# fetch_stage

### Placed cells, one color a class, fetch_stage

Bar = 50 um.
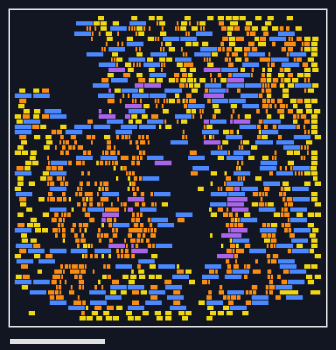
### Placement view, fetch_stage

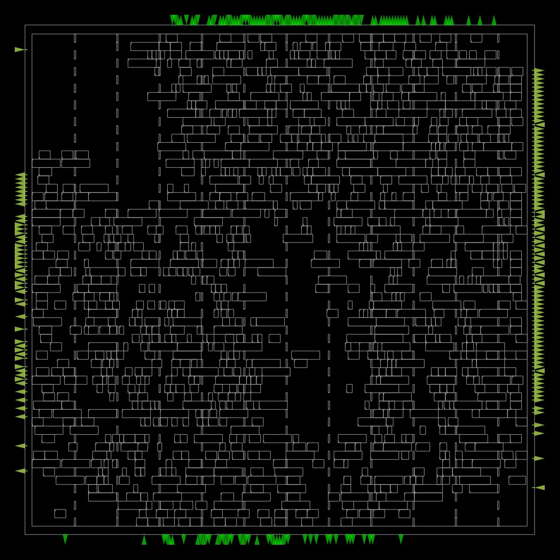
$ cat config.mk
export PLATFORM = sky130hd
export DESIGN_NAME = fetch_stage
export DESIGN_NICKNAME = d
export VERILOG_FILES = /design/src/rtl/fetch_stage.sv
export SDC_FILE = /design/constraint.sdc
export NUM_CORES = 1
export LEC_CHECK = 0
export CAP_MARGIN = 20
export CORE_MARGIN = 2
export CORE_UTILIZATION = 30
export DETAILED_ROUTE_END_ITERATION = 12
export GPL_TIMING_DRIVEN = 0
export HOLD_SLACK_MARGIN = 0.06
export PLACE_DENSITY_LB_ADDON = 0.12
export SETUP_SLACK_MARGIN = 0.05
export SYNTH_ARGS = -nofsm -noshare
export SYNTH_HDL_FRONTEND = slang
export SYNTH_SLANG_ARGS = --single-unit
$ cat constraint.sdc
create_clock -name clk -period 3.4 [get_ports clk]
set_input_delay 0.85 -clock clk [delete_from_list [all_inputs] [get_ports clk]]
set_output_delay 0.85 -clock clk [all_outputs]
set_load 0.005 [all_outputs]
$ cat src/rtl/fetch_stage.sv
// Instruction-fetch stage: owns the PC, reads a combinational IMEM and fills the
// IF/ID register, with decoder back-pressure, EX redirects and fault halting.
module fetch_stage #(
  parameter logic [31:0] RESET_PC   = 32'h0000_0000,
  parameter int          IMEM_WORDS = 64
) (
  input  logic        clk,
  input  logic        reset_n,
  output logic [31:0] IF_PC,
  input  logic [31:0] IF_instruction,
  input  logic        EX_redirect_valid,
  input  logic [31:0] EX_redirect_target,
  input  logic        ID_ready,
  output logic        ID_valid,
  output logic [31:0] ID_instruction,
  output logic [31:0] ID_PC,
  output logic [31:0] ID_PC_plus4,
  output logic        fetch_fault,
  output logic [31:0] fetch_fault_pc,
  output logic [31:0] fetch_count
);

  typedef enum logic [1:0] {BOOT, RUN, HALT} state_t;

  localparam logic [31:0] WORDS_LIMIT = 32'(IMEM_WORDS);

  state_t      state_reg, state_next;
  logic [31:0] pc_next, id_instruction_next, id_pc_next, fault_pc_next, count_next;
  logic        id_valid_next, fault_next;
  logic        accepted, pc_ok;

  assign accepted    = !ID_valid || ID_ready;
  assign pc_ok       = (IF_PC[1:0] == 2'b00) && ({2'b00, IF_PC[31:2]} < WORDS_LIMIT);
  assign ID_PC_plus4 = ID_PC + 32'd4;

  always_comb begin
    state_next          = state_reg;
    pc_next             = IF_PC;
    id_valid_next       = ID_valid;
    id_instruction_next = ID_instruction;
    id_pc_next          = ID_PC;
    fault_next          = fetch_fault;
    fault_pc_next       = fetch_fault_pc;
    count_next          = fetch_count;
    case (state_reg)
      BOOT: begin
        state_next = RUN;
        if (EX_redirect_valid) pc_next = EX_redirect_target;
      end
      RUN: begin
        // Redirect flushes the wrong-path instruction even if the decoder is stalled.
        if (EX_redirect_valid) begin
          pc_next       = EX_redirect_target;
          id_valid_next = 1'b0;
        end else if (accepted) begin
          if (pc_ok) begin
            id_instruction_next = IF_instruction;
            id_pc_next          = IF_PC;
            id_valid_next       = 1'b1;
            pc_next             = IF_PC + 32'd4;
            count_next          = fetch_count + 32'd1;
          end else begin
            id_valid_next = 1'b0;
            fault_next    = 1'b1;
            fault_pc_next = IF_PC;
            state_next    = HALT;
          end
        end
      end
      HALT: begin
        if (EX_redirect_valid) begin
          pc_next       = EX_redirect_target;
          id_valid_next = 1'b0;
          fault_next    = 1'b0;
          state_next    = RUN;
        end else if (ID_valid && ID_ready) begin
          id_valid_next = 1'b0;
        end
      end
      default: state_next = BOOT;
    endcase
  end

  always_ff @(posedge clk or negedge reset_n) begin
    if (!reset_n) begin
      state_reg      <= BOOT;
      IF_PC          <= RESET_PC;
      ID_valid       <= 1'b0;
      ID_instruction <= 32'd0;
      ID_PC          <= 32'd0;
      fetch_fault    <= 1'b0;
      fetch_fault_pc <= 32'd0;
      fetch_count    <= 32'd0;
    end else begin
      state_reg      <= state_next;
      IF_PC          <= pc_next;
      ID_valid       <= id_valid_next;
      ID_instruction <= id_instruction_next;
      ID_PC          <= id_pc_next;
      fetch_fault    <= fault_next;
      fetch_fault_pc <= fault_pc_next;
      fetch_count    <= count_next;
    end
  end

endmodule
==> GITHUB_STEP_SUMMARY <==
## Implementation flow summary

| Metric | Value |
|---|---|
| CP Depth | 7 |
| Worst path buffer plus inverter count | 2 |
| Count leader, synth | dfrtp_1 |
| Post-Syn Area | 0.00789 mm^2 |
| Adders+Majority by Area | 0.0111 |
| Relative slew margins | 0.511 |
| Sw Share | 0.351 |
| Sequential share of power | 0.380 |
| Final Hold Viols | 0 |
| CP startpoint kind | flop |
| GR Overflow Total | 0 |
| DP Worst Slack | 46.3 ps |
| Most frequent cells in the layout | 256 x clkdlybuf4s50_1, 153 x dfrtp_1, 152 x nand2_1 |
| Top cells by count | 164 x dfrtp_1, 152 x nand2_1, 43 x nand3_1 |
| Mux frac, synth | 0.0471 |
| Max Cap Violations | 0 |
| Grt met3 use | 0.0436 |
| CTS H-tree lvls | 4 |
| Reg clk slew, reported paths | 70 ps |
| Clock Skew | 23.7 ps |
| Reg area | 0.00412 mm^2 |
| 1st-pass router iterations | 6 |
| CTS max path bufs | 2 |
| Pin count of the biggest net entering global routing | 90 |
| Clock network area share | 0.0509 |
| XORs/XNORs by Area | 0.0655 |
| DP Area | 0.0109 mm^2 |
| Setup violations, final | 0 |
| HP Class | input pin to asynchronous set/reset pin |
| WL met3 | 1.74 mm |
| Via count | 7213 |
| MI comb area | 0.00360 mm^2 |
| Cells after Synth | 795 |
| GPL Wtd Cong | 0.839 |
| P_leak | 5.09 nW |
| Port bufs | 260 |
| Filler instances | 2512 |
| Net Sw Power | 2.64 mW |
| Status | finished clean |
About 'Placed cells, one color a class' of fetch_stage:
Key: purple = clock drivers and dummy loads [cells 32, share of their area 5.3%]; blue = registers [cells 164, share of their area 36%]; orange = remaining logic cells [cells 587, share of their area 32%]; yellow = remaining buffers and delay cells [cells 324, share of their area 26%]

About 'Placement view' of fetch_stage:
Non-Filler Instances: 1443
Tap Count: 335
row count: 59
sequential cells: 164


# arbiter_rr_lock

File: src/rtl/arbiter_rr_lock.sv
// Round-robin arbiter with packet lock: a grant is held until the winner's last beat, then priority rotates.
// Optional per-grant beat quota when ARBITER_RR_LOCK_QUOTA_EN is defined (MAX_BURST beats max per grant).
module arbiter_rr_lock #(
  parameter int NUM_REQ   = 4,
  parameter int SEL_W     = 2,
  parameter int MAX_BURST = 16
) (
  input  logic               ap_clk,
  input  logic               areset,
  input  logic               enable,
  input  logic [NUM_REQ-1:0] req,
  input  logic [NUM_REQ-1:0] req_last,
  input  logic               ack,
  output logic [NUM_REQ-1:0] grant,
  output logic [SEL_W-1:0]   select,
  output logic               valid
);

  if (NUM_REQ < 1 || MAX_BURST < 1 ||
      SEL_W != ((NUM_REQ > 1) ? $clog2(NUM_REQ) : 1)) begin : g_param_err
    $error("arbiter_rr_lock: illegal NUM_REQ/SEL_W/MAX_BURST combination");
  end

  typedef enum logic {IDLE, LOCK} state_e;

  state_e             state_q, state_d;
  logic [SEL_W-1:0]   ptr_q, ptr_d, sel_q, sel_d;
  logic [SEL_W-1:0]   rot_ptr, base, win_idx;
  logic [NUM_REQ-1:0] grant_q, grant_d, win_oh;
  logic               valid_q, valid_d;
  logic               win_found, beat, quota_hit, rel, new_grant;

  assign beat = valid_q & ack;

  // Next pointer wraps at NUM_REQ, not at 2^SEL_W.
  always_comb begin
    rot_ptr = '0;
    if (int'(sel_q) < NUM_REQ - 1) rot_ptr = sel_q + 1'b1;
  end

  // Release on the granted requester's last beat (or quota), or abort when it drops req without a beat.
  assign rel  = (state_q == LOCK) &&
                ((beat && (req_last[sel_q] || quota_hit)) || (!beat && !req[sel_q]));
  assign base = (state_q == LOCK) ? rot_ptr : ptr_q;

  always_comb begin
    int idx;
    win_found = 1'b0;
    win_idx   = '0;
    win_oh    = '0;
    idx       = 0;
    for (int k = 0; k < NUM_REQ; k++) begin
      idx = int'(base) + k;
      if (idx >= NUM_REQ) idx = idx - NUM_REQ;
      if (!win_found && req[idx]) begin
        win_found   = 1'b1;
        win_idx     = SEL_W'(idx);
        win_oh[idx] = 1'b1;
      end
    end
  end

  always_comb begin
    state_d = state_q;
    ptr_d   = ptr_q;
    sel_d   = sel_q;
    grant_d = grant_q;
    valid_d = valid_q;
    case (state_q)
      IDLE: begin
        if (enable && win_found) begin
          state_d = LOCK;
          grant_d = win_oh;
          sel_d   = win_idx;
          valid_d = 1'b1;
        end
      end
      LOCK: begin
        if (rel) begin
          ptr_d = rot_ptr;
          if (enable && win_found) begin
            grant_d = win_oh;
            sel_d   = win_idx;
            valid_d = 1'b1;
          end else begin
            state_d = IDLE;
            grant_d = '0;
            valid_d = 1'b0;
          end
        end
      end
      default: state_d = IDLE;
    endcase
  end

  assign new_grant = (state_d == LOCK) && ((state_q == IDLE) || rel);

  always_ff @(posedge ap_clk) begin
    if (areset) begin
      state_q <= IDLE;
      ptr_q   <= '0;
      sel_q   <= '0;
      grant_q <= '0;
      valid_q <= 1'b0;
    end else begin
      state_q <= state_d;
      ptr_q   <= ptr_d;
      sel_q   <= sel_d;
      grant_q <= grant_d;
      valid_q <= valid_d;
    end
  end

`ifdef ARBITER_RR_LOCK_QUOTA_EN
  localparam int CNT_W = $clog2(MAX_BURST + 1);
  logic [CNT_W-1:0] cnt_q, cnt_d;

  // cnt_q counts beats already taken, so the MAX_BURST-th beat forces release.
  assign quota_hit = (cnt_q == CNT_W'(MAX_BURST - 1));

  always_comb begin
    cnt_d = cnt_q;
    if (new_grant)  cnt_d = '0;
    else if (beat)  cnt_d = cnt_q + 1'b1;
  end

  always_ff @(posedge ap_clk) begin
    if (areset) cnt_q <= '0;
    else        cnt_q <= cnt_d;
  end
`else
  logic unused_ng;
  assign unused_ng = new_grant;
  assign quota_hit = 1'b0;
`endif

  assign grant  = grant_q;
  assign select = sel_q;
  assign valid  = valid_q;

endmodule

File: config.mk
export PLATFORM = sky130hd
export DESIGN_NAME = arbiter_rr_lock
export DESIGN_NICKNAME = d
export VERILOG_FILES = /design/src/rtl/arbiter_rr_lock.sv
export SDC_FILE = /design/constraint.sdc
export NUM_CORES = 1
export LEC_CHECK = 0
export CAP_MARGIN = 20
export CORE_AREA = 2 2 54 61
export DETAILED_ROUTE_END_ITERATION = 7
export DIE_AREA = 0 0 56 63
export MAX_ROUTING_LAYER = met4
export PLACE_DENSITY = 0.58
export SLEW_MARGIN = 25
export SYNTH_ARGS = -nofsm -noshare
export SYNTH_HDL_FRONTEND = slang
export SYNTH_SLANG_ARGS = --single-unit
File: constraint.sdc
create_clock -name ap_clk -period 3.6 [get_ports ap_clk]
set_clock_uncertainty 0.05 [all_clocks]
set_input_delay 0.72 -clock ap_clk [delete_from_list [all_inputs] [get_ports ap_clk]]
set_output_delay 0.72 -clock ap_clk [all_outputs]
set_load 0.02 [all_outputs]
### Placement view, arbiter_rr_lock

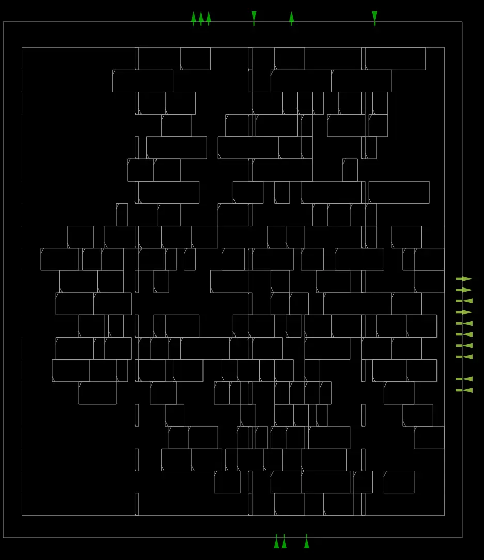
Non-Filler Instances: 179
Final Util: 0.453
Seq/total area: 0.150

### Logic cells by family, arbiter_rr_lock

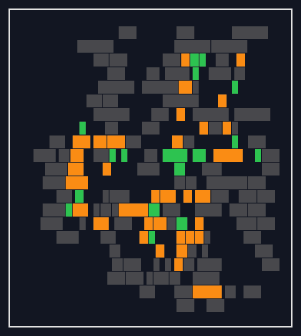
Key: green = nand cells [cells 17, most used nand2_1]; orange = aoi and oai cells [cells 34, most used a21oi_1]

### Met2 routing, arbiter_rr_lock

Cells faint in the background.
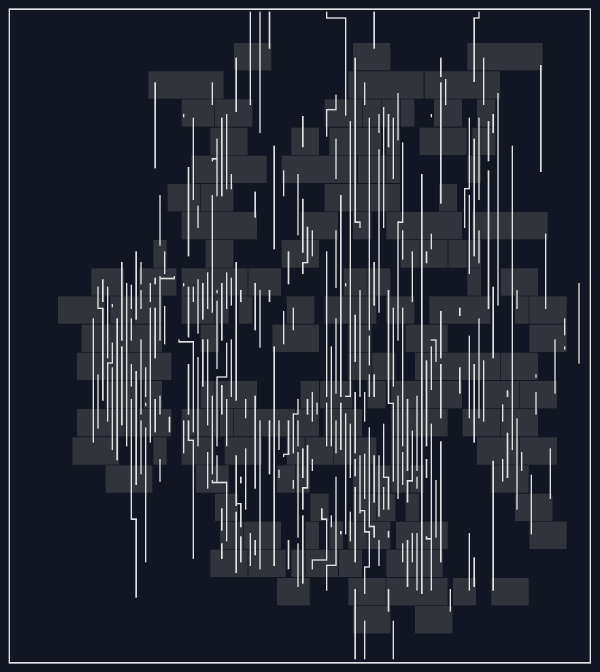
145 nets have wire on it. The layer holds 50% of the routed length. The layer carries 1480 um of wire. The wires run mostly vertical. The longest straight run is 40.5 um.

==> GITHUB_STEP_SUMMARY <==
## Implementation flow summary

| Metric | Value |
|---|---|
| Yosys aoi share | 0.283 |
| P_seq | 0.134 mW |
| Vias in the first global route | 1098 |
| Die W | 56 um |
| Reg2reg start | state_q |
| Floorplan Nets | 151 |
| Placed Instances | 176 |
| Via-per-instance ratio | 6.15 |
| Port bufs | 18 |
| Sequential share of the synthesized area | 0.179 |
| Comb pwr | 0.215 mW |
| Status | finished clean |
| Total negative slack | 0 ps |
| Final WS setup | 628 ps |
| Most frequent cells in the layout | 18 x clkdlybuf4s50_1, 10 x nand2_1, 10 x a21oi_1, 10 x dfxtp_1, 9 x mux2i_1 |
| Hpwl dp | 2.19 mm |
| Worst path cell trace | nand2b_4 -> nand2_2 -> ha_1 -> mux2i_1 -> a21oi_1 -> a32o_2 -> a221oi_1 -> and4_1 -> nor3_2 |
| Relative slew margins | 0.603 |
| Die height | 63 um |
| Simple share | 0.222 |
| Area Overhead vs Synth | 19.0% |
| Met1 WL | 1.29 mm |
| GR Overflow Total | 0 |
| Num CTS Buffers | 3 |
| WL per Instance | 16.5 um |
| Cells after Synth | 131 |
| Top cells by count | 10 x a21oi_1, 10 x dfxtp_1, 10 x nand2_1 |
| MI comb area | 858 um^2 |
| DR top layer | met4 |
| Crit path largest cell delay | 600 ps |
| Internal | 0.255 mW |
| Worst EP required | 3690 ps |
| Final worst-path cycle share | 0.826 |
| Grt met3 use | 0.0476 |
| Met1 usage | 0.218 |
| Non-clock buffer share | 0.141 |
| Ys flops | 10 |
| CTS max path bufs | 2 |
| Sw Share | 0.396 |
| Crit Path Max Fanout | 11 |
| Hold path endpoint | ptr_q[1] |
| Initial antenna violation count | 0 |
| Pin count of the biggest net entering global routing | 16 |
| CP Data Arrival Time | 3060 ps |
| Area leader, netlist | dfxtp_1 |
| Max-slew violation count | 0 |
| Drt drc | 0 |
| Row count | 21 |
| FFs w/ async S/R, synth | 0 |
| Layout Cell Area excl Fill | 0.00133 mm^2 |
| Kind of critical path | flop to flop |
| CTS Root Cell | clkbuf_4 |
| Largest cell class | logic gates |
| P_leak | 0.522 nW |

# shift_seq_ctrl_flat

### Met2 routing, shift_seq_ctrl_flat

Cells faint in the background.
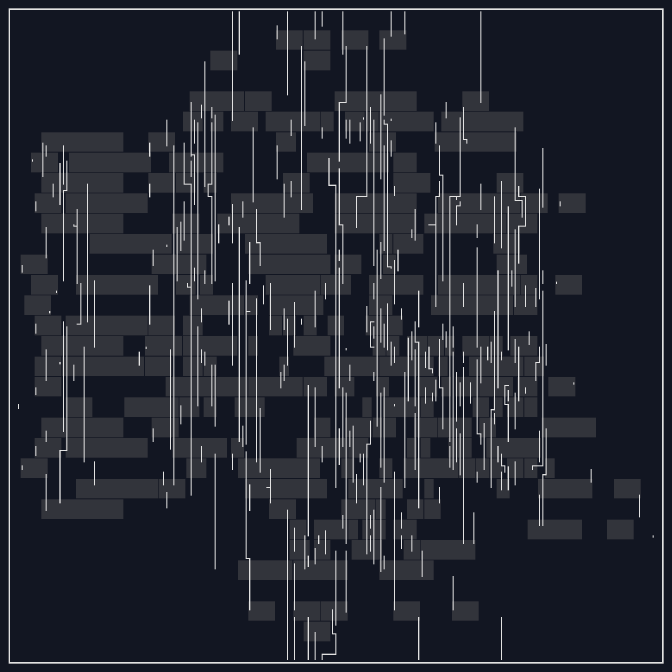
### Placed cells, one color a class, shift_seq_ctrl_flat

Bar = 20 um.
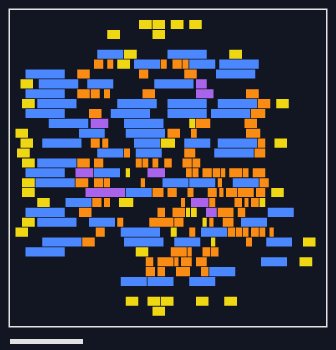
$ cat src/rtl/shift_seq_ctrl_if.sv
// Command and shift-register drive bundle for shift_seq_ctrl.
// The abort line only exists when SHIFT_SEQ_ABORT_EN is defined.
interface shift_seq_ctrl_if #(
  parameter int CNT_W  = 4,
  parameter int DATA_W = 8
);
  logic              cmd_valid;
  logic              cmd_ready;
  logic [2:0]        cmd_op;
  logic [CNT_W-1:0]  cmd_count;
  logic [DATA_W-1:0] cmd_data;
  logic              sr_enable;
  logic [2:0]        sr_shift_direction;
  logic [DATA_W-1:0] sr_data_in;
  logic              busy;
  logic              done;
`ifdef SHIFT_SEQ_ABORT_EN
  logic              abort;

  modport master (
    output cmd_valid, cmd_op, cmd_count, cmd_data, abort,
    input  cmd_ready, sr_enable, sr_shift_direction, sr_data_in, busy, done
  );

  modport slave (
    input  cmd_valid, cmd_op, cmd_count, cmd_data, abort,
    output cmd_ready, sr_enable, sr_shift_direction, sr_data_in, busy, done
  );
`else
  modport master (
    output cmd_valid, cmd_op, cmd_count, cmd_data,
    input  cmd_ready, sr_enable, sr_shift_direction, sr_data_in, busy, done
  );

  modport slave (
    input  cmd_valid, cmd_op, cmd_count, cmd_data,
    output cmd_ready, sr_enable, sr_shift_direction, sr_data_in, busy, done
  );
`endif
endinterface

$ cat src/rtl/shift_seq_ctrl.sv
// Command sequencer for the multi-mode shift register: 2-entry command FIFO feeding an IDLE/RUN/DONE FSM.
// Define SHIFT_SEQ_ABORT_EN to add the abort input (flushes the FIFO and cuts a running command short).
module shift_seq_ctrl #(
  parameter int CNT_W  = 4,
  parameter int DATA_W = 8
) (
  input logic             clk,
  input logic             reset,
  shift_seq_ctrl_if.slave bus
);
  localparam int ENTRY_W = 3 + CNT_W + DATA_W;

  typedef enum logic [1:0] {IDLE, RUN, DONE} state_t;

  state_t              r_state;
  state_t              w_nextState;
  logic [ENTRY_W-1:0]  r_mem [2];
  logic                r_wrPtr;
  logic                r_rdPtr;
  logic [1:0]          r_fill;
  logic [1:0]          w_nextFill;
  logic                r_cmdReady;
  logic                r_srEnable;
  logic                r_done;
  logic                r_busy;
  logic [2:0]          r_srDir;
  logic [DATA_W-1:0]   r_srData;
  logic [CNT_W-1:0]    r_cnt;
  logic                w_nextEnable;
  logic                w_nextDone;
  logic [2:0]          w_nextDir;
  logic [DATA_W-1:0]   w_nextData;
  logic [CNT_W-1:0]    w_nextCnt;
  logic                w_abort;
  logic                w_push;
  logic                w_pop;
  logic [2:0]          w_headOp;
  logic [CNT_W-1:0]    w_headCnt;
  logic [DATA_W-1:0]   w_headData;

`ifdef SHIFT_SEQ_ABORT_EN
  assign w_abort = bus.abort;
`else
  assign w_abort = 1'b0;
`endif

  // Abort wins over both a simultaneous push and the IDLE pop.
  assign w_push     = bus.cmd_valid && r_cmdReady && !w_abort;
  assign w_pop      = (r_state == IDLE) && (r_fill != 2'd0) && !w_abort;
  assign {w_headOp, w_headCnt, w_headData} = r_mem[r_rdPtr];
  assign w_nextFill = w_abort ? 2'd0 : (r_fill + {1'b0, w_push} - {1'b0, w_pop});

  always_comb begin
    w_nextState  = r_state;
    w_nextEnable = r_srEnable;
    w_nextDone   = 1'b0;
    w_nextDir    = r_srDir;
    w_nextData   = r_srData;
    w_nextCnt    = r_cnt;
    case (r_state)
      IDLE: begin
        w_nextEnable = 1'b0;
        if (w_pop) begin
          w_nextDir  = w_headOp;
          w_nextData = w_headData;
          w_nextCnt  = w_headCnt;
          if (w_headCnt != '0) begin
            w_nextState  = RUN;
            w_nextEnable = 1'b1;
          end else begin
            w_nextState = DONE;
            w_nextDone  = 1'b1;
          end
        end
      end
      RUN: begin
        w_nextCnt = r_cnt - 1'b1;
        if (w_abort || (r_cnt == CNT_W'(1))) begin
          w_nextState  = DONE;
          w_nextEnable = 1'b0;
          w_nextDone   = 1'b1;
        end
      end
      DONE: begin
        w_nextState  = IDLE;
        w_nextEnable = 1'b0;
      end
      default: begin
        w_nextState  = IDLE;
        w_nextEnable = 1'b0;
      end
    endcase
  end

  always_ff @(posedge clk) begin
    if (!reset) begin
      r_state <= IDLE;
    end else begin
      r_state <= w_nextState;
    end
  end

  always_ff @(posedge clk) begin
    if (!reset) begin
      r_wrPtr    <= 1'b0;
      r_rdPtr    <= 1'b0;
      r_fill     <= 2'd0;
      r_cmdReady <= 1'b1;
      r_srEnable <= 1'b0;
      r_done     <= 1'b0;
      r_busy     <= 1'b0;
      r_srDir    <= 3'd0;
      r_srData   <= '0;
      r_cnt      <= '0;
    end else begin
      if (w_abort) begin
        r_wrPtr <= 1'b0;
        r_rdPtr <= 1'b0;
      end else begin
        if (w_push) r_wrPtr <= !r_wrPtr;
        if (w_pop)  r_rdPtr <= !r_rdPtr;
      end
      r_fill     <= w_nextFill;
      r_cmdReady <= (w_nextFill != 2'd2);
      r_srEnable <= w_nextEnable;
      r_done     <= w_nextDone;
      r_busy     <= (w_nextState != IDLE) || (w_nextFill != 2'd0);
      r_srDir    <= w_nextDir;
      r_srData   <= w_nextData;
      r_cnt      <= w_nextCnt;
    end
  end

  always_ff @(posedge clk) begin
    if (reset && w_push) begin
      r_mem[r_wrPtr] <= {bus.cmd_op, bus.cmd_count, bus.cmd_data};
    end
  end

  assign bus.cmd_ready          = r_cmdReady;
  assign bus.sr_enable          = r_srEnable;
  assign bus.sr_shift_direction = r_srDir;
  assign bus.sr_data_in         = r_srData;
  assign bus.busy               = r_busy;
  assign bus.done               = r_done;
endmodule

$ cat src/flat_wrapper.sv
// flat-port wrapper written by rule: the top's interface ports become plain ports
module shift_seq_ctrl_flat 
#(
  parameter int CNT_W  = 4,
  parameter int DATA_W = 8
)
  (clk, reset, bus_cmd_valid, bus_cmd_op, bus_cmd_count, bus_cmd_data, bus_cmd_ready, bus_sr_enable, bus_sr_shift_direction, bus_sr_data_in, bus_busy, bus_done);
  shift_seq_ctrl_if #(.CNT_W(CNT_W), .DATA_W(DATA_W)) bus_i ();
  input logic clk;
  input logic reset;
  input wire logic [$bits(bus_i.cmd_valid)-1:0] bus_cmd_valid;
  input wire logic [$bits(bus_i.cmd_op)-1:0] bus_cmd_op;
  input wire logic [$bits(bus_i.cmd_count)-1:0] bus_cmd_count;
  input wire logic [$bits(bus_i.cmd_data)-1:0] bus_cmd_data;
  output wire logic [$bits(bus_i.cmd_ready)-1:0] bus_cmd_ready;
  output wire logic [$bits(bus_i.sr_enable)-1:0] bus_sr_enable;
  output wire logic [$bits(bus_i.sr_shift_direction)-1:0] bus_sr_shift_direction;
  output wire logic [$bits(bus_i.sr_data_in)-1:0] bus_sr_data_in;
  output wire logic [$bits(bus_i.busy)-1:0] bus_busy;
  output wire logic [$bits(bus_i.done)-1:0] bus_done;
  assign bus_i.cmd_valid = bus_cmd_valid;
  assign bus_i.cmd_op = bus_cmd_op;
  assign bus_i.cmd_count = bus_cmd_count;
  assign bus_i.cmd_data = bus_cmd_data;
  assign bus_cmd_ready = bus_i.cmd_ready;
  assign bus_sr_enable = bus_i.sr_enable;
  assign bus_sr_shift_direction = bus_i.sr_shift_direction;
  assign bus_sr_data_in = bus_i.sr_data_in;
  assign bus_busy = bus_i.busy;
  assign bus_done = bus_i.done;
  shift_seq_ctrl #(.CNT_W(CNT_W), .DATA_W(DATA_W)) u_core (.clk(clk), .reset(reset), .bus(bus_i));
endmodule
$ cat config.mk
export PLATFORM = sky130hd
export DESIGN_NAME = shift_seq_ctrl_flat
export DESIGN_NICKNAME = d
export VERILOG_FILES = /design/src/rtl/shift_seq_ctrl_if.sv /design/src/rtl/shift_seq_ctrl.sv /design/src/flat_wrapper.sv
export SDC_FILE = /design/constraint.sdc
export NUM_CORES = 1
export LEC_CHECK = 0
export CORE_UTILIZATION = 30
export DETAILED_ROUTE_END_ITERATION = 10
export GPL_TIMING_DRIVEN = 0
export SLEW_MARGIN = 15
export SYNTH_ARGS = -nofsm -noshare
export SYNTH_HDL_FRONTEND = slang
export SYNTH_SLANG_ARGS = --single-unit
$ cat constraint.sdc
create_clock -name clk -period 2.7 [get_ports clk]
set_input_delay 0.675 -clock clk [delete_from_list [all_inputs] [get_ports clk]]
set_output_delay 0.675 -clock clk [all_outputs]
set_load 0.05 [all_outputs]
==> GITHUB_STEP_SUMMARY <==
## Implementation flow summary

| Metric | Value |
|---|---|
| Status | finished clean |
| Most frequent cells in the layout | 32 x clkdlybuf4s50_1, 30 x edfxtp_1, 26 x dfxtp_1 |
| First-pass GRT wire length | 6.68 mm |
| Max Cap Violations | 0 |
| MI comb area | 687 um^2 |
| Pin count of the biggest net entering global routing | 19 |
| # Cells Yosys | 162 |
| Grt met3 use | 0.0313 |
| DR top layer | met4 |
| Yosys warns | 0 |
| Worst R2R End | u_core.bus.busy |
| Biggest register | u_core.r_mem |
| Buffers excl. clock | 42 |
| Reg2reg start | u_core.r_state[0] |
| GR Overflow Total | 0 |
| Post-cts sizing count | 0 |
| Worst r2r path cells | 10 |
| RSZ-0062 raised after global routing | false |
| Port bufs | 32 |
| Adders+Majority by Area | 0.0231 |
| Delay-heaviest family, CP | buffers and inverters |
| P_seq | 1.20 mW |
| Final Hold Viols | 0 |
| R2R setup slack | 280 ps |
| Critical path origin | reset |
| Area leader, netlist | edfxtp_1 |
| CP endpoint kind | flop |
| Worst hold start | u_core.bus.sr_enable |
| Met1 usage | 0.155 |
| WL per Instance | 13.5 um |
| N_diodes | 0 |
| Post-CTS setup buffer count | 0 |
| Final WS setup | 276 ps |
| Via count | 1367 |
| Flip-flops with a built-in enable | 30 |
Notes on 'Met2 routing' of shift_seq_ctrl_flat above:
The layer holds 47% of the routed length. The wires run mostly vertical. The longest straight run is 45.2 um.

Notes on 'Placed cells, one color a class' of shift_seq_ctrl_flat above:
Key: purple = clock drivers and dummy loads [cells 8, share of their area 4.4%]; blue = registers [cells 56, share of their area 54%]; orange = remaining logic cells [cells 97, share of their area 27%]; yellow = remaining buffers and delay cells [cells 42, share of their area 14%]


# ex_muldiv

### Placement view, ex_muldiv

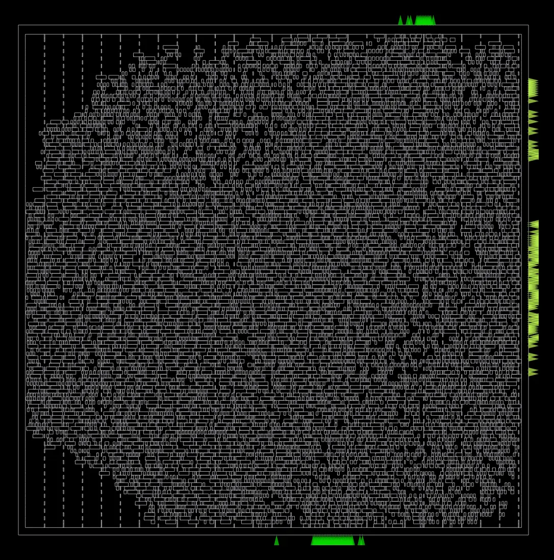
### Clock wires, drivers and flops, ex_muldiv

Bar = 100 um.
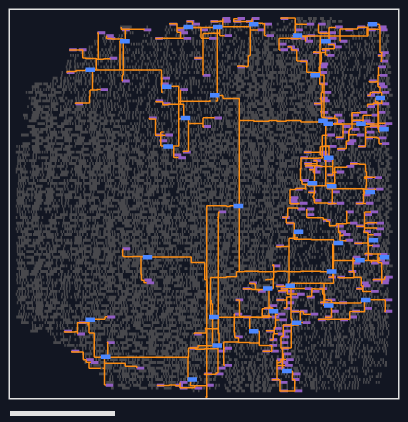
### Met2 routing, ex_muldiv

Cells faint in the background.
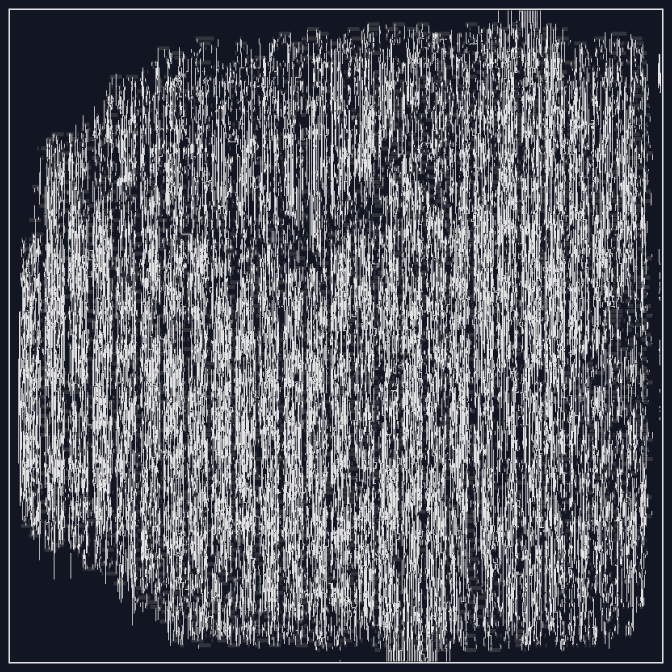
### src/rtl/ex_muldiv_pkg.sv
// Shared constants for the EX-stage multiply/divide unit: operation codes,
// FSM state encoding and divider iteration count.
package ex_muldiv_pkg;

  localparam int RegDataWidth = 32;

  localparam logic [2:0] OP_MULT  = 3'd0;
  localparam logic [2:0] OP_MULTU = 3'd1;
  localparam logic [2:0] OP_DIV   = 3'd2;
  localparam logic [2:0] OP_DIVU  = 3'd3;

  // Divider iteration counter width and iterations per division.
  localparam int              CNT_W     = 6;
  localparam logic [CNT_W-1:0] DIV_ITERS = 6'd32;

  typedef enum logic [1:0] {
    S_IDLE = 2'd0,
    S_MUL  = 2'd1,
    S_DIV  = 2'd2,
    S_DONE = 2'd3
  } state_t;

endpackage

### src/rtl/ex_muldiv_div_iter.sv
// Iterative restoring divider on unsigned magnitudes, one quotient bit per
// step. A zero divisor yields an all-ones quotient and remainder = dividend.
module ex_muldiv_div_iter
  import ex_muldiv_pkg::*;
#(
  parameter int data_width = RegDataWidth
) (
  input  logic                  clk,
  input  logic                  rst,
  input  logic                  load,
  input  logic                  step,
  input  logic [data_width-1:0] dividend,
  input  logic [data_width-1:0] divisor,
  output logic [data_width-1:0] quotient,
  output logic [data_width-1:0] remainder,
  output logic                  last
);

  logic [data_width-1:0] rem_q;
  logic [data_width-1:0] quo_q;
  logic [data_width-1:0] dsr_q;
  logic [data_width-1:0] diff;
  logic [data_width:0]   rem_shift;
  logic [CNT_W-1:0]      cnt_q;
  logic                  fits;

  // Trial subtraction of the divisor from the shifted partial remainder.
  // The true difference is below the divisor when it fits, so the low
  // bits of a plain subtraction are exact.
  always_comb begin
    rem_shift = {rem_q, quo_q[data_width-1]};
    fits      = (rem_shift >= {1'b0, dsr_q});
    diff      = rem_shift[data_width-1:0] - dsr_q;
  end

  // Load operands, then shift in one quotient bit per step until the count expires.
  always_ff @(posedge clk) begin
    if (rst) begin
      rem_q <= '0;
      quo_q <= '0;
      dsr_q <= '0;
      cnt_q <= '0;
    end else if (load) begin
      rem_q <= '0;
      quo_q <= dividend;
      dsr_q <= divisor;
      cnt_q <= DIV_ITERS;
    end else if (step && (cnt_q != '0)) begin
      rem_q <= fits ? diff : rem_shift[data_width-1:0];
      quo_q <= {quo_q[data_width-2:0], fits};
      cnt_q <= cnt_q - CNT_W'(1);
    end
  end

  assign quotient  = quo_q;
  assign remainder = rem_q;
  assign last      = (cnt_q == CNT_W'(1));

endmodule

### src/rtl/ex_muldiv.sv
// EX-stage HI/LO multiply/divide unit. MULT/MULTU take one busy cycle,
// DIV/DIVU take 32 iterations; results are presented with a one-cycle
// hilo_we strobe in DONE and held until the next completed operation.
//
// state  | meaning
// IDLE   | waiting for start with a valid op
// MUL    | one cycle computing the 64-bit product
// DIV    | 32 restoring-division iterations
// DONE   | result on hi_out/lo_out, hilo_we strobe
module ex_muldiv
  import ex_muldiv_pkg::*;
#(
  parameter int data_width = RegDataWidth,
  parameter int op_width   = 3
) (
  input  logic                  clk,
  input  logic                  rst,
  input  logic                  start,
  input  logic [op_width-1:0]   md_op,
  input  logic [data_width-1:0] opa,
  input  logic [data_width-1:0] opb,
  input  logic                  flush,
  output logic                  stall_req,
  output logic                  hilo_we,
  output logic [data_width-1:0] hi_out,
  output logic [data_width-1:0] lo_out
);

  localparam int PW = 2 * data_width;

  state_t state, state_nxt;

  logic                  op_valid;
  logic                  op_is_div;
  logic                  op_signed;
  logic                  accept;
  logic [data_width-1:0] opa_q;
  logic [data_width-1:0] opb_q;
  logic                  signed_q;
  logic                  div_q;
  logic [PW-1:0]         a_ext;
  logic [PW-1:0]         b_ext;
  logic [PW-1:0]         prod_q;
  logic [data_width-1:0] opa_mag;
  logic [data_width-1:0] opb_mag;
  logic [data_width-1:0] quo;
  logic [data_width-1:0] rem;
  logic                  div_last;
  logic                  div_by_zero;
  logic                  q_neg;
  logic                  r_neg;
  logic [data_width-1:0] res_hi;
  logic [data_width-1:0] res_lo;
  logic [data_width-1:0] hi_q;
  logic [data_width-1:0] lo_q;

  // Decode md_op; unknown codes are simply never accepted.
  always_comb begin
    op_valid  = (md_op == op_width'(OP_MULT)) || (md_op == op_width'(OP_MULTU)) ||
                (md_op == op_width'(OP_DIV))  || (md_op == op_width'(OP_DIVU));
    op_is_div = (md_op == op_width'(OP_DIV))  || (md_op == op_width'(OP_DIVU));
    op_signed = (md_op == op_width'(OP_MULT)) || (md_op == op_width'(OP_DIV));
  end

  // Reset and flush both win over start, so neither can let an op in.
  assign accept = (state == S_IDLE) && start && op_valid && !flush && !rst;

  assign opa_mag = (op_signed && opa[data_width-1]) ? -opa : opa;
  assign opb_mag = (op_signed && opb[data_width-1]) ? -opb : opb;

  // State register.
  always_ff @(posedge clk) begin
    if (rst) state <= S_IDLE;
    else     state <= state_nxt;
  end

  // Next-state logic; flush returns to IDLE from anywhere.
  always_comb begin
    state_nxt = state;
    if (flush) begin
      state_nxt = S_IDLE;
    end else begin
      case (state)
        S_IDLE: if (accept) state_nxt = op_is_div ? S_DIV : S_MUL;
        S_MUL:  state_nxt = S_DONE;
        S_DIV:  if (div_last) state_nxt = S_DONE;
        S_DONE: state_nxt = S_IDLE;
        default: state_nxt = S_IDLE;
      endcase
    end
  end

  // FSM outputs: stall while accepting or busy, strobe only in an uncancelled DONE.
  always_comb begin
    stall_req = accept || (state == S_MUL) || (state == S_DIV);
    hilo_we   = (state == S_DONE) && !flush && !rst;
  end

  // Capture operands and op flavour at acceptance.
  always_ff @(posedge clk) begin
    if (rst) begin
      opa_q    <= '0;
      opb_q    <= '0;
      signed_q <= 1'b0;
      div_q    <= 1'b0;
    end else if (accept) begin
      opa_q    <= opa;
      opb_q    <= opb;
      signed_q <= op_signed;
      div_q    <= op_is_div;
    end
  end

  // Sign- or zero-extending to full width makes the low half of one
  // unsigned multiply correct for both MULT and MULTU.
  assign a_ext = {{data_width{signed_q & opa_q[data_width-1]}}, opa_q};
  assign b_ext = {{data_width{signed_q & opb_q[data_width-1]}}, opb_q};

  // Product register, written during the single MUL cycle.
  always_ff @(posedge clk) begin
    if (rst)                 prod_q <= '0;
    else if (state == S_MUL) prod_q <= a_ext * b_ext;
  end

  ex_muldiv_div_iter #(.data_width(data_width)) div_iter (
    .clk       (clk),
    .rst       (rst),
    .load      (accept),
    .step      (state == S_DIV),
    .dividend  (opa_mag),
    .divisor   (opb_mag),
    .quotient  (quo),
    .remainder (rem),
    .last      (div_last)
  );

  // Select the finished result and restore signs for DIV. Divide by zero
  // reports the raw dividend, not its magnitude.
  always_comb begin
    div_by_zero = (opb_q == '0);
    q_neg       = signed_q && (opa_q[data_width-1] ^ opb_q[data_width-1]);
    r_neg       = signed_q && opa_q[data_width-1];
    if (!div_q) begin
      res_hi = prod_q[PW-1:data_width];
      res_lo = prod_q[data_width-1:0];
    end else if (div_by_zero) begin
      res_hi = opa_q;
      res_lo = '1;
    end else begin
      res_hi = r_neg ? -rem : rem;
      res_lo = q_neg ? -quo : quo;
    end
  end

  // HI/LO hold registers, updated on the write strobe.
  always_ff @(posedge clk) begin
    if (rst) begin
      hi_q <= '0;
      lo_q <= '0;
    end else if (hilo_we) begin
      hi_q <= res_hi;
      lo_q <= res_lo;
    end
  end

  assign hi_out = hilo_we ? res_hi : hi_q;
  assign lo_out = hilo_we ? res_lo : lo_q;

endmodule

### config.mk
export PLATFORM = sky130hd
export DESIGN_NAME = ex_muldiv
export DESIGN_NICKNAME = d
export VERILOG_FILES = /design/src/rtl/ex_muldiv_pkg.sv /design/src/rtl/ex_muldiv_div_iter.sv /design/src/rtl/ex_muldiv.sv
export SDC_FILE = /design/constraint.sdc
export NUM_CORES = 2
export LEC_CHECK = 0
export ABC_AREA = 1
export CELL_PAD_IN_SITES_DETAIL_PLACEMENT = 1
export CELL_PAD_IN_SITES_GLOBAL_PLACEMENT = 1
export CORE_MARGIN = 5
export CORE_UTILIZATION = 45
export DETAILED_ROUTE_END_ITERATION = 12
export PLACE_DENSITY = 0.77
export RECOVER_POWER = 100
export SKIP_LAST_GASP = 1
export SYNTH_ARGS = -nofsm -noshare
export SYNTH_HDL_FRONTEND = slang
export SYNTH_HIERARCHICAL = 1
export SYNTH_SLANG_ARGS = --single-unit
### constraint.sdc
create_clock -name clk -period 8.5 [get_ports clk]
set_clock_uncertainty 0.15 [all_clocks]
set_input_delay 1.7 -clock clk [delete_from_list [all_inputs] [get_ports clk]]
set_output_delay 1.7 -clock clk [all_outputs]
set_load 0.02 [all_outputs]
==> GITHUB_STEP_SUMMARY <==
## Implementation flow summary

| Metric | Value |
|---|---|
| Max Cap Violations | 5 |
| Adders+Majority by Area | 0.438 |
| DIE AREA | 0.138 mm^2 |
| Critical Path Most Common Cell | fa_1 |
| Clock-net power | 1.95 mW |
| Max-slew violation count | 299 |
| N_diodes | 0 |
| Status | finished, violations left |
| Cells after Synth | 8166 |
| Count of cell types in the netlist | 51 |
| First-pass GRT wire length | 359 mm |
| Worst-Skew Late Latency | 650 ps |
| Biggest register | prod_q |
| Flip-flops with a built-in enable | 0 |
| Area Overhead vs Synth | 8.24% |
| Violated checks | max-capacitance violations, max-slew violations |
| Hpwl dp | 197 mm |
| Crit Path Max Fanout | 16 |
| Worst hold start | div_iter/dsr_q[30] |
About 'Placement view' of ex_muldiv:
core area: 0.130 mm^2
Non-Filler Instances: 9894
Final Util: 0.490
Seq/total area: 0.0939

About 'Clock wires, drivers and flops' of ex_muldiv:
Key: blue = clock-net drivers [count 43]; orange = clock wires [length 6150 um]; purple = flip-flops [count 298]
There are 44 routed clock nets.

About 'Met2 routing' of ex_muldiv:
The layer carries 111 mm of wire. The wires run mostly vertical.


# spi_slave_byte

### src/rtl/spi_slave_byte_pkg.sv
// Shared definitions for the byte-oriented SPI slave: FSM states and the
// CPOL/CPHA edge-selection helpers.
package spi_slave_byte_pkg;

  typedef enum logic [1:0] {
    ST_WAIT_HI = 2'd0,
    ST_IDLE    = 2'd1,
    ST_LOAD    = 2'd2,
    ST_SHIFT   = 2'd3
  } state_t;

  localparam int         SYNC_STAGES = 2;
  // n_cs must read high this many consecutive cycles before leaving WAIT_HI,
  // so the idle reset value still sitting in the synchronizer is not trusted.
  localparam logic [1:0] SETTLE_MAX  = 2'd3;

  function automatic logic sample_edge(input logic cpol, input logic cpha,
                                       input logic rise, input logic fall);
    logic lead;
    logic trail;
    lead  = cpol ? fall : rise;
    trail = cpol ? rise : fall;
    return cpha ? trail : lead;
  endfunction

  function automatic logic shift_edge(input logic cpol, input logic cpha,
                                      input logic rise, input logic fall);
    logic lead;
    logic trail;
    lead  = cpol ? fall : rise;
    trail = cpol ? rise : fall;
    return cpha ? lead : trail;
  endfunction

endpackage

### src/rtl/spi_slave_byte_sync_edge.sv
// N-stage synchronizer for an asynchronous input with rise/fall detection
// against one extra history register.
module spi_slave_byte_sync_edge #(
  parameter int   STAGES  = 2,
  parameter logic RST_VAL = 1'b0
) (
  input  logic sys_clk,
  input  logic rst,
  input  logic i_async,
  output logic o_sync,
  output logic o_rise,
  output logic o_fall
);

  logic [STAGES-1:0] r_pipe;
  logic              r_prev;

  always_ff @(posedge sys_clk) begin
    if (rst) begin
      r_pipe <= {STAGES{RST_VAL}};
      r_prev <= RST_VAL;
    end else begin
      r_pipe <= {r_pipe[STAGES-2:0], i_async};
      r_prev <= r_pipe[STAGES-1];
    end
  end

  assign o_sync = r_pipe[STAGES-1];
  assign o_rise = r_pipe[STAGES-1] & ~r_prev;
  assign o_fall = ~r_pipe[STAGES-1] & r_prev;

endmodule

### src/rtl/spi_slave_byte.sv
// Byte-oriented SPI slave: oversamples the SPI pins in the sys_clk domain,
// shifts bytes MSB-first, writes RX bytes to a FIFO and pops TX bytes onto miso.
module spi_slave_byte
  import spi_slave_byte_pkg::*;
#(
  parameter logic       CPOL            = 1'b0,
  parameter logic       CPHA            = 1'b0,
  parameter logic [7:0] BYTES_PER_FRAME = 8'd2,
  parameter logic [7:0] DUMMY_BYTE      = 8'hFF
) (
  input  logic       sys_clk,
  input  logic       rst,
  input  logic       sclk,
  input  logic       n_cs,
  input  logic       mosi,
  output logic       miso,
  output logic       miso_oe,
  input  logic [7:0] tx_data,
  input  logic       tx_empty,
  output logic       tx_rdreq,
  output logic [7:0] rx_data,
  output logic       rx_wrreq,
  output logic       frame_done,
  output logic       frame_err,
  output logic       busy
);

  logic w_sclk_rise, w_sclk_fall, w_unused_sclk_lvl;
  logic w_cs_sync, w_cs_rise, w_cs_fall;
  logic w_mosi_sync, w_unused_mosi_rise, w_unused_mosi_fall;

  spi_slave_byte_sync_edge #(.STAGES(SYNC_STAGES), .RST_VAL(CPOL)) u_sync_sclk (
    .sys_clk(sys_clk), .rst(rst), .i_async(sclk),
    .o_sync(w_unused_sclk_lvl), .o_rise(w_sclk_rise), .o_fall(w_sclk_fall)
  );

  spi_slave_byte_sync_edge #(.STAGES(SYNC_STAGES), .RST_VAL(1'b1)) u_sync_cs (
    .sys_clk(sys_clk), .rst(rst), .i_async(n_cs),
    .o_sync(w_cs_sync), .o_rise(w_cs_rise), .o_fall(w_cs_fall)
  );

  spi_slave_byte_sync_edge #(.STAGES(SYNC_STAGES), .RST_VAL(1'b0)) u_sync_mosi (
    .sys_clk(sys_clk), .rst(rst), .i_async(mosi),
    .o_sync(w_mosi_sync), .o_rise(w_unused_mosi_rise), .o_fall(w_unused_mosi_fall)
  );

  state_t     r_state;
  logic [1:0] r_settle;
  logic [7:0] r_tx;
  logic [7:0] r_rx_sh;
  logic [2:0] r_bit_cnt;
  logic [7:0] r_byte_cnt;
  logic [7:0] r_rx_data;
  logic       r_rx_wrreq;
  logic       r_frame_done;
  logic       r_frame_err;
  logic       r_busy;

  logic       w_sample;
  logic       w_shift;
  logic [7:0] w_rx_sh_next;

  assign w_sample     = sample_edge(CPOL, CPHA, w_sclk_rise, w_sclk_fall) & ~w_cs_sync;
  assign w_shift      = shift_edge(CPOL, CPHA, w_sclk_rise, w_sclk_fall) & ~w_cs_sync;
  assign w_rx_sh_next = {r_rx_sh[6:0], w_mosi_sync};

  always_ff @(posedge sys_clk) begin
    if (rst) begin
      r_state      <= ST_WAIT_HI;
      r_settle     <= 2'd0;
      r_tx         <= DUMMY_BYTE;
      r_rx_sh      <= 8'd0;
      r_bit_cnt    <= 3'd0;
      r_byte_cnt   <= 8'd0;
      r_rx_data    <= 8'd0;
      r_rx_wrreq   <= 1'b0;
      r_frame_done <= 1'b0;
      r_frame_err  <= 1'b0;
      r_busy       <= 1'b0;
    end else begin
      r_rx_wrreq   <= 1'b0;
      r_frame_done <= 1'b0;
      r_frame_err  <= 1'b0;
      if (r_state != ST_WAIT_HI && w_cs_rise) begin
        // End of window: a partial byte is dropped silently.
        r_state    <= ST_IDLE;
        r_busy     <= 1'b0;
        r_bit_cnt  <= 3'd0;
        r_byte_cnt <= 8'd0;
        if (r_bit_cnt == 3'd0 && r_byte_cnt == BYTES_PER_FRAME) r_frame_done <= 1'b1;
        else                                                     r_frame_err  <= 1'b1;
      end else begin
        case (r_state)
          ST_WAIT_HI: begin
            if (w_cs_sync) begin
              if (r_settle == SETTLE_MAX) r_state  <= ST_IDLE;
              else                        r_settle <= r_settle + 2'd1;
            end else begin
              r_settle <= 2'd0;
            end
          end
          ST_IDLE: begin
            if (w_cs_fall) begin
              r_state    <= ST_LOAD;
              r_busy     <= 1'b1;
              r_byte_cnt <= 8'd0;
            end
          end
          ST_LOAD: begin
            r_tx      <= tx_empty ? DUMMY_BYTE : tx_data;
            r_bit_cnt <= 3'd0;
            r_state   <= ST_SHIFT;
          end
          ST_SHIFT: begin
            // The first shift edge of each byte is skipped: the MSB is already on miso.
            if (w_shift && r_bit_cnt != 3'd0) r_tx <= {r_tx[6:0], 1'b0};
            if (w_sample) begin
              r_rx_sh   <= w_rx_sh_next;
              r_bit_cnt <= r_bit_cnt + 3'd1;
              if (r_bit_cnt == 3'd7) begin
                r_rx_data  <= w_rx_sh_next;
                r_rx_wrreq <= 1'b1;
                if (r_byte_cnt != 8'hFF) r_byte_cnt <= r_byte_cnt + 8'd1;
                r_state    <= ST_LOAD;
              end
            end
          end
          default: r_state <= ST_WAIT_HI;
        endcase
      end
    end
  end

  // Pop handshake is decoded from LOAD so it coincides with the tx_data capture.
  assign tx_rdreq   = (r_state == ST_LOAD) && !tx_empty && !w_cs_rise;
  assign miso       = r_tx[7];
  assign miso_oe    = r_busy & ~w_cs_sync;
  assign rx_data    = r_rx_data;
  assign rx_wrreq   = r_rx_wrreq;
  assign frame_done = r_frame_done;
  assign frame_err  = r_frame_err;
  assign busy       = r_busy;

endmodule

### config.mk
export PLATFORM = sky130hd
export DESIGN_NAME = spi_slave_byte
export DESIGN_NICKNAME = d
export VERILOG_FILES = /design/src/rtl/spi_slave_byte_pkg.sv /design/src/rtl/spi_slave_byte_sync_edge.sv /design/src/rtl/spi_slave_byte.sv
export SDC_FILE = /design/constraint.sdc
export NUM_CORES = 1
export LEC_CHECK = 0
export CELL_PAD_IN_SITES_DETAIL_PLACEMENT = 1
export CELL_PAD_IN_SITES_GLOBAL_PLACEMENT = 1
export CORE_MARGIN = 4
export CORE_UTILIZATION = 25
export DETAILED_ROUTE_END_ITERATION = 10
export GPL_TIMING_DRIVEN = 1
export PLACE_DENSITY_LB_ADDON = 0.05
export SLEW_MARGIN = 20
export SYNTH_ARGS = -nofsm -noshare
export SYNTH_HDL_FRONTEND = slang
export SYNTH_SLANG_ARGS = --single-unit
export TNS_END_PERCENT = 10
### constraint.sdc
create_clock -name sys_clk -period 2.1 [get_ports sys_clk]
set_input_delay 0.315 -clock sys_clk [delete_from_list [all_inputs] [get_ports sys_clk]]
set_output_delay 0.315 -clock sys_clk [all_outputs]
set_load 0.01 [all_outputs]
### Met2 routing, spi_slave_byte

Cells faint in the background.
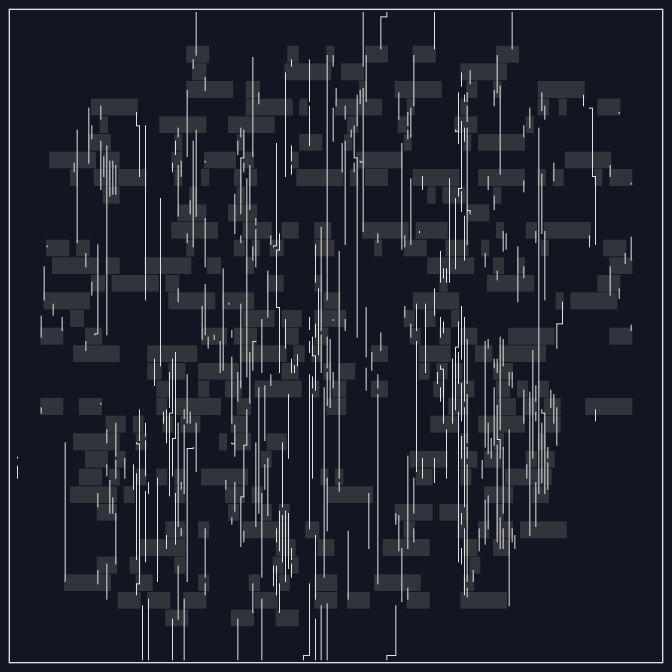
239 nets have wire on it. The longest straight run is 56.4 um. The layer holds 45% of the routed length. The layer carries 2370 um of wire.

==> GITHUB_STEP_SUMMARY <==
## Implementation flow summary

| Metric | Value |
|---|---|
| Filler instances | 963 |
| DR top layer | met4 |
| GPL Wtd Cong | 0.687 |
| Vias in the first global route | 1770 |
| GR Overflow Total | 0 |
| CTS max path bufs | 2 |
| Worst-Skew Late Latency | 300 ps |
| Core area | 0.00830 mm^2 |
| Most Crowded Layer GR | met2 |
| Max Cap Violations | 0 |
| CTS Root Cell | clkbuf_8 |
| Pwr dens | 625 mW/mm^2 |
| HP Class | flop to flop |
| Max Clk Rate | 520 MHz |
| Final Hold Viols | 0 |
| First-pass GRT wire length | 8.80 mm |
| WL per Instance | 14.0 um |
| Worst R2R End | r_byte_cnt[5] |
| Port bufs | 28 |
| Syn Area/Cell | 9.10 um^2 |
| Sequential share of the synthesized area | 0.466 |
| Die height | 101 um |
| Routed wire length | 5.25 mm |
| Slew @ Worst Pin | 340 ps |
| Comb pwr | 0.127 mW |
| Yosys aoi share | 0.188 |
| Worst path cell trace | nand2b_1 -> nor3_1 -> clkdlybuf4s50_1 |
| Sw Share | 0.240 |
| Hold_ws | 417 ps |
| Cell area leaders | dfxtp_1 47%, a21oi_1 5.4%, nand2_1 4.2% |
| Clock network area share | 0.0297 |
| Clock share of power | 0.330 |
| Buffers excl. clock | 40 |
| Sequential cells | 50 |
| Status | finished clean |
| 1st-pass router iterations | 3 |
| Hpwl dp | 3.81 mm |
| Non-Filler Instances | 375 |
| Via count | 1735 |
| XORs/XNORs by Area | 0.00408 |
| Internal | 1.26 mW |
| CP Depth | 3 |

# sub_serial_flat

<file path="src/rtl/sub_serial_if.sv">
// Handshake bundle for sub_serial: operand channel (in_*, I0, I1) and result
// channel (out_*, O, BORROW). The OVF line exists only when
// SUB_SERIAL_SIGNED_OVF_EN is defined.
// WIDTH must match the WIDTH of the sub_serial instance it is connected to.
interface sub_serial_if #(
  parameter int unsigned WIDTH = 8
);
  logic             in_valid;
  logic             in_ready;
  logic [WIDTH-1:0] I0;
  logic [WIDTH-1:0] I1;
  logic             out_valid;
  logic             out_ready;
  logic [WIDTH-1:0] O;
  logic             BORROW;
`ifdef SUB_SERIAL_SIGNED_OVF_EN
  logic             OVF;
`endif

`ifdef SUB_SERIAL_SIGNED_OVF_EN
  // Producer/consumer side: drives operands, takes results.
  modport master (
    output in_valid, I0, I1, out_ready,
    input  in_ready, out_valid, O, BORROW, OVF
  );

  // Subtractor side.
  modport slave (
    input  in_valid, I0, I1, out_ready,
    output in_ready, out_valid, O, BORROW, OVF
  );
`else
  // Producer/consumer side: drives operands, takes results.
  modport master (
    output in_valid, I0, I1, out_ready,
    input  in_ready, out_valid, O, BORROW
  );

  // Subtractor side.
  modport slave (
    input  in_valid, I0, I1, out_ready,
    output in_ready, out_valid, O, BORROW
  );
`endif
endinterface

</file>
<file path="src/rtl/sub_serial.sv">
// Bit-serial subtractor: O = I0 - I1 (mod 2^WIDTH), one bit per cycle, LSB
// first, with valid/ready handshakes on both sides.
// Optional feature macro: SUB_SERIAL_SIGNED_OVF_EN adds a signed-overflow
// flag (bus.OVF) loaded together with O/BORROW.
// Timing: accept edge, then WIDTH bit-step edges; out_valid is high in the
// cycle after the last step. With out_ready held high the issue interval is
// WIDTH+2 cycles.
module sub_serial #(
  parameter int unsigned WIDTH = 8
) (
  input logic         CLK,
  input logic         RESETN,
  sub_serial_if.slave bus
);

  localparam int unsigned CntW = (WIDTH > 1) ? $clog2(WIDTH) : 1;

  if (WIDTH < 2) begin : gen_bad_width
    $error("sub_serial: WIDTH must be >= 2");
  end

  typedef enum logic [1:0] {
    StIdle,
    StRun,
    StDone
  } state_e;

  state_e           state_q;
  logic             in_ready_q;
  logic             out_valid_q;
  logic [WIDTH-1:0] a_q;
  logic [WIDTH-1:0] b_q;
  logic [WIDTH-1:0] r_q;
  logic [WIDTH-1:0] o_q;
  logic             br_q;
  logic             borrow_q;
  logic [CntW-1:0]  cnt_q;
`ifdef SUB_SERIAL_SIGNED_OVF_EN
  // Sign bits are kept aside because a_q/b_q are shifted away during RUN.
  logic             a_msb_q;
  logic             b_msb_q;
  logic             ovf_q;
`endif

  logic             bit_d;
  logic             br_d;
  logic [WIDTH-1:0] r_d;
  logic             last_step;
  logic             accept;

  // One full-subtractor bit-step on the current LSBs plus handshake decode.
  always_comb begin
    bit_d     = a_q[0] ^ b_q[0] ^ br_q;
    br_d      = (~a_q[0] & b_q[0]) | (~(a_q[0] ^ b_q[0]) & br_q);
    r_d       = {bit_d, r_q[WIDTH-1:1]};
    last_step = (cnt_q == CntW'(WIDTH - 1));
    accept    = bus.in_valid & in_ready_q;
  end

  // Control FSM and datapath; every output is registered.
  always_ff @(posedge CLK) begin
    if (!RESETN) begin
      state_q     <= StIdle;
      in_ready_q  <= 1'b0;
      out_valid_q <= 1'b0;
      a_q         <= '0;
      b_q         <= '0;
      r_q         <= '0;
      o_q         <= '0;
      br_q        <= 1'b0;
      borrow_q    <= 1'b0;
      cnt_q       <= '0;
`ifdef SUB_SERIAL_SIGNED_OVF_EN
      a_msb_q     <= 1'b0;
      b_msb_q     <= 1'b0;
      ovf_q       <= 1'b0;
`endif
    end else begin
      unique case (state_q)
        StIdle: begin
          // in_ready_q is low only in the first cycle after reset release.
          in_ready_q <= 1'b1;
          if (accept) begin
            a_q        <= bus.I0;
            b_q        <= bus.I1;
            cnt_q      <= '0;
            br_q       <= 1'b0;
            in_ready_q <= 1'b0;
            state_q    <= StRun;
`ifdef SUB_SERIAL_SIGNED_OVF_EN
            a_msb_q    <= bus.I0[WIDTH-1];
            b_msb_q    <= bus.I1[WIDTH-1];
`endif
          end
        end
        StRun: begin
          a_q   <= a_q >> 1;
          b_q   <= b_q >> 1;
          r_q   <= r_d;
          br_q  <= br_d;
          cnt_q <= cnt_q + 1'b1;
          if (last_step) begin
            o_q         <= r_d;
            borrow_q    <= br_d;
            out_valid_q <= 1'b1;
            state_q     <= StDone;
`ifdef SUB_SERIAL_SIGNED_OVF_EN
            ovf_q       <= (a_msb_q ^ b_msb_q) & (bit_d ^ a_msb_q);
`endif
          end
        end
        StDone: begin
          // in_ready stays low in the handshake cycle: no same-cycle re-accept.
          if (bus.out_ready) begin
            out_valid_q <= 1'b0;
            in_ready_q  <= 1'b1;
            state_q     <= StIdle;
          end
        end
        default: begin
          state_q <= StIdle;
        end
      endcase
    end
  end

  assign bus.in_ready  = in_ready_q;
  assign bus.out_valid = out_valid_q;
  assign bus.O         = o_q;
  assign bus.BORROW    = borrow_q;
`ifdef SUB_SERIAL_SIGNED_OVF_EN
  assign bus.OVF       = ovf_q;
`endif

endmodule

</file>
<file path="src/flat_wrapper.sv">
// flat-port wrapper written by rule: the top's interface ports become plain ports
module sub_serial_flat 
#(
  parameter int unsigned WIDTH = 8
)
  (CLK, RESETN, bus_in_valid, bus_I0, bus_I1, bus_out_ready, bus_in_ready, bus_out_valid, bus_O, bus_BORROW);
  sub_serial_if #(.WIDTH(WIDTH)) bus_i ();
  input logic CLK;
  input logic RESETN;
  input wire logic [$bits(bus_i.in_valid)-1:0] bus_in_valid;
  input wire logic [$bits(bus_i.I0)-1:0] bus_I0;
  input wire logic [$bits(bus_i.I1)-1:0] bus_I1;
  input wire logic [$bits(bus_i.out_ready)-1:0] bus_out_ready;
  output wire logic [$bits(bus_i.in_ready)-1:0] bus_in_ready;
  output wire logic [$bits(bus_i.out_valid)-1:0] bus_out_valid;
  output wire logic [$bits(bus_i.O)-1:0] bus_O;
  output wire logic [$bits(bus_i.BORROW)-1:0] bus_BORROW;
  assign bus_i.in_valid = bus_in_valid;
  assign bus_i.I0 = bus_I0;
  assign bus_i.I1 = bus_I1;
  assign bus_i.out_ready = bus_out_ready;
  assign bus_in_ready = bus_i.in_ready;
  assign bus_out_valid = bus_i.out_valid;
  assign bus_O = bus_i.O;
  assign bus_BORROW = bus_i.BORROW;
  sub_serial #(.WIDTH(WIDTH)) u_core (.CLK(CLK), .RESETN(RESETN), .bus(bus_i));
endmodule
</file>
<file path="config.mk">
export PLATFORM = sky130hd
export DESIGN_NAME = sub_serial_flat
export DESIGN_NICKNAME = d
export VERILOG_FILES = /design/src/rtl/sub_serial_if.sv /design/src/rtl/sub_serial.sv /design/src/flat_wrapper.sv
export SDC_FILE = /design/constraint.sdc
export NUM_CORES = 1
export LEC_CHECK = 0
export ABC_AREA = 1
export CORE_MARGIN = 5
export CORE_UTILIZATION = 30
export DETAILED_ROUTE_END_ITERATION = 10
export SLEW_MARGIN = 20
export SYNTH_ARGS = -nofsm -noshare
export SYNTH_HDL_FRONTEND = slang
export SYNTH_SLANG_ARGS = --single-unit
</file>
<file path="constraint.sdc">
create_clock -name CLK -period 1.3 [get_ports CLK]
set_input_delay 0.26 -clock CLK [delete_from_list [all_inputs] [get_ports CLK]]
set_output_delay 0.26 -clock CLK [all_outputs]
set_load 0.01 [all_outputs]
</file>
### Clock wires, drivers and flops, sub_serial_flat

Bar = 20 um.
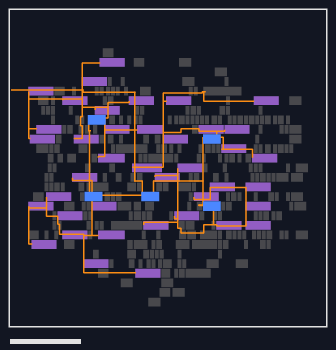
Key: blue = clock-net drivers [count 5]; purple = flip-flops [count 40]; orange = clock wires [length 537 um]
There are 6 routed clock nets.

### Logic cells by family, sub_serial_flat

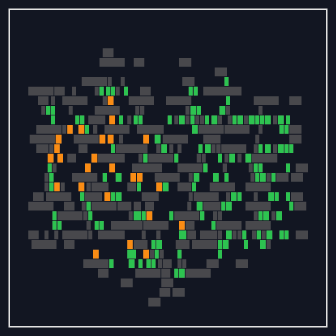
Key: orange = aoi and oai cells [cells 25, most used a21oi_1]; green = nand cells [cells 120, most used nand2_1]

==> GITHUB_STEP_SUMMARY <==
## Implementation flow summary

| Metric | Value |
|---|---|
| Comb gates | 192 |
| Placed Instances | 389 |
| R2R setup slack | 80 ps |
| Final Util | 0.392 |
| Met1 usage | 0.141 |
| CP endpoint kind | flop |
| Yosys aoi share | 0.0657 |
| Main flop type | dfxtp_1 |
| Tot GR Track Use | 0.116 |
| Worst path buffer plus inverter count | 1 |
| Sink Count | 40 |
| Setup violations, final | 0 |
| Pwr dens | 1190 mW/mm^2 |
| Core area | 0.00628 mm^2 |
| HP Class | flop to flop |
| Clock network area share | 0.0513 |
| Post-CTS setup buffer count | 0 |
| MI comb area | 881 um^2 |
| Vias in the first global route | 1704 |
| Crit Path Max Fanout | 2 |
| Layout cell share with drive strength beyond 1 | 0.103 |
| WL per Instance | 10.6 um |
| Most Crowded Layer GR | met2 |
| GR Overflow Total | 0 |
| Delay-heaviest family, CP | adder cells |
| Sequential cells | 40 |
| Cts hold-fix bufs | 0 |
| Crit path largest cell delay | 590 ps |
| Logic share of the area | 0.358 |
| Die height | 89.6 um |
| Reg2reg start | u_core.br_q |
| Comb pwr | 0.469 mW |
| Worst EP required | 1520 ps |
| Worst hold start | u_core.cnt_q[0] |
| Most frequent cells in the layout | 82 x nand2_1, 41 x nor2_1, 36 x inv_1, 36 x dfxtp_1, 35 x nand3_1 |
| DR top layer | met4 |
| Filler instances | 653 |
| Non-Filler Instances | 397 |
| Final worst-path cycle share | 0.940 |
| Max-slew violation count | 0 |
| Relative slew margins | 0.664 |
| WL met3 | 246 um |
| Clock tree from TritonCTS | built |
| P_leak | 1.18 nW |
| Inverters, non-clock | 38 |
| Layout Cell Area excl Fill | 0.00246 mm^2 |
| Largest cell class | logic gates |
| Status | finished clean |
| CP Depth | 4 |
| Worst path cell trace | inv_1 -> fa_1 -> o21ai_1 -> a21oi_1 |
| P_seq | 1.35 mW |
| Hold_ws | 457 ps |
| Count leader, synth | nand2_1 |
| Worst-Skew Late Latency | 290 ps |
| Maximum vdd drop | 0.000868 V |
| Row count | 29 |
| CTS Root Cell | clkbuf_8 |
| Ys flops | 40 |
| CTS H-tree lvls | 2 |
| Pin count of the biggest net entering global routing | 21 |
| CTS max path bufs | 2 |
| Routed wire length | 4.22 mm |
| Starting DRT DRC Count | 80 |
| CP startpoint kind | flop |
| Crit path capture | u_core.r_q[7] |
| Main logic family | simple AND/OR/NAND/NOR gates |
| Final Total Pwr | 2.92 mW |
| Max Cap Violations | 0 |
| Number of clock buffers in the layout | 7 |
| Post-route ant nets | 0 |

# fetch_unit

### Placement view, fetch_unit

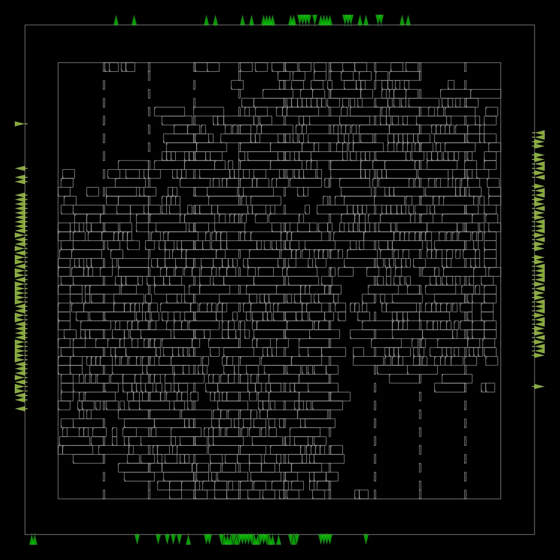
### Clock wires, drivers and flops, fetch_unit

Bar = 50 um.
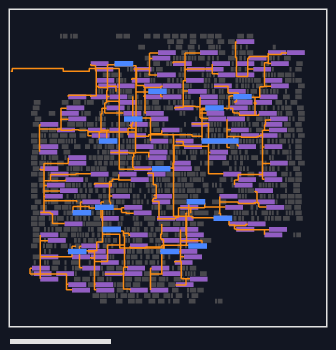
--- config.mk ---
export PLATFORM = sky130hd
export DESIGN_NAME = fetch_unit
export DESIGN_NICKNAME = d
export VERILOG_FILES = /design/src/rtl/fetch_pkg.sv /design/src/rtl/fetch_queue.sv /design/src/rtl/fetch_unit.sv
export SDC_FILE = /design/constraint.sdc
export NUM_CORES = 1
export LEC_CHECK = 0
export CAP_MARGIN = 25
export CORE_MARGIN = 10
export CORE_UTILIZATION = 45
export DETAILED_ROUTE_END_ITERATION = 10
export GPL_TIMING_DRIVEN = 0
export PLACE_DENSITY = 0.82
export SYNTH_ARGS = -nofsm -noshare
export SYNTH_HDL_FRONTEND = slang
export SYNTH_SLANG_ARGS = --single-unit
--- constraint.sdc ---
create_clock -name clk -period 5.5 [get_ports clk]
set_input_delay 1.1 -clock clk [delete_from_list [all_inputs] [get_ports clk]]
set_output_delay 1.1 -clock clk [all_outputs]
set_load 0.05 [all_outputs]
--- src/rtl/fetch_pkg.sv ---
// Shared types and constants for the instruction fetch front end.
// Entry states: FREE | slot unused ; ALLOC | pc known, word outstanding ; FILLED | word present
package fetch_pkg;

   localparam logic [31:0] NOP_INSTR = 32'h0000_0013;

   typedef enum logic [1:0] {
      FREE   = 2'd0,
      ALLOC  = 2'd1,
      FILLED = 2'd2
   } entry_state_t;

   typedef struct packed {
      entry_state_t state;
      logic [31:0]  pc;
      logic [31:0]  instr;
   } fetch_entry_t;

   function automatic logic [31:0] word_align(input logic [31:0] addr);
      return addr & ~32'h3;
   endfunction

endpackage

--- src/rtl/fetch_queue.sv ---
// In-order circular buffer of fetched instructions; entries are allocated at
// request time and filled in order as responses return.
module fetch_queue
   import fetch_pkg::*;
#(
   parameter int DEPTH = 2,
   localparam int PW = $clog2(DEPTH),
   localparam int CW = $clog2(DEPTH + 1)
) (
   input  logic          clk,
   input  logic          rst,
   input  logic          flush,
   input  logic          alloc,
   input  logic [31:0]   alloc_pc,
   input  logic          fill,
   input  logic [31:0]   fill_data,
   input  logic          pop,
   output logic [CW-1:0] count,
   output logic [CW-1:0] pend,
   output entry_state_t  head_state,
   output logic [31:0]   head_pc,
   output logic [31:0]   head_instr
);

   fetch_entry_t ent [DEPTH];
   logic [PW-1:0] head;
   logic [PW-1:0] tail;
   logic [PW-1:0] fptr;

   assign head_state = ent[head].state;
   assign head_pc    = ent[head].pc;
   assign head_instr = ent[head].instr;

   always_ff @(posedge clk or posedge rst) begin
      if (rst) begin
         for (int i = 0; i < DEPTH; i++) begin
            ent[i] <= '{state: FREE, pc: 32'h0, instr: NOP_INSTR};
         end
         head  <= '0;
         tail  <= '0;
         fptr  <= '0;
         count <= '0;
         pend  <= '0;
      end else if (flush) begin
         for (int i = 0; i < DEPTH; i++) begin
            ent[i].state <= FREE;
         end
         head  <= '0;
         tail  <= '0;
         fptr  <= '0;
         count <= '0;
         pend  <= '0;
      end else begin
         if (alloc) begin
            ent[tail].state <= ALLOC;
            ent[tail].pc    <= alloc_pc;
            ent[tail].instr <= NOP_INSTR;
            tail            <= tail + PW'(1);
         end
         // a fill that is popped in the same cycle (bypass) never lands
         if (fill && !(pop && (fptr == head))) begin
            ent[fptr].state <= FILLED;
            ent[fptr].instr <= fill_data;
         end
         if (fill) begin
            fptr <= fptr + PW'(1);
         end
         if (pop) begin
            ent[head].state <= FREE;
            head            <= head + PW'(1);
         end
         count <= count + CW'(alloc) - CW'(pop);
         pend  <= pend + CW'(alloc) - CW'(fill);
      end
   end

endmodule

--- src/rtl/fetch_unit.sv ---
// Fetch front end: PC, request credit, redirect flush with response dropping.
// Optional FETCH_BYPASS_EN forwards a response straight to the output when it fills the head.
module fetch_unit
   import fetch_pkg::*;
#(
   parameter int          DEPTH    = 2,
   parameter logic [31:0] RESET_PC = 32'h0000_0000
) (
   input  logic        clk,
   input  logic        rst,
   input  logic        taken,
   input  logic [31:0] target,
   output logic        req_valid,
   input  logic        req_ready,
   output logic [31:0] req_addr,
   input  logic        resp_valid,
   input  logic [31:0] resp_data,
   output logic        out_valid,
   input  logic        out_ready,
   output logic [31:0] out_pc,
   output logic [31:0] out_instr
);

   localparam int CW = $clog2(DEPTH + 1);

   logic [31:0]   pc;
   logic [CW-1:0] drop_cnt;
   logic [CW-1:0] count;
   logic [CW-1:0] pend;
   entry_state_t  head_state;
   logic [31:0]   head_pc;
   logic [31:0]   head_instr;
   logic          issue;
   logic          drop;
   logic          fill;
   logic          resp_used;
   logic          bypass;
   logic          pop;

   always_comb begin
      drop      = resp_valid && (drop_cnt != '0);
      fill      = resp_valid && (drop_cnt == '0) && (pend != '0);
      resp_used = drop || fill;
      // credit covers both queued entries and responses still owed from before a redirect
      req_valid = !rst && !taken && ((32'(count) + 32'(drop_cnt)) < 32'(DEPTH));
      issue     = req_valid && req_ready;
`ifdef FETCH_BYPASS_EN
      bypass    = (head_state == ALLOC) && fill;
`else
      bypass    = 1'b0;
`endif
      out_valid = (head_state == FILLED) || bypass;
      if (head_state == FILLED) begin
         out_instr = head_instr;
      end else if (bypass) begin
         out_instr = resp_data;
      end else begin
         out_instr = NOP_INSTR;
      end
      out_pc    = out_valid ? head_pc : 32'h0;
      pop       = out_valid && out_ready && !taken;
   end

   assign req_addr = pc;

   always_ff @(posedge clk or posedge rst) begin
      if (rst) begin
         pc       <= RESET_PC;
         drop_cnt <= '0;
      end else if (taken) begin
         pc       <= word_align(target);
         drop_cnt <= drop_cnt + pend - CW'(resp_used);
      end else begin
         if (issue) begin
            pc <= pc + 32'd4;
         end
         if (drop) begin
            drop_cnt <= drop_cnt - CW'(1);
         end
      end
   end

   fetch_queue #(.DEPTH(DEPTH)) u_queue (
      .clk        (clk),
      .rst        (rst),
      .flush      (taken),
      .alloc      (issue),
      .alloc_pc   (pc),
      .fill       (fill),
      .fill_data  (resp_data),
      .pop        (pop),
      .count      (count),
      .pend       (pend),
      .head_state (head_state),
      .head_pc    (head_pc),
      .head_instr (head_instr)
   );

endmodule

==> GITHUB_STEP_SUMMARY <==
## Implementation flow summary

| Metric | Value |
|---|---|
| FFs w/ async S/R, synth | 1.00 |
| Starting DRT DRC Count | 773 |
| Ys flops | 167 |
| Max-slew violation count | 0 |
| Met1 WL | 10.3 mm |
| CTS max path bufs | 2 |
| Cell area leaders | dfrtp_1 49%, nand2_1 12%, mux2i_1 7.3% |
| Syn Area/Cell | 9.14 um^2 |
| Final Total Pwr | 3.98 mW |
| Top pwr grp | sequential cells |
| Delay-heaviest family, CP | buffers and inverters |
| Clock tree from TritonCTS | built |
| R2R setup slack | 2630 ps |
| DP Area | 0.0103 mm^2 |
| Tot GR Track Use | 0.202 |
| Top cells by count | 254 x nand2_1, 161 x dfrtp_1, 86 x nor2_1 |
| Worst-Skew Late Latency | 440 ps |
| Layout Cell Area excl Fill | 0.0109 mm^2 |
| Biggest register | u_queue.ent |
| Reg clk slew, reported paths | 70 ps |
| Hold_ws | 476 ps |
| CTS H-tree lvls | 4 |
| Pin count of the biggest net entering global routing | 37 |
| Reg area | 0.00419 mm^2 |
| Cts hold-fix bufs | 0 |
| Crit Path Max Fanout | 10 |
| Min Tclk post-route | 4250 ps |
| Worst r2r path cells | 11 |
| Final Util | 0.602 |
| CP startpoint kind | flop |
| Cells after Synth | 906 |
| P_seq | 1.82 mW |
| Slowest CP cell | clkdlybuf4s50_1 |
| Area Overhead vs Synth | 31.1% |
| Pwr dens | 367 mW/mm^2 |
| Largest cell class | sequential cells |
| WL per Instance | 18.4 um |
| Placed Instances | 1303 |
| Met1 usage | 0.262 |
| Status | finished clean |
| Final WS setup | 1250 ps |
| Yosys aoi share | 0.110 |
| # Cells Yosys | 906 |
| Num CTS Buffers | 17 |
About 'Placement view' of fetch_unit:
filler instances: 1523
row count: 49
Tap Count: 229

About 'Clock wires, drivers and flops' of fetch_unit:
Key: purple = flip-flops [count 167]; blue = clock-net drivers [count 17]; orange = clock wires [length 1980 um]
Position of the flops: spread over the die. There are 18 routed clock nets.


# tile_grid_renderer

[config.mk]
export PLATFORM = sky130hd
export DESIGN_NAME = tile_grid_renderer
export DESIGN_NICKNAME = d
export VERILOG_FILES = /design/src/rtl/tile_grid_renderer.sv
export SDC_FILE = /design/constraint.sdc
export NUM_CORES = 1
export LEC_CHECK = 0
export CORE_AREA = 2 2 99 101
export CTS_CLUSTER_DIAMETER = 80
export DETAILED_ROUTE_END_ITERATION = 12
export DIE_AREA = 0 0 101 103
export GPL_ROUTABILITY_DRIVEN = 0
export PLACE_DENSITY = 0.8
export REMOVE_ABC_BUFFERS = 1
export SLEW_MARGIN = 20
export SYNTH_ARGS = -nofsm -noshare
export SYNTH_HDL_FRONTEND = slang
export SYNTH_SLANG_ARGS = --single-unit
[constraint.sdc]
create_clock -name iCLK -period 1.62 [get_ports iCLK]
set_input_delay 0.162 -clock iCLK [delete_from_list [all_inputs] [get_ports iCLK]]
set_output_delay 0.162 -clock iCLK [all_outputs]
set_load 0.01 [all_outputs]
[src/rtl/tile_grid_renderer.sv]
// tile_grid_renderer: GRID_W x GRID_H tile store with a valid/ready write
// port, a clear sequencer and a 2-stage pixel colour pipeline for vga_sync.
// Optional build macro: TILE_CORNER_CUT_EN removes the pixels whose
// Manhattan distance to a tile corner is below RADIUS.
//
// Write handshake: a write is accepted on any cycle where wr_valid && wr_ready
// at the rising edge of iCLK. wr_ready is high only in IDLE with clr low, so a
// writer whose request meets a clr must hold wr_valid until wr_ready returns.
module tile_grid_renderer #(
    parameter int GRID_W   = 4,
    parameter int GRID_H   = 4,
    parameter int TILE_DIM = 100,
    parameter int MARGIN   = 10,
    parameter int X_OFF    = 100,
    parameter int Y_OFF    = 20,
    parameter int VAL_W    = 4,
    parameter int COORD_W  = 10,
    parameter int RADIUS   = 3
) (
    input  logic               iCLK,
    input  logic               iRST_N,
    input  logic [COORD_W-1:0] px,
    input  logic [COORD_W-1:0] py,
    input  logic               wr_valid,
    output logic               wr_ready,
    input  logic [2:0]         wr_x,
    input  logic [2:0]         wr_y,
    input  logic [VAL_W-1:0]   wr_val,
    input  logic               clr,
    output logic               o_busy,
    output logic               o_wr_err,
    output logic [9:0]         oRed,
    output logic [9:0]         oGreen,
    output logic [9:0]         oBlue,
    output logic               o_tile_hit,
    output logic [VAL_W-1:0]   o_tile_val,
    output logic               dbg_state
);

    localparam int NCELL = GRID_W * GRID_H;
    localparam int IDX_W = (NCELL > 1) ? $clog2(NCELL) : 1;
    // Two extra bits so tile origins past 2^COORD_W never wrap into the screen.
    localparam int CW2   = COORD_W + 2;

    typedef enum logic {S_IDLE = 1'b0, S_CLEAR = 1'b1} state_t;

    state_t             state, state_n;
    logic [IDX_W-1:0]   idx, idx_n;
    logic [VAL_W-1:0]   cells [NCELL];

    logic               wr_acc;
    logic               wr_oor;
    logic [IDX_W-1:0]   wr_idx;

    logic [CW2-1:0]     px_e, py_e;
    logic               col_any, row_any, in_tile;
    logic [2:0]         col_sel, row_sel;
    logic [2:0]         s1_col, s1_row;
    logic               s1_in;
    logic [IDX_W-1:0]   rd_idx;
    logic [VAL_W-1:0]   rd_val;

`ifdef TILE_CORNER_CUT_EN
    logic [CW2-1:0]     ox_sel, oy_sel;
    logic [CW2-1:0]     lx, ly, rx, ry, mx, my;
    logic [CW2:0]       dist_v;
    logic               cut;
`else
    localparam int unused_radius = RADIUS;
`endif

    // Colour lookup for a stored tile value.
    function automatic logic [29:0] palette(input logic [VAL_W-1:0] v);
        case (int'(v))
            0:       return {10'h000, 10'h000, 10'h000};
            1:       return {10'h000, 10'h3FF, 10'h3FF};
            2:       return {10'h3FF, 10'h000, 10'h3FF};
            3:       return {10'h3FF, 10'h3FF, 10'h000};
            4:       return {10'h000, 10'h000, 10'h3FF};
            5:       return {10'h3FF, 10'h000, 10'h000};
            6:       return {10'h000, 10'h3FF, 10'h000};
            default: return {10'h3FF, 10'h3FF, 10'h3FF};
        endcase
    endfunction

    assign wr_acc    = wr_valid && wr_ready;
    assign wr_oor    = (int'(wr_x) >= GRID_W) || (int'(wr_y) >= GRID_H);
    assign wr_idx    = IDX_W'(int'(wr_y) * GRID_W + int'(wr_x));
    assign dbg_state = (state == S_CLEAR);

    // Sequencer state and clear index register.
    always_ff @(posedge iCLK or negedge iRST_N) begin
        if (!iRST_N) begin
            state <= S_IDLE;
            idx   <= '0;
        end else begin
            state <= state_n;
            idx   <= idx_n;
        end
    end

    // Next state: clr always (re)starts the clear from cell 0.
    always_comb begin
        state_n = state;
        idx_n   = idx;
        case (state)
            S_IDLE: begin
                if (clr) begin
                    state_n = S_CLEAR;
                    idx_n   = '0;
                end
            end
            S_CLEAR: begin
                if (clr) begin
                    idx_n = '0;
                end else if (idx == IDX_W'(NCELL - 1)) begin
                    state_n = S_IDLE;
                    idx_n   = '0;
                end else begin
                    idx_n = idx + IDX_W'(1);
                end
            end
            default: begin
                state_n = S_IDLE;
                idx_n   = '0;
            end
        endcase
    end

    // Sequencer outputs; wr_ready is held low while reset is asserted.
    always_comb begin
        wr_ready = 1'b0;
        o_busy   = 1'b0;
        case (state)
            S_IDLE:  wr_ready = iRST_N && !clr;
            S_CLEAR: o_busy   = 1'b1;
            default: ;
        endcase
    end

    // Tile store: clear sequencer and write port never overlap (no ready in CLEAR).
    always_ff @(posedge iCLK or negedge iRST_N) begin
        if (!iRST_N) begin
            for (int i = 0; i < NCELL; i++) cells[i] <= '0;
        end else if (state == S_CLEAR) begin
            cells[idx] <= '0;
        end else if (wr_acc && !wr_oor) begin
            cells[wr_idx] <= wr_val;
        end
    end

    // Error pulse the cycle after an out-of-range write is accepted.
    always_ff @(posedge iCLK or negedge iRST_N) begin
        if (!iRST_N) o_wr_err <= 1'b0;
        else         o_wr_err <= wr_acc && wr_oor;
    end

    // Stage-1 decode: one comparator pair per column and per row.
    always_comb begin
        logic [CW2-1:0] o;
        o       = '0;
        px_e    = CW2'(px);
        py_e    = CW2'(py);
        col_any = 1'b0;
        row_any = 1'b0;
        col_sel = '0;
        row_sel = '0;
`ifdef TILE_CORNER_CUT_EN
        ox_sel  = '0;
        oy_sel  = '0;
`endif
        for (int c = 0; c < GRID_W; c++) begin
            o = CW2'(X_OFF + MARGIN + (TILE_DIM + MARGIN) * c);
            if (px_e >= o && px_e < o + CW2'(TILE_DIM)) begin
                col_any = 1'b1;
                col_sel = 3'(c);
`ifdef TILE_CORNER_CUT_EN
                ox_sel  = o;
`endif
            end
        end
        for (int r = 0; r < GRID_H; r++) begin
            o = CW2'(Y_OFF + MARGIN + (TILE_DIM + MARGIN) * r);
            if (py_e >= o && py_e < o + CW2'(TILE_DIM)) begin
                row_any = 1'b1;
                row_sel = 3'(r);
`ifdef TILE_CORNER_CUT_EN
                oy_sel  = o;
`endif
            end
        end
    end

`ifdef TILE_CORNER_CUT_EN
    // Distance to the nearest corner is the nearer x edge plus the nearer y edge.
    always_comb begin
        lx     = px_e - ox_sel;
        ly     = py_e - oy_sel;
        rx     = CW2'(TILE_DIM - 1) - lx;
        ry     = CW2'(TILE_DIM - 1) - ly;
        mx     = (lx < rx) ? lx : rx;
        my     = (ly < ry) ? ly : ry;
        dist_v = {1'b0, mx} + {1'b0, my};
        cut    = dist_v < (CW2 + 1)'(RADIUS);
    end
    assign in_tile = col_any && row_any && !cut;
`else
    assign in_tile = col_any && row_any;
`endif

    // Stage-1 pipeline register.
    always_ff @(posedge iCLK or negedge iRST_N) begin
        if (!iRST_N) begin
            s1_col <= '0;
            s1_row <= '0;
            s1_in  <= 1'b0;
        end else begin
            s1_col <= col_sel;
            s1_row <= row_sel;
            s1_in  <= in_tile;
        end
    end

    assign rd_idx = IDX_W'(int'(s1_row) * GRID_W + int'(s1_col));
    assign rd_val = cells[rd_idx];

    // Stage-2: cell read and registered colour / hit outputs.
    always_ff @(posedge iCLK or negedge iRST_N) begin
        if (!iRST_N) begin
            oRed       <= '0;
            oGreen     <= '0;
            oBlue      <= '0;
            o_tile_hit <= 1'b0;
            o_tile_val <= '0;
        end else if (s1_in) begin
            {oRed, oGreen, oBlue} <= palette(rd_val);
            o_tile_hit <= 1'b1;
            o_tile_val <= rd_val;
        end else begin
            oRed       <= '0;
            oGreen     <= '0;
            oBlue      <= '0;
            o_tile_hit <= 1'b0;
            o_tile_val <= '0;
        end
    end

endmodule

### Clock wires, drivers and flops, tile_grid_renderer

Bar = 20 um.
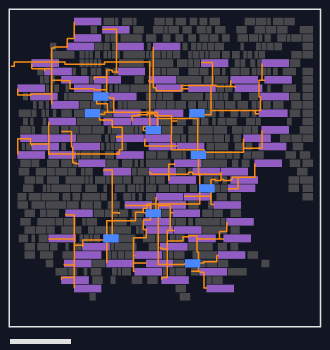
Key: orange = clock wires [length 960 um]; blue = clock-net drivers [count 9]; purple = flip-flops [count 83]
There are 10 routed clock nets.

==> GITHUB_STEP_SUMMARY <==
## Implementation flow summary

| Metric | Value |
|---|---|
| Worst path cell trace | buf_12 -> mux4_2 -> a22oi_2 -> nand3_2 -> xor2_1 -> xnor2_1 -> o21ai_1 |
| CP Data Arrival Time | 2190 ps |
| Nets@finish | 596 |
| Largest cell class | logic gates |
| Violated checks | negative setup slack |
| Slew @ Worst Pin | 590 ps |
| Main logic family | simple AND/OR/NAND/NOR gates |
| Post-Syn Area | 0.00451 mm^2 |
| Final worst-path cycle share | 1.20 |
| Via-per-instance ratio | 6.09 |
| Num CTS Buffers | 9 |
| Most Crowded Layer GR | met2 |
| Syn Area/Cell | 10.0 um^2 |
| Yosys Chip Area | 0.00451 mm^2 |
| Status | finished, violations left |
| Comb pwr | 1.03 mW |
| Worst EP required | 1860 ps |
| Seq/total area | 0.331 |
| Sw Share | 0.314 |
| Logic share of the area | 0.393 |
| Dominant cell area share | 0.461 |
| HP Class | input pin to asynchronous set/reset pin |
| CP Depth | 7 |
| Min Tclk post-route | 1950 ps |
| Die height | 103 um |
| Met1 usage | 0.306 |
| Drt drc | 0 |
| GR Overflow Total | 0 |
| Area Overhead vs Synth | 39.4% |
| Number of clock buffers in the layout | 9 |
| Final WS setup | -332 ps |
| Total negative slack | -8000 ps |
| Setup violations, final | 67 |
| Clock-net power | 1.43 mW |
| Hold_ws | 349 ps |
| Count of cell types in the netlist | 51 |
| FFs w/ async S/R, synth | 1.00 |
| XORs/XNORs by Area | 0.0117 |
| First-pass GRT wire length | 19.4 mm |
| Pwr dens | 774 mW/mm^2 |
| Non-clock buffer share | 0.217 |
| Post-route ant nets | 0 |
| Top pwr grp | sequential cells |
| Max Cap Violations | 0 |
| Sequential cells | 83 |
| Flip-flops with a built-in enable | 0 |
| Yosys aoi share | 0.113 |
| Worst r2r path cells | 7 |
| Sink Count | 83 |
| Filler instances | 671 |
| Clock Skew | 13.3 ps |
| # Cells Yosys | 450 |
| Initial antenna violation count | 0 |
| Delay-heaviest family, CP | multiplexers |
| Area leader, netlist | dfrtp_1 |
| Row count | 36 |
| Reg area | 0.00208 mm^2 |
| WL per Instance | 19.9 um |
| Hpwl dp | 8.80 mm |
| Layout cell share with drive strength beyond 1 | 0.345 |
| Mux frac, synth | 0.133 |
| MI comb area | 0.00247 mm^2 |
| RSZ-0062 raised after global routing | true |
| DP Worst Slack | -340 ps |
| Clock share of power | 0.294 |
### Logic cells by family, tile_grid_renderer

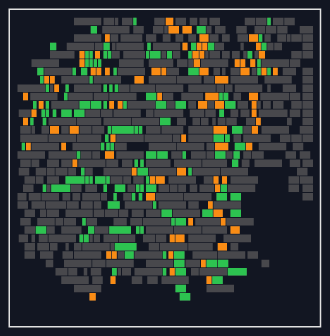
Key: green = nand cells [cells 134, most used nand2_1]; orange = aoi and oai cells [cells 84, most used o21ai_1, where spread over the die]


# db_multi

File: src/rtl/db_pkg.sv
// Shared types and helpers for the multi-channel switch debouncer.
//   db_state_t : per-channel FSM state; bit 1 of the encoding is the debounced level.
//   cnt_width  : width of the per-channel tick counter for a given STABLE_TICKS.
package db_pkg;

    typedef enum logic [1:0] {
        ZERO  = 2'b00,
        WAIT1 = 2'b01,
        ONE   = 2'b10,
        WAIT0 = 2'b11
    } db_state_t;

    // ceil(log2(stable_ticks+1)) bits hold 0..stable_ticks
    function automatic int unsigned cnt_width(input int unsigned stable_ticks);
        return $clog2(stable_ticks + 1);
    endfunction

endpackage

File: src/rtl/db_chan.sv
// One debounce channel: 2-flop synchronizer, ZERO/WAIT1/ONE/WAIT0 FSM with tick
// counter, and registered edge pulses.
//   clk, reset_n : clock, async active-low reset
//   sw_i         : raw asynchronous switch input
//   tick_i       : shared sample tick
//   db_o         : debounced level
//   rise_o/fall_o: one-cycle pulse on the first cycle of a new debounced level
module db_chan
    import db_pkg::*;
#(
    parameter int unsigned STABLE_TICKS = 3
) (
    input  logic clk,
    input  logic reset_n,
    input  logic sw_i,
    input  logic tick_i,
    output logic db_o,
    output logic rise_o,
    output logic fall_o
);

    localparam int unsigned     CW       = cnt_width(STABLE_TICKS);
    localparam logic [CW-1:0]   CNT_LAST = CW'(STABLE_TICKS - 1);

    logic [1:0]    sync_q;
    logic          s;
    db_state_t     state_q, state_d;
    logic [CW-1:0] cnt_q, cnt_d;
    logic          rise_q, rise_d;
    logic          fall_q, fall_d;

    assign s = sync_q[1];

    // State, counter, synchronizer and pulse registers
    always_ff @(posedge clk or negedge reset_n) begin
        if (!reset_n) begin
            sync_q  <= 2'b00;
            state_q <= ZERO;
            cnt_q   <= '0;
            rise_q  <= 1'b0;
            fall_q  <= 1'b0;
        end else begin
            sync_q  <= {sync_q[0], sw_i};
            state_q <= state_d;
            cnt_q   <= cnt_d;
            rise_q  <= rise_d;
            fall_q  <= fall_d;
        end
    end

    // Next state: an input reversal is tested before the tick, so it wins a tie
    always_comb begin
        state_d = state_q;
        cnt_d   = cnt_q;
        rise_d  = 1'b0;
        fall_d  = 1'b0;
        case (state_q)
            ZERO: begin
                if (s) begin
                    state_d = WAIT1;
                    cnt_d   = '0;
                end
            end
            WAIT1: begin
                if (!s) begin
                    state_d = ZERO;
                end else if (tick_i) begin
                    if (cnt_q == CNT_LAST) begin
                        state_d = ONE;
                        rise_d  = 1'b1;
                    end else begin
                        cnt_d = cnt_q + CW'(1);
                    end
                end
            end
            ONE: begin
                if (!s) begin
                    state_d = WAIT0;
                    cnt_d   = '0;
                end
            end
            WAIT0: begin
                if (s) begin
                    state_d = ONE;
                end else if (tick_i) begin
                    if (cnt_q == CNT_LAST) begin
                        state_d = ZERO;
                        fall_d  = 1'b1;
                    end else begin
                        cnt_d = cnt_q + CW'(1);
                    end
                end
            end
            default: begin
                state_d = ZERO;
                cnt_d   = '0;
            end
        endcase
    end

    // Level is the MSB of the state encoding (ONE, WAIT0 -> 1)
    assign db_o   = state_q[1];
    assign rise_o = rise_q;
    assign fall_o = fall_q;

endmodule

File: src/rtl/db_multi.sv
// Multi-channel switch debouncer with one shared sample-tick prescaler.
//   clk, reset_n : clock, async active-low reset
//   sw           : NCH raw switch inputs
//   db           : NCH debounced levels
//   rise, fall   : NCH one-cycle edge pulses on db
//   tick         : shared sample tick, high while the prescaler is all-ones
module db_multi
    import db_pkg::*;
#(
    parameter int unsigned NCH          = 4,
    parameter int unsigned TICK_BITS    = 20,
    parameter int unsigned STABLE_TICKS = 3
) (
    input  logic           clk,
    input  logic           reset_n,
    input  logic [NCH-1:0] sw,
    output logic [NCH-1:0] db,
    output logic [NCH-1:0] rise,
    output logic [NCH-1:0] fall,
    output logic           tick
);

    logic [TICK_BITS-1:0] pre_q, pre_d;
    logic                 tick_q;

    assign pre_d = pre_q + TICK_BITS'(1);

    // Free-running prescaler; tick_q mirrors "prescaler is all-ones" as a flop
    always_ff @(posedge clk or negedge reset_n) begin
        if (!reset_n) begin
            pre_q  <= '0;
            tick_q <= 1'b0;
        end else begin
            pre_q  <= pre_d;
            tick_q <= (pre_d == '1);
        end
    end

    assign tick = tick_q;

    // Independent channels
    for (genvar g = 0; g < NCH; g++) begin : g_chan
        db_chan #(
            .STABLE_TICKS(STABLE_TICKS)
        ) u_chan (
            .clk    (clk),
            .reset_n(reset_n),
            .sw_i   (sw[g]),
            .tick_i (tick_q),
            .db_o   (db[g]),
            .rise_o (rise[g]),
            .fall_o (fall[g])
        );
    end

endmodule

File: config.mk
export PLATFORM = sky130hd
export DESIGN_NAME = db_multi
export DESIGN_NICKNAME = d
export VERILOG_FILES = /design/src/rtl/db_pkg.sv /design/src/rtl/db_chan.sv /design/src/rtl/db_multi.sv
export SDC_FILE = /design/constraint.sdc
export NUM_CORES = 1
export LEC_CHECK = 0
export ABC_AREA = 1
export CELL_PAD_IN_SITES_DETAIL_PLACEMENT = 0
export CELL_PAD_IN_SITES_GLOBAL_PLACEMENT = 2
export CORE_MARGIN = 3
export CORE_UTILIZATION = 38
export DETAILED_ROUTE_END_ITERATION = 8
export PLACE_DENSITY = 0.85
export SLEW_MARGIN = 0
export SYNTH_ARGS = -nofsm -noshare
export SYNTH_HDL_FRONTEND = slang
export SYNTH_SLANG_ARGS = --single-unit
File: constraint.sdc
create_clock -name clk -period 2.3 [get_ports clk]
set_input_delay 0.69 -clock clk [delete_from_list [all_inputs] [get_ports clk]]
set_output_delay 0.69 -clock clk [all_outputs]
set_load 0.02 [all_outputs]
### Placed cells, one color a class, db_multi

Bar = 20 um.
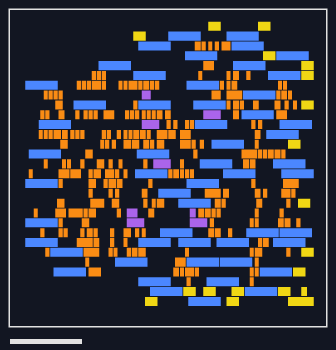
Key: blue = registers [cells 53, share of their area 49%]; purple = clock drivers and dummy loads [cells 8, share of their area 3.3%]; yellow = remaining buffers and delay cells [cells 19, share of their area 7.2%]; orange = remaining logic cells [cells 228, share of their area 41%]

==> GITHUB_STEP_SUMMARY <==
## Implementation flow summary

| Metric | Value |
|---|---|
| DIE AREA | 0.00765 mm^2 |
| Initial antenna violation count | 0 |
| Reg clk slew, reported paths | 100 ps |
| Core area | 0.00639 mm^2 |
| Status | finished clean |
| MI comb area | 900 um^2 |
| Cts hold-fix bufs | 0 |
| RSZ-0062 raised after global routing | false |
| Met1 WL | 2.13 mm |
| Io pins | 19 |
| GR Overflow Total | 0 |
| Final Util | 0.441 |
| Largest cell class | sequential cells |
| Via-per-instance ratio | 4.44 |
| CTS max path bufs | 2 |
| Largest regs | pre_q (20), g_chan.u_chan.cnt_q (8), g_chan.u_chan.sync_q (8) |
| Tool warnings | 27 |
| Maximum vdd drop | 0.000290 V |
| Clock share of power | 0.327 |
| GPL Wtd Cong | 0.803 |
| Setup violations, final | 0 |
| Max Cap Violations | 0 |
### Clock wires, drivers and flops, db_multi

Bar = 20 um.
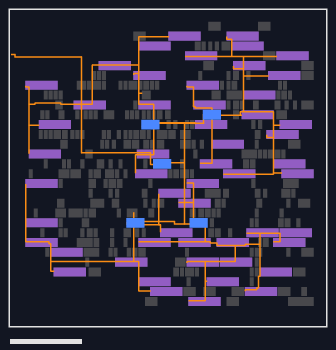
Key: purple = flip-flops [count 53]; orange = clock wires [length 649 um]; blue = clock-net drivers [count 5]
Position of the flops: spread over the die. There are 6 routed clock nets.


# gpio_stream_reader

--- config.mk ---
export PLATFORM = sky130hd
export DESIGN_NAME = gpio_stream_reader
export DESIGN_NICKNAME = d
export VERILOG_FILES = /design/src/rtl/gpio_map_pkg.sv /design/src/rtl/gpio_strobe_sync.sv /design/src/rtl/gpio_stream_reader.sv
export SDC_FILE = /design/constraint.sdc
export NUM_CORES = 1
export LEC_CHECK = 0
export CAP_MARGIN = 15
export CORE_AREA = 2 2 221 223
export DETAILED_ROUTE_END_ITERATION = 10
export DIE_AREA = 0 0 223 225
export DONT_BUFFER_PORTS = 1
export PLACE_DENSITY_LB_ADDON = 0.3
export SYNTH_ARGS = -nofsm -noshare
export SYNTH_HDL_FRONTEND = slang
export SYNTH_SLANG_ARGS = --single-unit
--- constraint.sdc ---
create_clock -name clk -period 2.9 [get_ports clk]
set_input_delay 0.58 -clock clk [delete_from_list [all_inputs] [get_ports clk]]
set_output_delay 0.58 -clock clk [all_outputs]
set_load 0.01 [all_outputs]
--- src/rtl/gpio_map_pkg.sv ---
// GPIO register map shared by the stream reader and writer: bit positions of
// the strobe and address fields, fixed register addresses, and FSM states.
package gpio_map_pkg;

  localparam int STROBE_BIT = 31;
  localparam int ADDR_LSB   = 16;

  localparam logic [7:0] CH_BASE     = 8'h20;
  localparam logic [7:0] STATUS_ADDR = 8'h1F;
  localparam logic [7:0] RESYNC_ADDR = 8'h1E;

  typedef enum logic {
    IDLE = 1'b0,
    HOLD = 1'b1
  } fsm_state_t;

endpackage

--- src/rtl/gpio_strobe_sync.sv ---
// Two-flop synchroniser for the CPU strobe plus a history flop, giving a
// one-cycle rise indication and a level fall indication. Shared with the
// GPIO writer.
module gpio_strobe_sync (
  input  logic clk,
  input  logic rst,
  input  logic strobe,
  output logic rise,
  output logic fall
);

  logic s1, s2, s3;

  // Synchronise the asynchronous strobe and keep one cycle of history.
  always_ff @(posedge clk or negedge rst) begin
    if (!rst) begin
      s1 <= 1'b0;
      s2 <= 1'b0;
      s3 <= 1'b0;
    end else begin
      // NOTE: non-blocking assignments let every flop sample the old value of
      // its predecessor, which is what makes this a real shift chain.
      s1 <= strobe;
      s2 <= s1;
      s3 <= s2;
    end
  end

  assign rise = s2 & ~s3;
  assign fall = ~s2;

endmodule

--- src/rtl/gpio_stream_reader.sv ---
// CPU readback port: serialises DATA_W-bit AXI-Stream words from NUM_CH
// channels into 16-bit slices over the 32-bit GPIO interface, with a live
// status register and a slice-counter resync command.
// Optional feature: define GPIO_STREAM_READER_STATS_EN to add per-channel
// 16-bit saturating underflow counters at CH_BASE+NUM_CH+k.
module gpio_stream_reader #(
  parameter int                NUM_CH      = 4,
  parameter int                DATA_W      = 128,
  parameter int                ADDR_W      = 8,
  parameter logic [ADDR_W-1:0] CH_BASE     = gpio_map_pkg::CH_BASE,
  parameter logic [ADDR_W-1:0] STATUS_ADDR = gpio_map_pkg::STATUS_ADDR,
  parameter logic [ADDR_W-1:0] RESYNC_ADDR = gpio_map_pkg::RESYNC_ADDR
) (
  input  logic                     clk,
  input  logic                     rst,
  input  logic [31:0]              gpio_in,
  output logic [15:0]              gpio_out,
  output logic                     ack,
  input  logic [NUM_CH*DATA_W-1:0] ch_data,
  input  logic [NUM_CH-1:0]        ch_valid,
  output logic [NUM_CH-1:0]        ch_ready
);
  import gpio_map_pkg::*;

  localparam int SLICES = DATA_W / 16;
  localparam int CNT_W  = (SLICES > 1) ? $clog2(SLICES) : 1;
  localparam int CH_W   = (NUM_CH > 1) ? $clog2(NUM_CH) : 1;
  localparam logic [CNT_W-1:0]  LAST_SLICE = CNT_W'(SLICES - 1);
  localparam logic [ADDR_W-1:0] NUM_CH_A   = ADDR_W'(NUM_CH);

  // Address decode (address is sampled unsynchronised; the CPU keeps it stable)
  logic [ADDR_W-1:0] addr, ch_off;
  logic              is_ch, is_status, is_resync;
  logic [CH_W-1:0]   ch_idx;
  logic              rise, fall;
  logic              unused_bits;

  assign addr      = gpio_in[ADDR_LSB +: ADDR_W];
  assign ch_off    = addr - CH_BASE;
  assign is_ch     = (addr >= CH_BASE) && (ch_off < NUM_CH_A);
  assign ch_idx    = ch_off[CH_W-1:0];
  assign is_status = (addr == STATUS_ADDR);
  assign is_resync = (addr == RESYNC_ADDR);
  assign unused_bits = ^{gpio_in[STROBE_BIT-1:ADDR_LSB+ADDR_W], gpio_in[ADDR_LSB-1:0]};

  gpio_strobe_sync u_sync (
    .clk    (clk),
    .rst    (rst),
    .strobe (gpio_in[STROBE_BIT]),
    .rise   (rise),
    .fall   (fall)
  );

  // Per-channel view of the flattened stream data
  logic [DATA_W-1:0] words [NUM_CH];
  for (genvar g = 0; g < NUM_CH; g++) begin : g_words
    assign words[g] = ch_data[g*DATA_W +: DATA_W];
  end

  fsm_state_t        state_q, state_d;
  logic              ack_d;
  logic [NUM_CH-1:0] ready_d;
  logic [15:0]       out_q, out_d;
  logic [CNT_W-1:0]  cnt_q [NUM_CH];
  logic [CNT_W-1:0]  cnt_d [NUM_CH];
  logic [CNT_W-1:0]  cur_cnt;
  logic [15:0]       cur_slice;

  assign cur_cnt   = cnt_q[ch_idx];
  assign cur_slice = words[ch_idx][{cur_cnt, 4'b0000} +: 16];

`ifdef GPIO_STREAM_READER_STATS_EN
  logic [15:0]       uf_q [NUM_CH];
  logic [15:0]       uf_d [NUM_CH];
  logic [ADDR_W-1:0] uf_off;
  logic              is_uf;
  assign uf_off = addr - (CH_BASE + NUM_CH_A);
  assign is_uf  = (addr >= CH_BASE + NUM_CH_A) && (uf_off < NUM_CH_A);
`endif

  // Next-state and next-register values for one strobed read
  always_comb begin
    // NOTE: every target gets a default first so no path leaves it unassigned
    // and no latch is inferred.
    state_d = state_q;
    ack_d   = ack;
    ready_d = '0;
    out_d   = out_q;
    cnt_d   = cnt_q;
`ifdef GPIO_STREAM_READER_STATS_EN
    uf_d    = uf_q;
`endif
    case (state_q)
      IDLE: begin
        if (rise) begin
          state_d = HOLD;
          if (is_ch) begin
            if (ch_valid[ch_idx]) begin
              out_d = cur_slice;
              ack_d = 1'b1;
              if (cur_cnt == LAST_SLICE) begin
                ready_d[ch_idx] = 1'b1;
                cnt_d[ch_idx]   = '0;
              end else begin
                cnt_d[ch_idx] = cur_cnt + 1'b1;
              end
            end
`ifdef GPIO_STREAM_READER_STATS_EN
            else if (uf_q[ch_idx] != 16'hFFFF) begin
              uf_d[ch_idx] = uf_q[ch_idx] + 16'd1;
            end
`endif
          end else if (is_resync) begin
            for (int i = 0; i < NUM_CH; i++) begin
              cnt_d[i] = '0;
`ifdef GPIO_STREAM_READER_STATS_EN
              uf_d[i]  = '0;
`endif
            end
            ack_d = 1'b1;
          end else begin
            ack_d = 1'b1;
          end
        end
      end
      HOLD: begin
        if (fall) begin
          state_d = IDLE;
          ack_d   = 1'b0;
        end
      end
      default: state_d = IDLE;
    endcase
  end

  // State, handshake and slice-counter registers
  always_ff @(posedge clk or negedge rst) begin
    if (!rst) begin
      state_q  <= IDLE;
      ack      <= 1'b0;
      ch_ready <= '0;
      out_q    <= '0;
      // NOTE: the counter array is a handful of flops, not a RAM, and a reset
      // mid-word must restart reading at slice 0, so every entry is cleared.
      for (int i = 0; i < NUM_CH; i++) begin
        cnt_q[i] <= '0;
`ifdef GPIO_STREAM_READER_STATS_EN
        uf_q[i]  <= '0;
`endif
      end
    end else begin
      state_q  <= state_d;
      ack      <= ack_d;
      ch_ready <= ready_d;
      out_q    <= out_d;
      cnt_q    <= cnt_d;
`ifdef GPIO_STREAM_READER_STATS_EN
      uf_q     <= uf_d;
`endif
    end
  end

  // Readback mux, combinational from the current address
  always_comb begin
    gpio_out = 16'h0000;
    if (is_ch) begin
      gpio_out = out_q;
    end else if (is_status) begin
      gpio_out = 16'(ch_valid);
    end
`ifdef GPIO_STREAM_READER_STATS_EN
    else if (is_uf) begin
      gpio_out = uf_q[uf_off[CH_W-1:0]];
    end
`endif
  end

endmodule

### Clock wires, drivers and flops, gpio_stream_reader

Bar = 50 um.
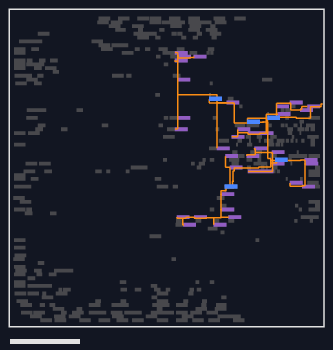
Key: purple = flip-flops [count 37]; orange = clock wires [length 668 um]; blue = clock-net drivers [count 5]
There are 6 routed clock nets.

### Logic cells by family, gpio_stream_reader

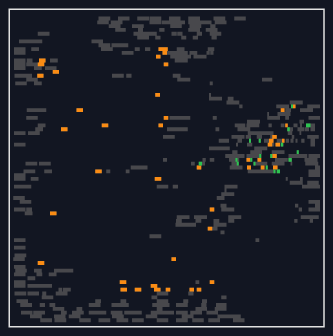
Key: orange = aoi and oai cells [cells 46, where spread over the die]; green = nand cells [cells 18, most used nand2_1, where middle right]

### Placement view, gpio_stream_reader

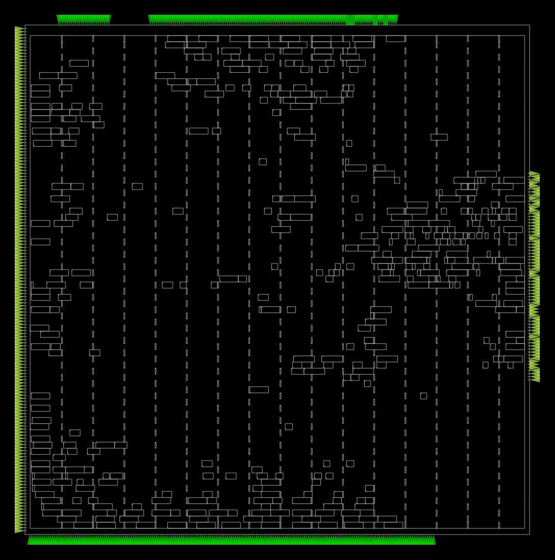
row count: 80
sequential cells: 37
Tap Count: 615
Seq/total area: 0.135
core area: 0.0475 mm^2

==> GITHUB_STEP_SUMMARY <==
## Implementation flow summary

| Metric | Value |
|---|---|
| Status | finished clean |
| Largest register FFs | 16 |
| Number of clock buffers in the layout | 8 |
| Port bufs | 0 |
| Initial antenna violation count | 53 |
| Final Hold Viols | 0 |
| Largest regs | out_q (16), cnt_q (12), ch_ready (4) |
| Internal | 1.26 mW |
| Buffers excl. clock | 17 |
| Critical path origin | gpio_in[21] |
| FFs w/ async S/R, synth | 1.00 |
| Final Util | 0.144 |
| Final WS setup | 354 ps |
| DR WL met2 | 17.0 mm |
| DR top layer | met5 |
| DP Area | 0.00667 mm^2 |
| CP startpoint kind | input pin |
| CP Depth | 7 |
| Logic share of the area | 0.702 |
| # Cells Yosys | 415 |
| Adders+Majority by Area | 0.00617 |
| Floorplan Nets | 968 |
| First-pass GRT wire length | 46.6 mm |
| DP Worst Slack | 84.9 ps |
| Placed Instances | 996 |
| Biggest register | out_q |
| Area leader, netlist | mux4_2 |
| Yosys warns | 0 |
| Clock-net power | 0.535 mW |
| Tot GR Track Use | 0.138 |
| Reg clk slew, reported paths | 60 ps |
| Max Clk Rate | 393 MHz |
| Post-cts sizing count | 0 |
| Die W | 223 um |
| Mux frac, synth | 0.646 |
| Worst path cell trace | inv_1 -> ha_1 -> nor4b_1 -> and3_1 -> buf_4 -> and2_1 -> buf_4 |
| MI comb area | 0.00480 mm^2 |
| Area Overhead vs Synth | 12.4% |
| Sequential share of power | 0.323 |
| Slowest CP cell | nor4b_1 |
| Hold_ws | 137 ps |
| Top cell excl fill/tap | mux4_2 |
| Yosys aoi share | 0.0903 |
| Grt met3 use | 0.0544 |
| Slew @ Worst Pin | 823 ps |
| Final worst-path cycle share | 0.878 |
| GPL Wtd Cong | 1.06 |
| Drt drc | 0 |
| Via-per-instance ratio | 4.58 |
| Routed wire length | 36.5 mm |
| Worst path buffer plus inverter count | 3 |
| Filler instances | 5254 |
| P_leak | 2.11 nW |
| Maximum vdd drop | 0.000228 V |
| Crit path capture | gpio_out[15] |
| Yosys Chip Area | 0.00609 mm^2 |
| Clock network area share | 0.0199 |
| Crit path largest cell delay | 370 ps |
| CTS max path bufs | 2 |
| Post-Syn Area | 0.00609 mm^2 |
| Main flop type | dfrtp_1 |
| Max-slew violation count | 0 |
| Relative slew margins | 0.449 |
| Max Cap Violations | 0 |

# dmem_access_ctrl

### Clock wires, drivers and flops, dmem_access_ctrl

Bar = 50 um.
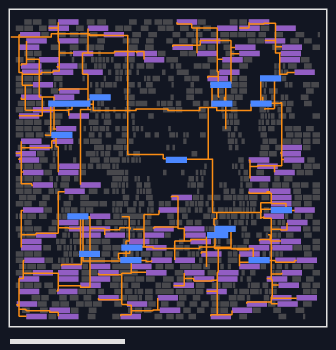
### Placement view, dmem_access_ctrl

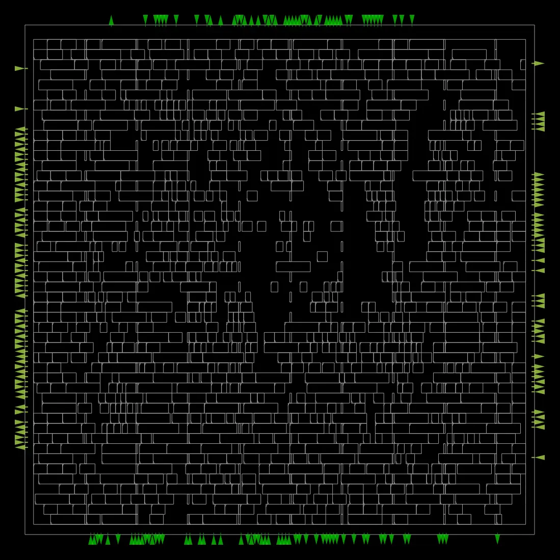
[src/rtl/dmem_pkg.sv]
// rtl/dmem_pkg.sv - access codes, FSM encoding and access-classification helpers
package dmem_pkg;

    localparam logic [3:0] ACC_LW  = 4'b0000;
    localparam logic [3:0] ACC_LH  = 4'b0001;
    localparam logic [3:0] ACC_LB  = 4'b0010;
    localparam logic [3:0] ACC_LBU = 4'b0011;
    localparam logic [3:0] ACC_LHU = 4'b0100;
    localparam logic [3:0] ACC_SW  = 4'b1000;
    localparam logic [3:0] ACC_SH  = 4'b1001;
    localparam logic [3:0] ACC_SB  = 4'b1011;

    typedef enum logic [2:0] {
        ST_IDLE  = 3'd0,
        ST_READ  = 3'd1,
        ST_WAIT  = 3'd2,
        ST_WRITE = 3'd3,
        ST_RESP  = 3'd4
    } state_t;

    function automatic logic is_load(input logic [3:0] acc);
        case (acc)
            ACC_LW, ACC_LH, ACC_LB, ACC_LBU, ACC_LHU: return 1'b1;
            default:                                  return 1'b0;
        endcase
    endfunction

    function automatic logic is_store(input logic [3:0] acc);
        case (acc)
            ACC_SW, ACC_SH, ACC_SB: return 1'b1;
            default:                return 1'b0;
        endcase
    endfunction

    // Halfwords may sit at offsets 0..2 because the RAM word is read whole;
    // only an access spilling past byte 3 is rejected.
    function automatic logic is_misaligned(input logic [3:0] acc, input logic [1:0] off);
        case (acc)
            ACC_LW, ACC_SW:          return off != 2'd0;
            ACC_LH, ACC_LHU, ACC_SH: return off == 2'd3;
            default:                 return 1'b0;
        endcase
    endfunction

endpackage

[src/rtl/dmem_lane_fmt.sv]
// rtl/dmem_lane_fmt.sv - load extraction/extension and sub-word store merge
module dmem_lane_fmt
    import dmem_pkg::*;
(
    input  logic [3:0]  acc,
    input  logic [1:0]  off,
    input  logic [31:0] old,
    input  logic [31:0] wd,
    output logic [31:0] load_data,
    output logic [31:0] merge_data
);

    logic [15:0] half_sel;
    logic [7:0]  byte_sel;
    logic [4:0]  bit_off;

    assign bit_off = {off, 3'b000};

    // Pick the addressed halfword and byte lane out of the old word
    always_comb begin
        half_sel = old[31:16];
        case (off)
            2'd0:    half_sel = old[15:0];
            2'd1:    half_sel = old[23:8];
            2'd2:    half_sel = old[31:16];
            default: half_sel = old[31:16];
        endcase
        byte_sel = old[bit_off +: 8];
    end

    // Right-align and extend the loaded field
    always_comb begin
        load_data = 32'd0;
        case (acc)
            ACC_LW:  load_data = old;
            ACC_LH:  load_data = {{16{half_sel[15]}}, half_sel};
            ACC_LHU: load_data = {16'd0, half_sel};
            ACC_LB:  load_data = {{24{byte_sel[7]}}, byte_sel};
            ACC_LBU: load_data = {24'd0, byte_sel};
            default: load_data = 32'd0;
        endcase
    end

    // Build the full word to write back: new field over the old word
    always_comb begin
        merge_data = old;
        case (acc)
            ACC_SW: merge_data = wd;
            ACC_SH: begin
                case (off)
                    2'd0:    merge_data = {old[31:16], wd[15:0]};
                    2'd1:    merge_data = {old[31:24], wd[15:0], old[7:0]};
                    2'd2:    merge_data = {wd[15:0], old[15:0]};
                    default: merge_data = old;
                endcase
            end
            ACC_SB:  merge_data[bit_off +: 8] = wd[7:0];
            default: merge_data = old;
        endcase
    end

endmodule

[src/rtl/dmem_access_ctrl.sv]
// rtl/dmem_access_ctrl.sv - MEM-stage data RAM sequencer with sub-word RMW
module dmem_access_ctrl
    import dmem_pkg::*;
#(
    parameter int RD_LAT = 1
) (
    input  logic        clk,
    input  logic        rst,
    input  logic        req_valid,
    output logic        req_ready,
    input  logic [31:0] req_addr,
    input  logic [3:0]  req_access,
    input  logic [31:0] req_wdata,
    output logic        resp_valid,
    output logic [31:0] resp_rdata,
    output logic        resp_err,
    output logic        busy,
    output logic [31:0] mem_addr,
    output logic        mem_re,
    output logic        mem_we,
    output logic [31:0] mem_wdata,
    input  logic [31:0] mem_rdata
);

    localparam logic [1:0] CNT_INIT = 2'(RD_LAT - 1);

    state_t      state, state_nxt;
    logic [31:0] addr_q;
    logic [3:0]  acc_q;
    logic [31:0] wdata_q;
    logic [31:0] old_q;
    logic        err_q;
    logic [1:0]  cnt_q;

    logic        accept;
    logic        req_err;
    logic        wait_done;
    logic [31:0] fmt_old;
    logic [31:0] load_data;
    logic [31:0] merge_data;

    assign accept    = req_valid && req_ready;
    assign req_err   = !(is_load(req_access) || is_store(req_access))
                       || is_misaligned(req_access, req_addr[1:0]);
    assign wait_done = (state == ST_WAIT) && (cnt_q == 2'd0);

    // In WAIT the formatter sees the live RAM word so the load result can be
    // registered on the capture edge; in WRITE it merges against old_q.
    assign fmt_old = (state == ST_WAIT) ? mem_rdata : old_q;

    dmem_lane_fmt u_lane_fmt (
        .acc        (acc_q),
        .off        (addr_q[1:0]),
        .old        (fmt_old),
        .wd         (wdata_q),
        .load_data  (load_data),
        .merge_data (merge_data)
    );

    assign mem_addr  = {addr_q[31:2], 2'b00};
    assign mem_wdata = merge_data;

    // State register
    always_ff @(posedge clk or posedge rst) begin
        if (rst) begin
            state <= ST_IDLE;
        end else begin
            state <= state_nxt;
        end
    end

    // Next-state decode
    always_comb begin
        state_nxt = state;
        case (state)
            ST_IDLE: begin
                if (accept) begin
                    if (req_err) begin
                        state_nxt = ST_RESP;
                    end else if (req_access == ACC_SW) begin
                        state_nxt = ST_WRITE;
                    end else begin
                        state_nxt = ST_READ;
                    end
                end
            end
            ST_READ:  state_nxt = ST_WAIT;
            ST_WAIT: begin
                if (wait_done) begin
                    state_nxt = is_load(acc_q) ? ST_RESP : ST_WRITE;
                end
            end
            ST_WRITE: state_nxt = ST_RESP;
            ST_RESP:  state_nxt = ST_IDLE;
            default:  state_nxt = ST_IDLE;
        endcase
    end

    // Moore output decode
    always_comb begin
        req_ready  = 1'b0;
        busy       = 1'b1;
        mem_re     = 1'b0;
        mem_we     = 1'b0;
        resp_valid = 1'b0;
        resp_err   = 1'b0;
        case (state)
            ST_IDLE: begin
                req_ready = 1'b1;
                busy      = 1'b0;
            end
            ST_READ:  mem_re = 1'b1;
            ST_WRITE: mem_we = 1'b1;
            ST_RESP: begin
                resp_valid = 1'b1;
                resp_err   = err_q;
            end
            default: ;
        endcase
    end

    // Request latch, read-latency counter, old-word capture and response data
    always_ff @(posedge clk or posedge rst) begin
        if (rst) begin
            addr_q     <= 32'd0;
            acc_q      <= 4'd0;
            wdata_q    <= 32'd0;
            old_q      <= 32'd0;
            err_q      <= 1'b0;
            cnt_q      <= 2'd0;
            resp_rdata <= 32'd0;
        end else begin
            if (accept) begin
                addr_q  <= req_addr;
                acc_q   <= req_access;
                wdata_q <= req_wdata;
                err_q   <= req_err;
                if (req_err) begin
                    resp_rdata <= 32'd0;
                end
            end
            if (state == ST_READ) begin
                cnt_q <= CNT_INIT;
            end
            if (state == ST_WAIT) begin
                if (cnt_q == 2'd0) begin
                    old_q <= mem_rdata;
                    if (is_load(acc_q)) begin
                        resp_rdata <= load_data;
                    end
                end else begin
                    cnt_q <= cnt_q - 2'd1;
                end
            end
            if (state == ST_WRITE) begin
                resp_rdata <= 32'd0;
            end
        end
    end

endmodule
[config.mk]
export PLATFORM = sky130hd
export DESIGN_NAME = dmem_access_ctrl
export DESIGN_NICKNAME = d
export VERILOG_FILES = /design/src/rtl/dmem_pkg.sv /design/src/rtl/dmem_lane_fmt.sv /design/src/rtl/dmem_access_ctrl.sv
export SDC_FILE = /design/constraint.sdc
export NUM_CORES = 1
export LEC_CHECK = 0
export CAP_MARGIN = 30
export CORE_MARGIN = 2
export CORE_UTILIZATION = 45
export DETAILED_ROUTE_END_ITERATION = 12
export MAX_ROUTING_LAYER = met4
export PLACE_DENSITY_LB_ADDON = 0.1
export SYNTH_ARGS = -nofsm -noshare
export SYNTH_HDL_FRONTEND = slang
export SYNTH_SLANG_ARGS = --single-unit
[constraint.sdc]
create_clock -name clk -period 4.9 [get_ports clk]
set_input_delay 1.47 -clock clk [delete_from_list [all_inputs] [get_ports clk]]
set_output_delay 1.47 -clock clk [all_outputs]
set_load 0.01 [all_outputs]
==> GITHUB_STEP_SUMMARY <==
## Implementation flow summary

| Metric | Value |
|---|---|
| Simple share | 0.103 |
| Top pwr grp | combinational logic |
| Hpwl dp | 20.2 mm |
| CP Depth | 7 |
| Syn Area/Cell | 10.2 um^2 |
| CTS max path bufs | 2 |
| Pwr dens | 758 mW/mm^2 |
| P_seq | 2.15 mW |
| Reg clk slew, reported paths | 60 ps |
| Layout Cell Area excl Fill | 0.0110 mm^2 |
| DP Area | 0.0103 mm^2 |
| HP Class | flop to flop |
| Worst R2R End | resp_rdata[4] |
| Reg area | 0.00345 mm^2 |
| Internal | 4.86 mW |
| Max-slew violation count | 0 |
| Status | finished clean |
| Clock tree from TritonCTS | built |
| Met1 usage | 0.357 |
| Hold path endpoint | old_q[11] |
| Sw Share | 0.415 |
| Seq/total area | 0.315 |
| Kind of critical path | input pin to primary output |
| CTS H-tree lvls | 4 |
| Sequential share of power | 0.259 |
| Sequential share of the synthesized area | 0.433 |
| Inverters, non-clock | 21 |
| Crit path largest cell delay | 500 ps |
| Filler instances | 1416 |
| Port bufs | 202 |
| Tap Count | 225 |
| CP Data Arrival Time | 3360 ps |
| Yosys aoi share | 0.196 |
| MI comb area | 0.00407 mm^2 |
| Reg2reg start | addr_q[1] |
| WL per Instance | 21.9 um |
| Setup violations, final | 0 |
| Final Total Pwr | 8.32 mW |
| Crit path capture | mem_wdata[25] |
| Count of cell types in the netlist | 53 |
| Non-clock buffer share | 0.228 |
| GPL Wtd Cong | 0.947 |
| Cell area leaders | dfrtp_1 43%, mux2_2 15%, a21oi_1 3.5% |
| Main logic family | AND-OR/OR-AND gates |
| RSZ-0062 raised after global routing | true |
| XORs/XNORs by Area | 0.00110 |
| # Cells Yosys | 781 |
| Largest cell class | logic gates |
| Number of clock buffers in the layout | 19 |
| Met1 WL | 10.8 mm |
| Final Hold Viols | 0 |
| GR Overflow Total | 0 |
| Worst EP required | 3430 ps |
| Initial antenna violation count | 0 |
| Max Cap Violations | 0 |
| Mux frac, synth | 0.183 |
| P_leak | 4.43 nW |
Notes on 'Clock wires, drivers and flops' of dmem_access_ctrl above:
Key: blue = clock-net drivers [count 17]; purple = flip-flops [count 138]; orange = clock wires [length 1920 um]
Position of the flops: spread over the die.

Notes on 'Placement view' of dmem_access_ctrl above:
Non-Filler Instances: 1213
row count: 48
Final Util: 0.635



==> notes/layouts.md <==
Pictures saved along the way, in no particular order.

Placement view.
image #1
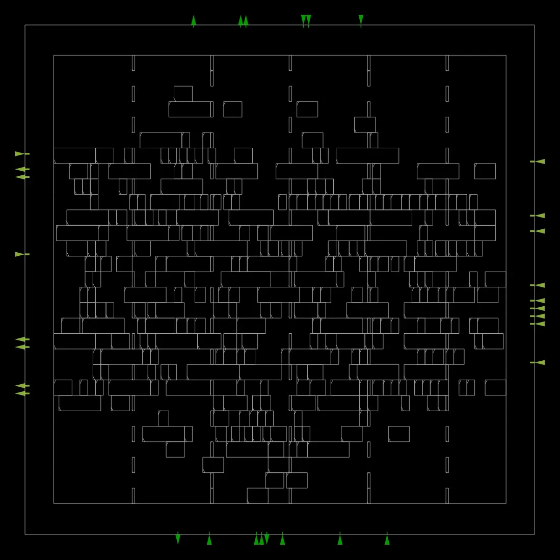
image #2
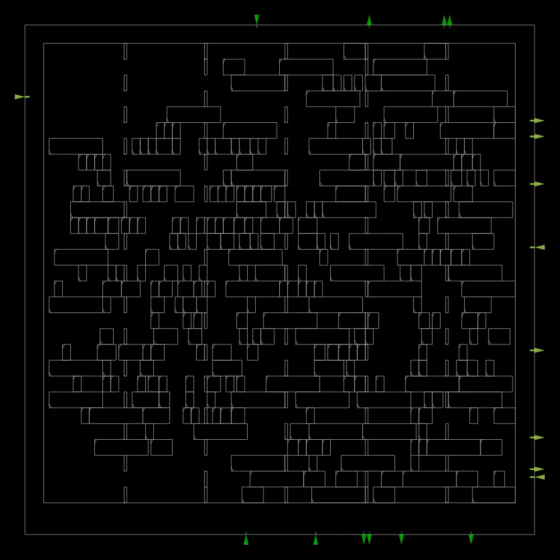
image #3
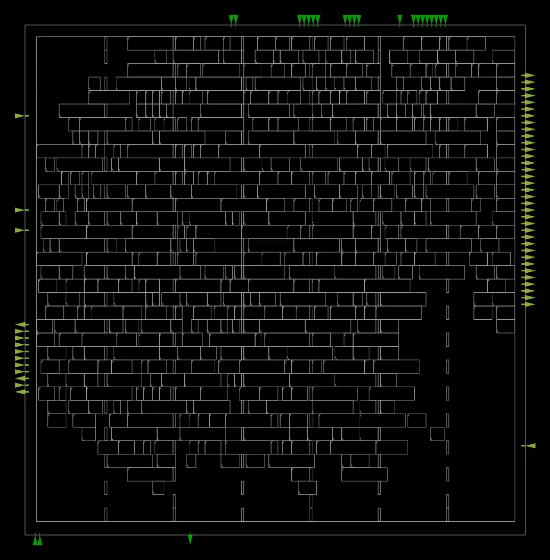
image #4
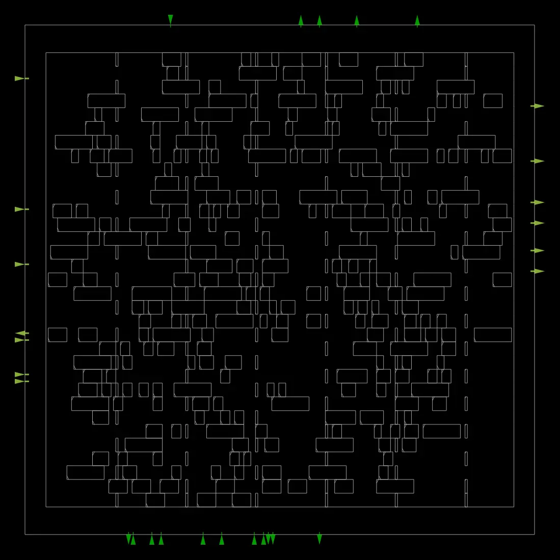
image #5
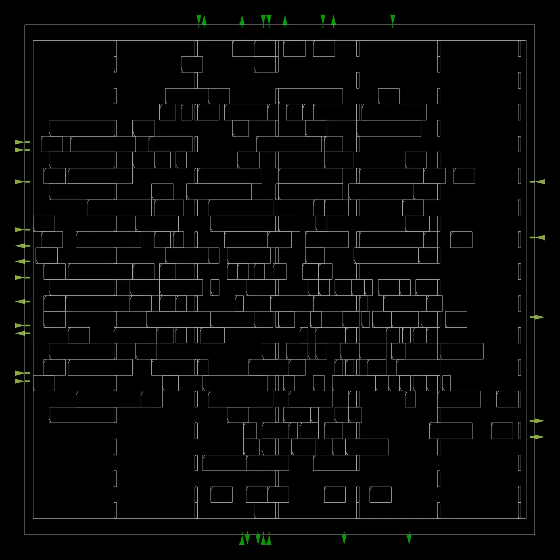
- shift_seq_ctrl_flat = image #5
- db_multi = image #2
- spi_slave_byte = image #4
- sub_serial_flat = image #1
- tile_grid_renderer = image #3
The one with the most sequential cells is image #3.
The one with the fewest cells is image #5.


==> layout pictures side by side <==
Placed cells, one color a class.
picture 1
Bar = 50 um.
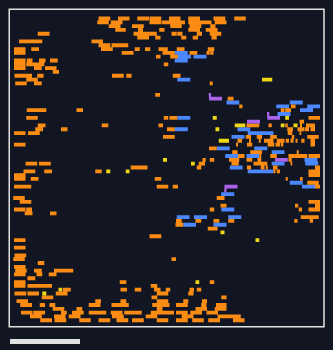
picture 2
Bar = 20 um.
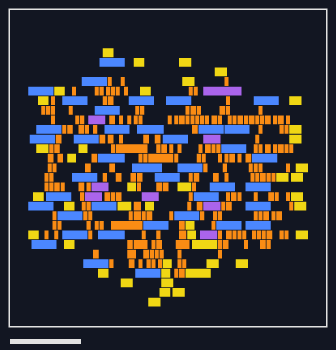
picture 3
Bar = 100 um.
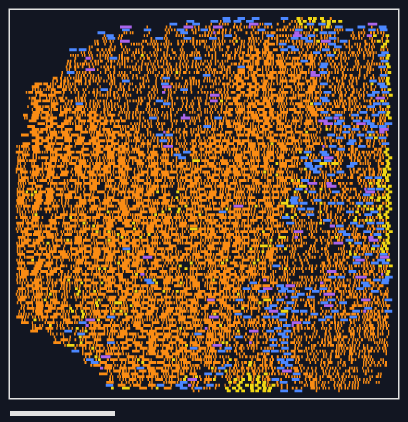
picture 4
Bar = 20 um.
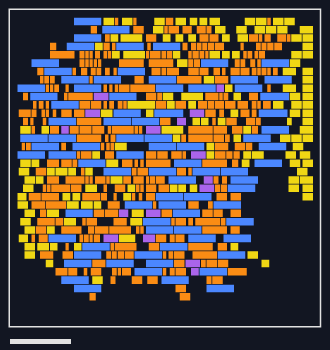
picture 5
Bar = 50 um.
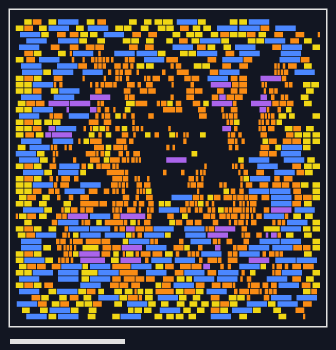
picture 6
Bar = 20 um.
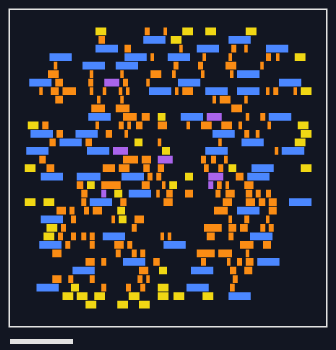
picture 3 -> ex_muldiv
picture 5 -> dmem_access_ctrl
picture 4 -> tile_grid_renderer
picture 2 -> sub_serial_flat
picture 6 -> spi_slave_byte
picture 1 -> gpio_stream_reader
Of these, most cells: picture 3

Key to picture 6:
Key: yellow = remaining buffers and delay cells [cells 40, share of their area 15%]; purple = clock drivers and dummy loads [cells 7, share of their area 3.1%]; orange = remaining logic cells [cells 173, share of their area 42%]; blue = registers [cells 50, share of their area 40%]

Power figures rest on the tool's default switching activity, not on a simulated workload.
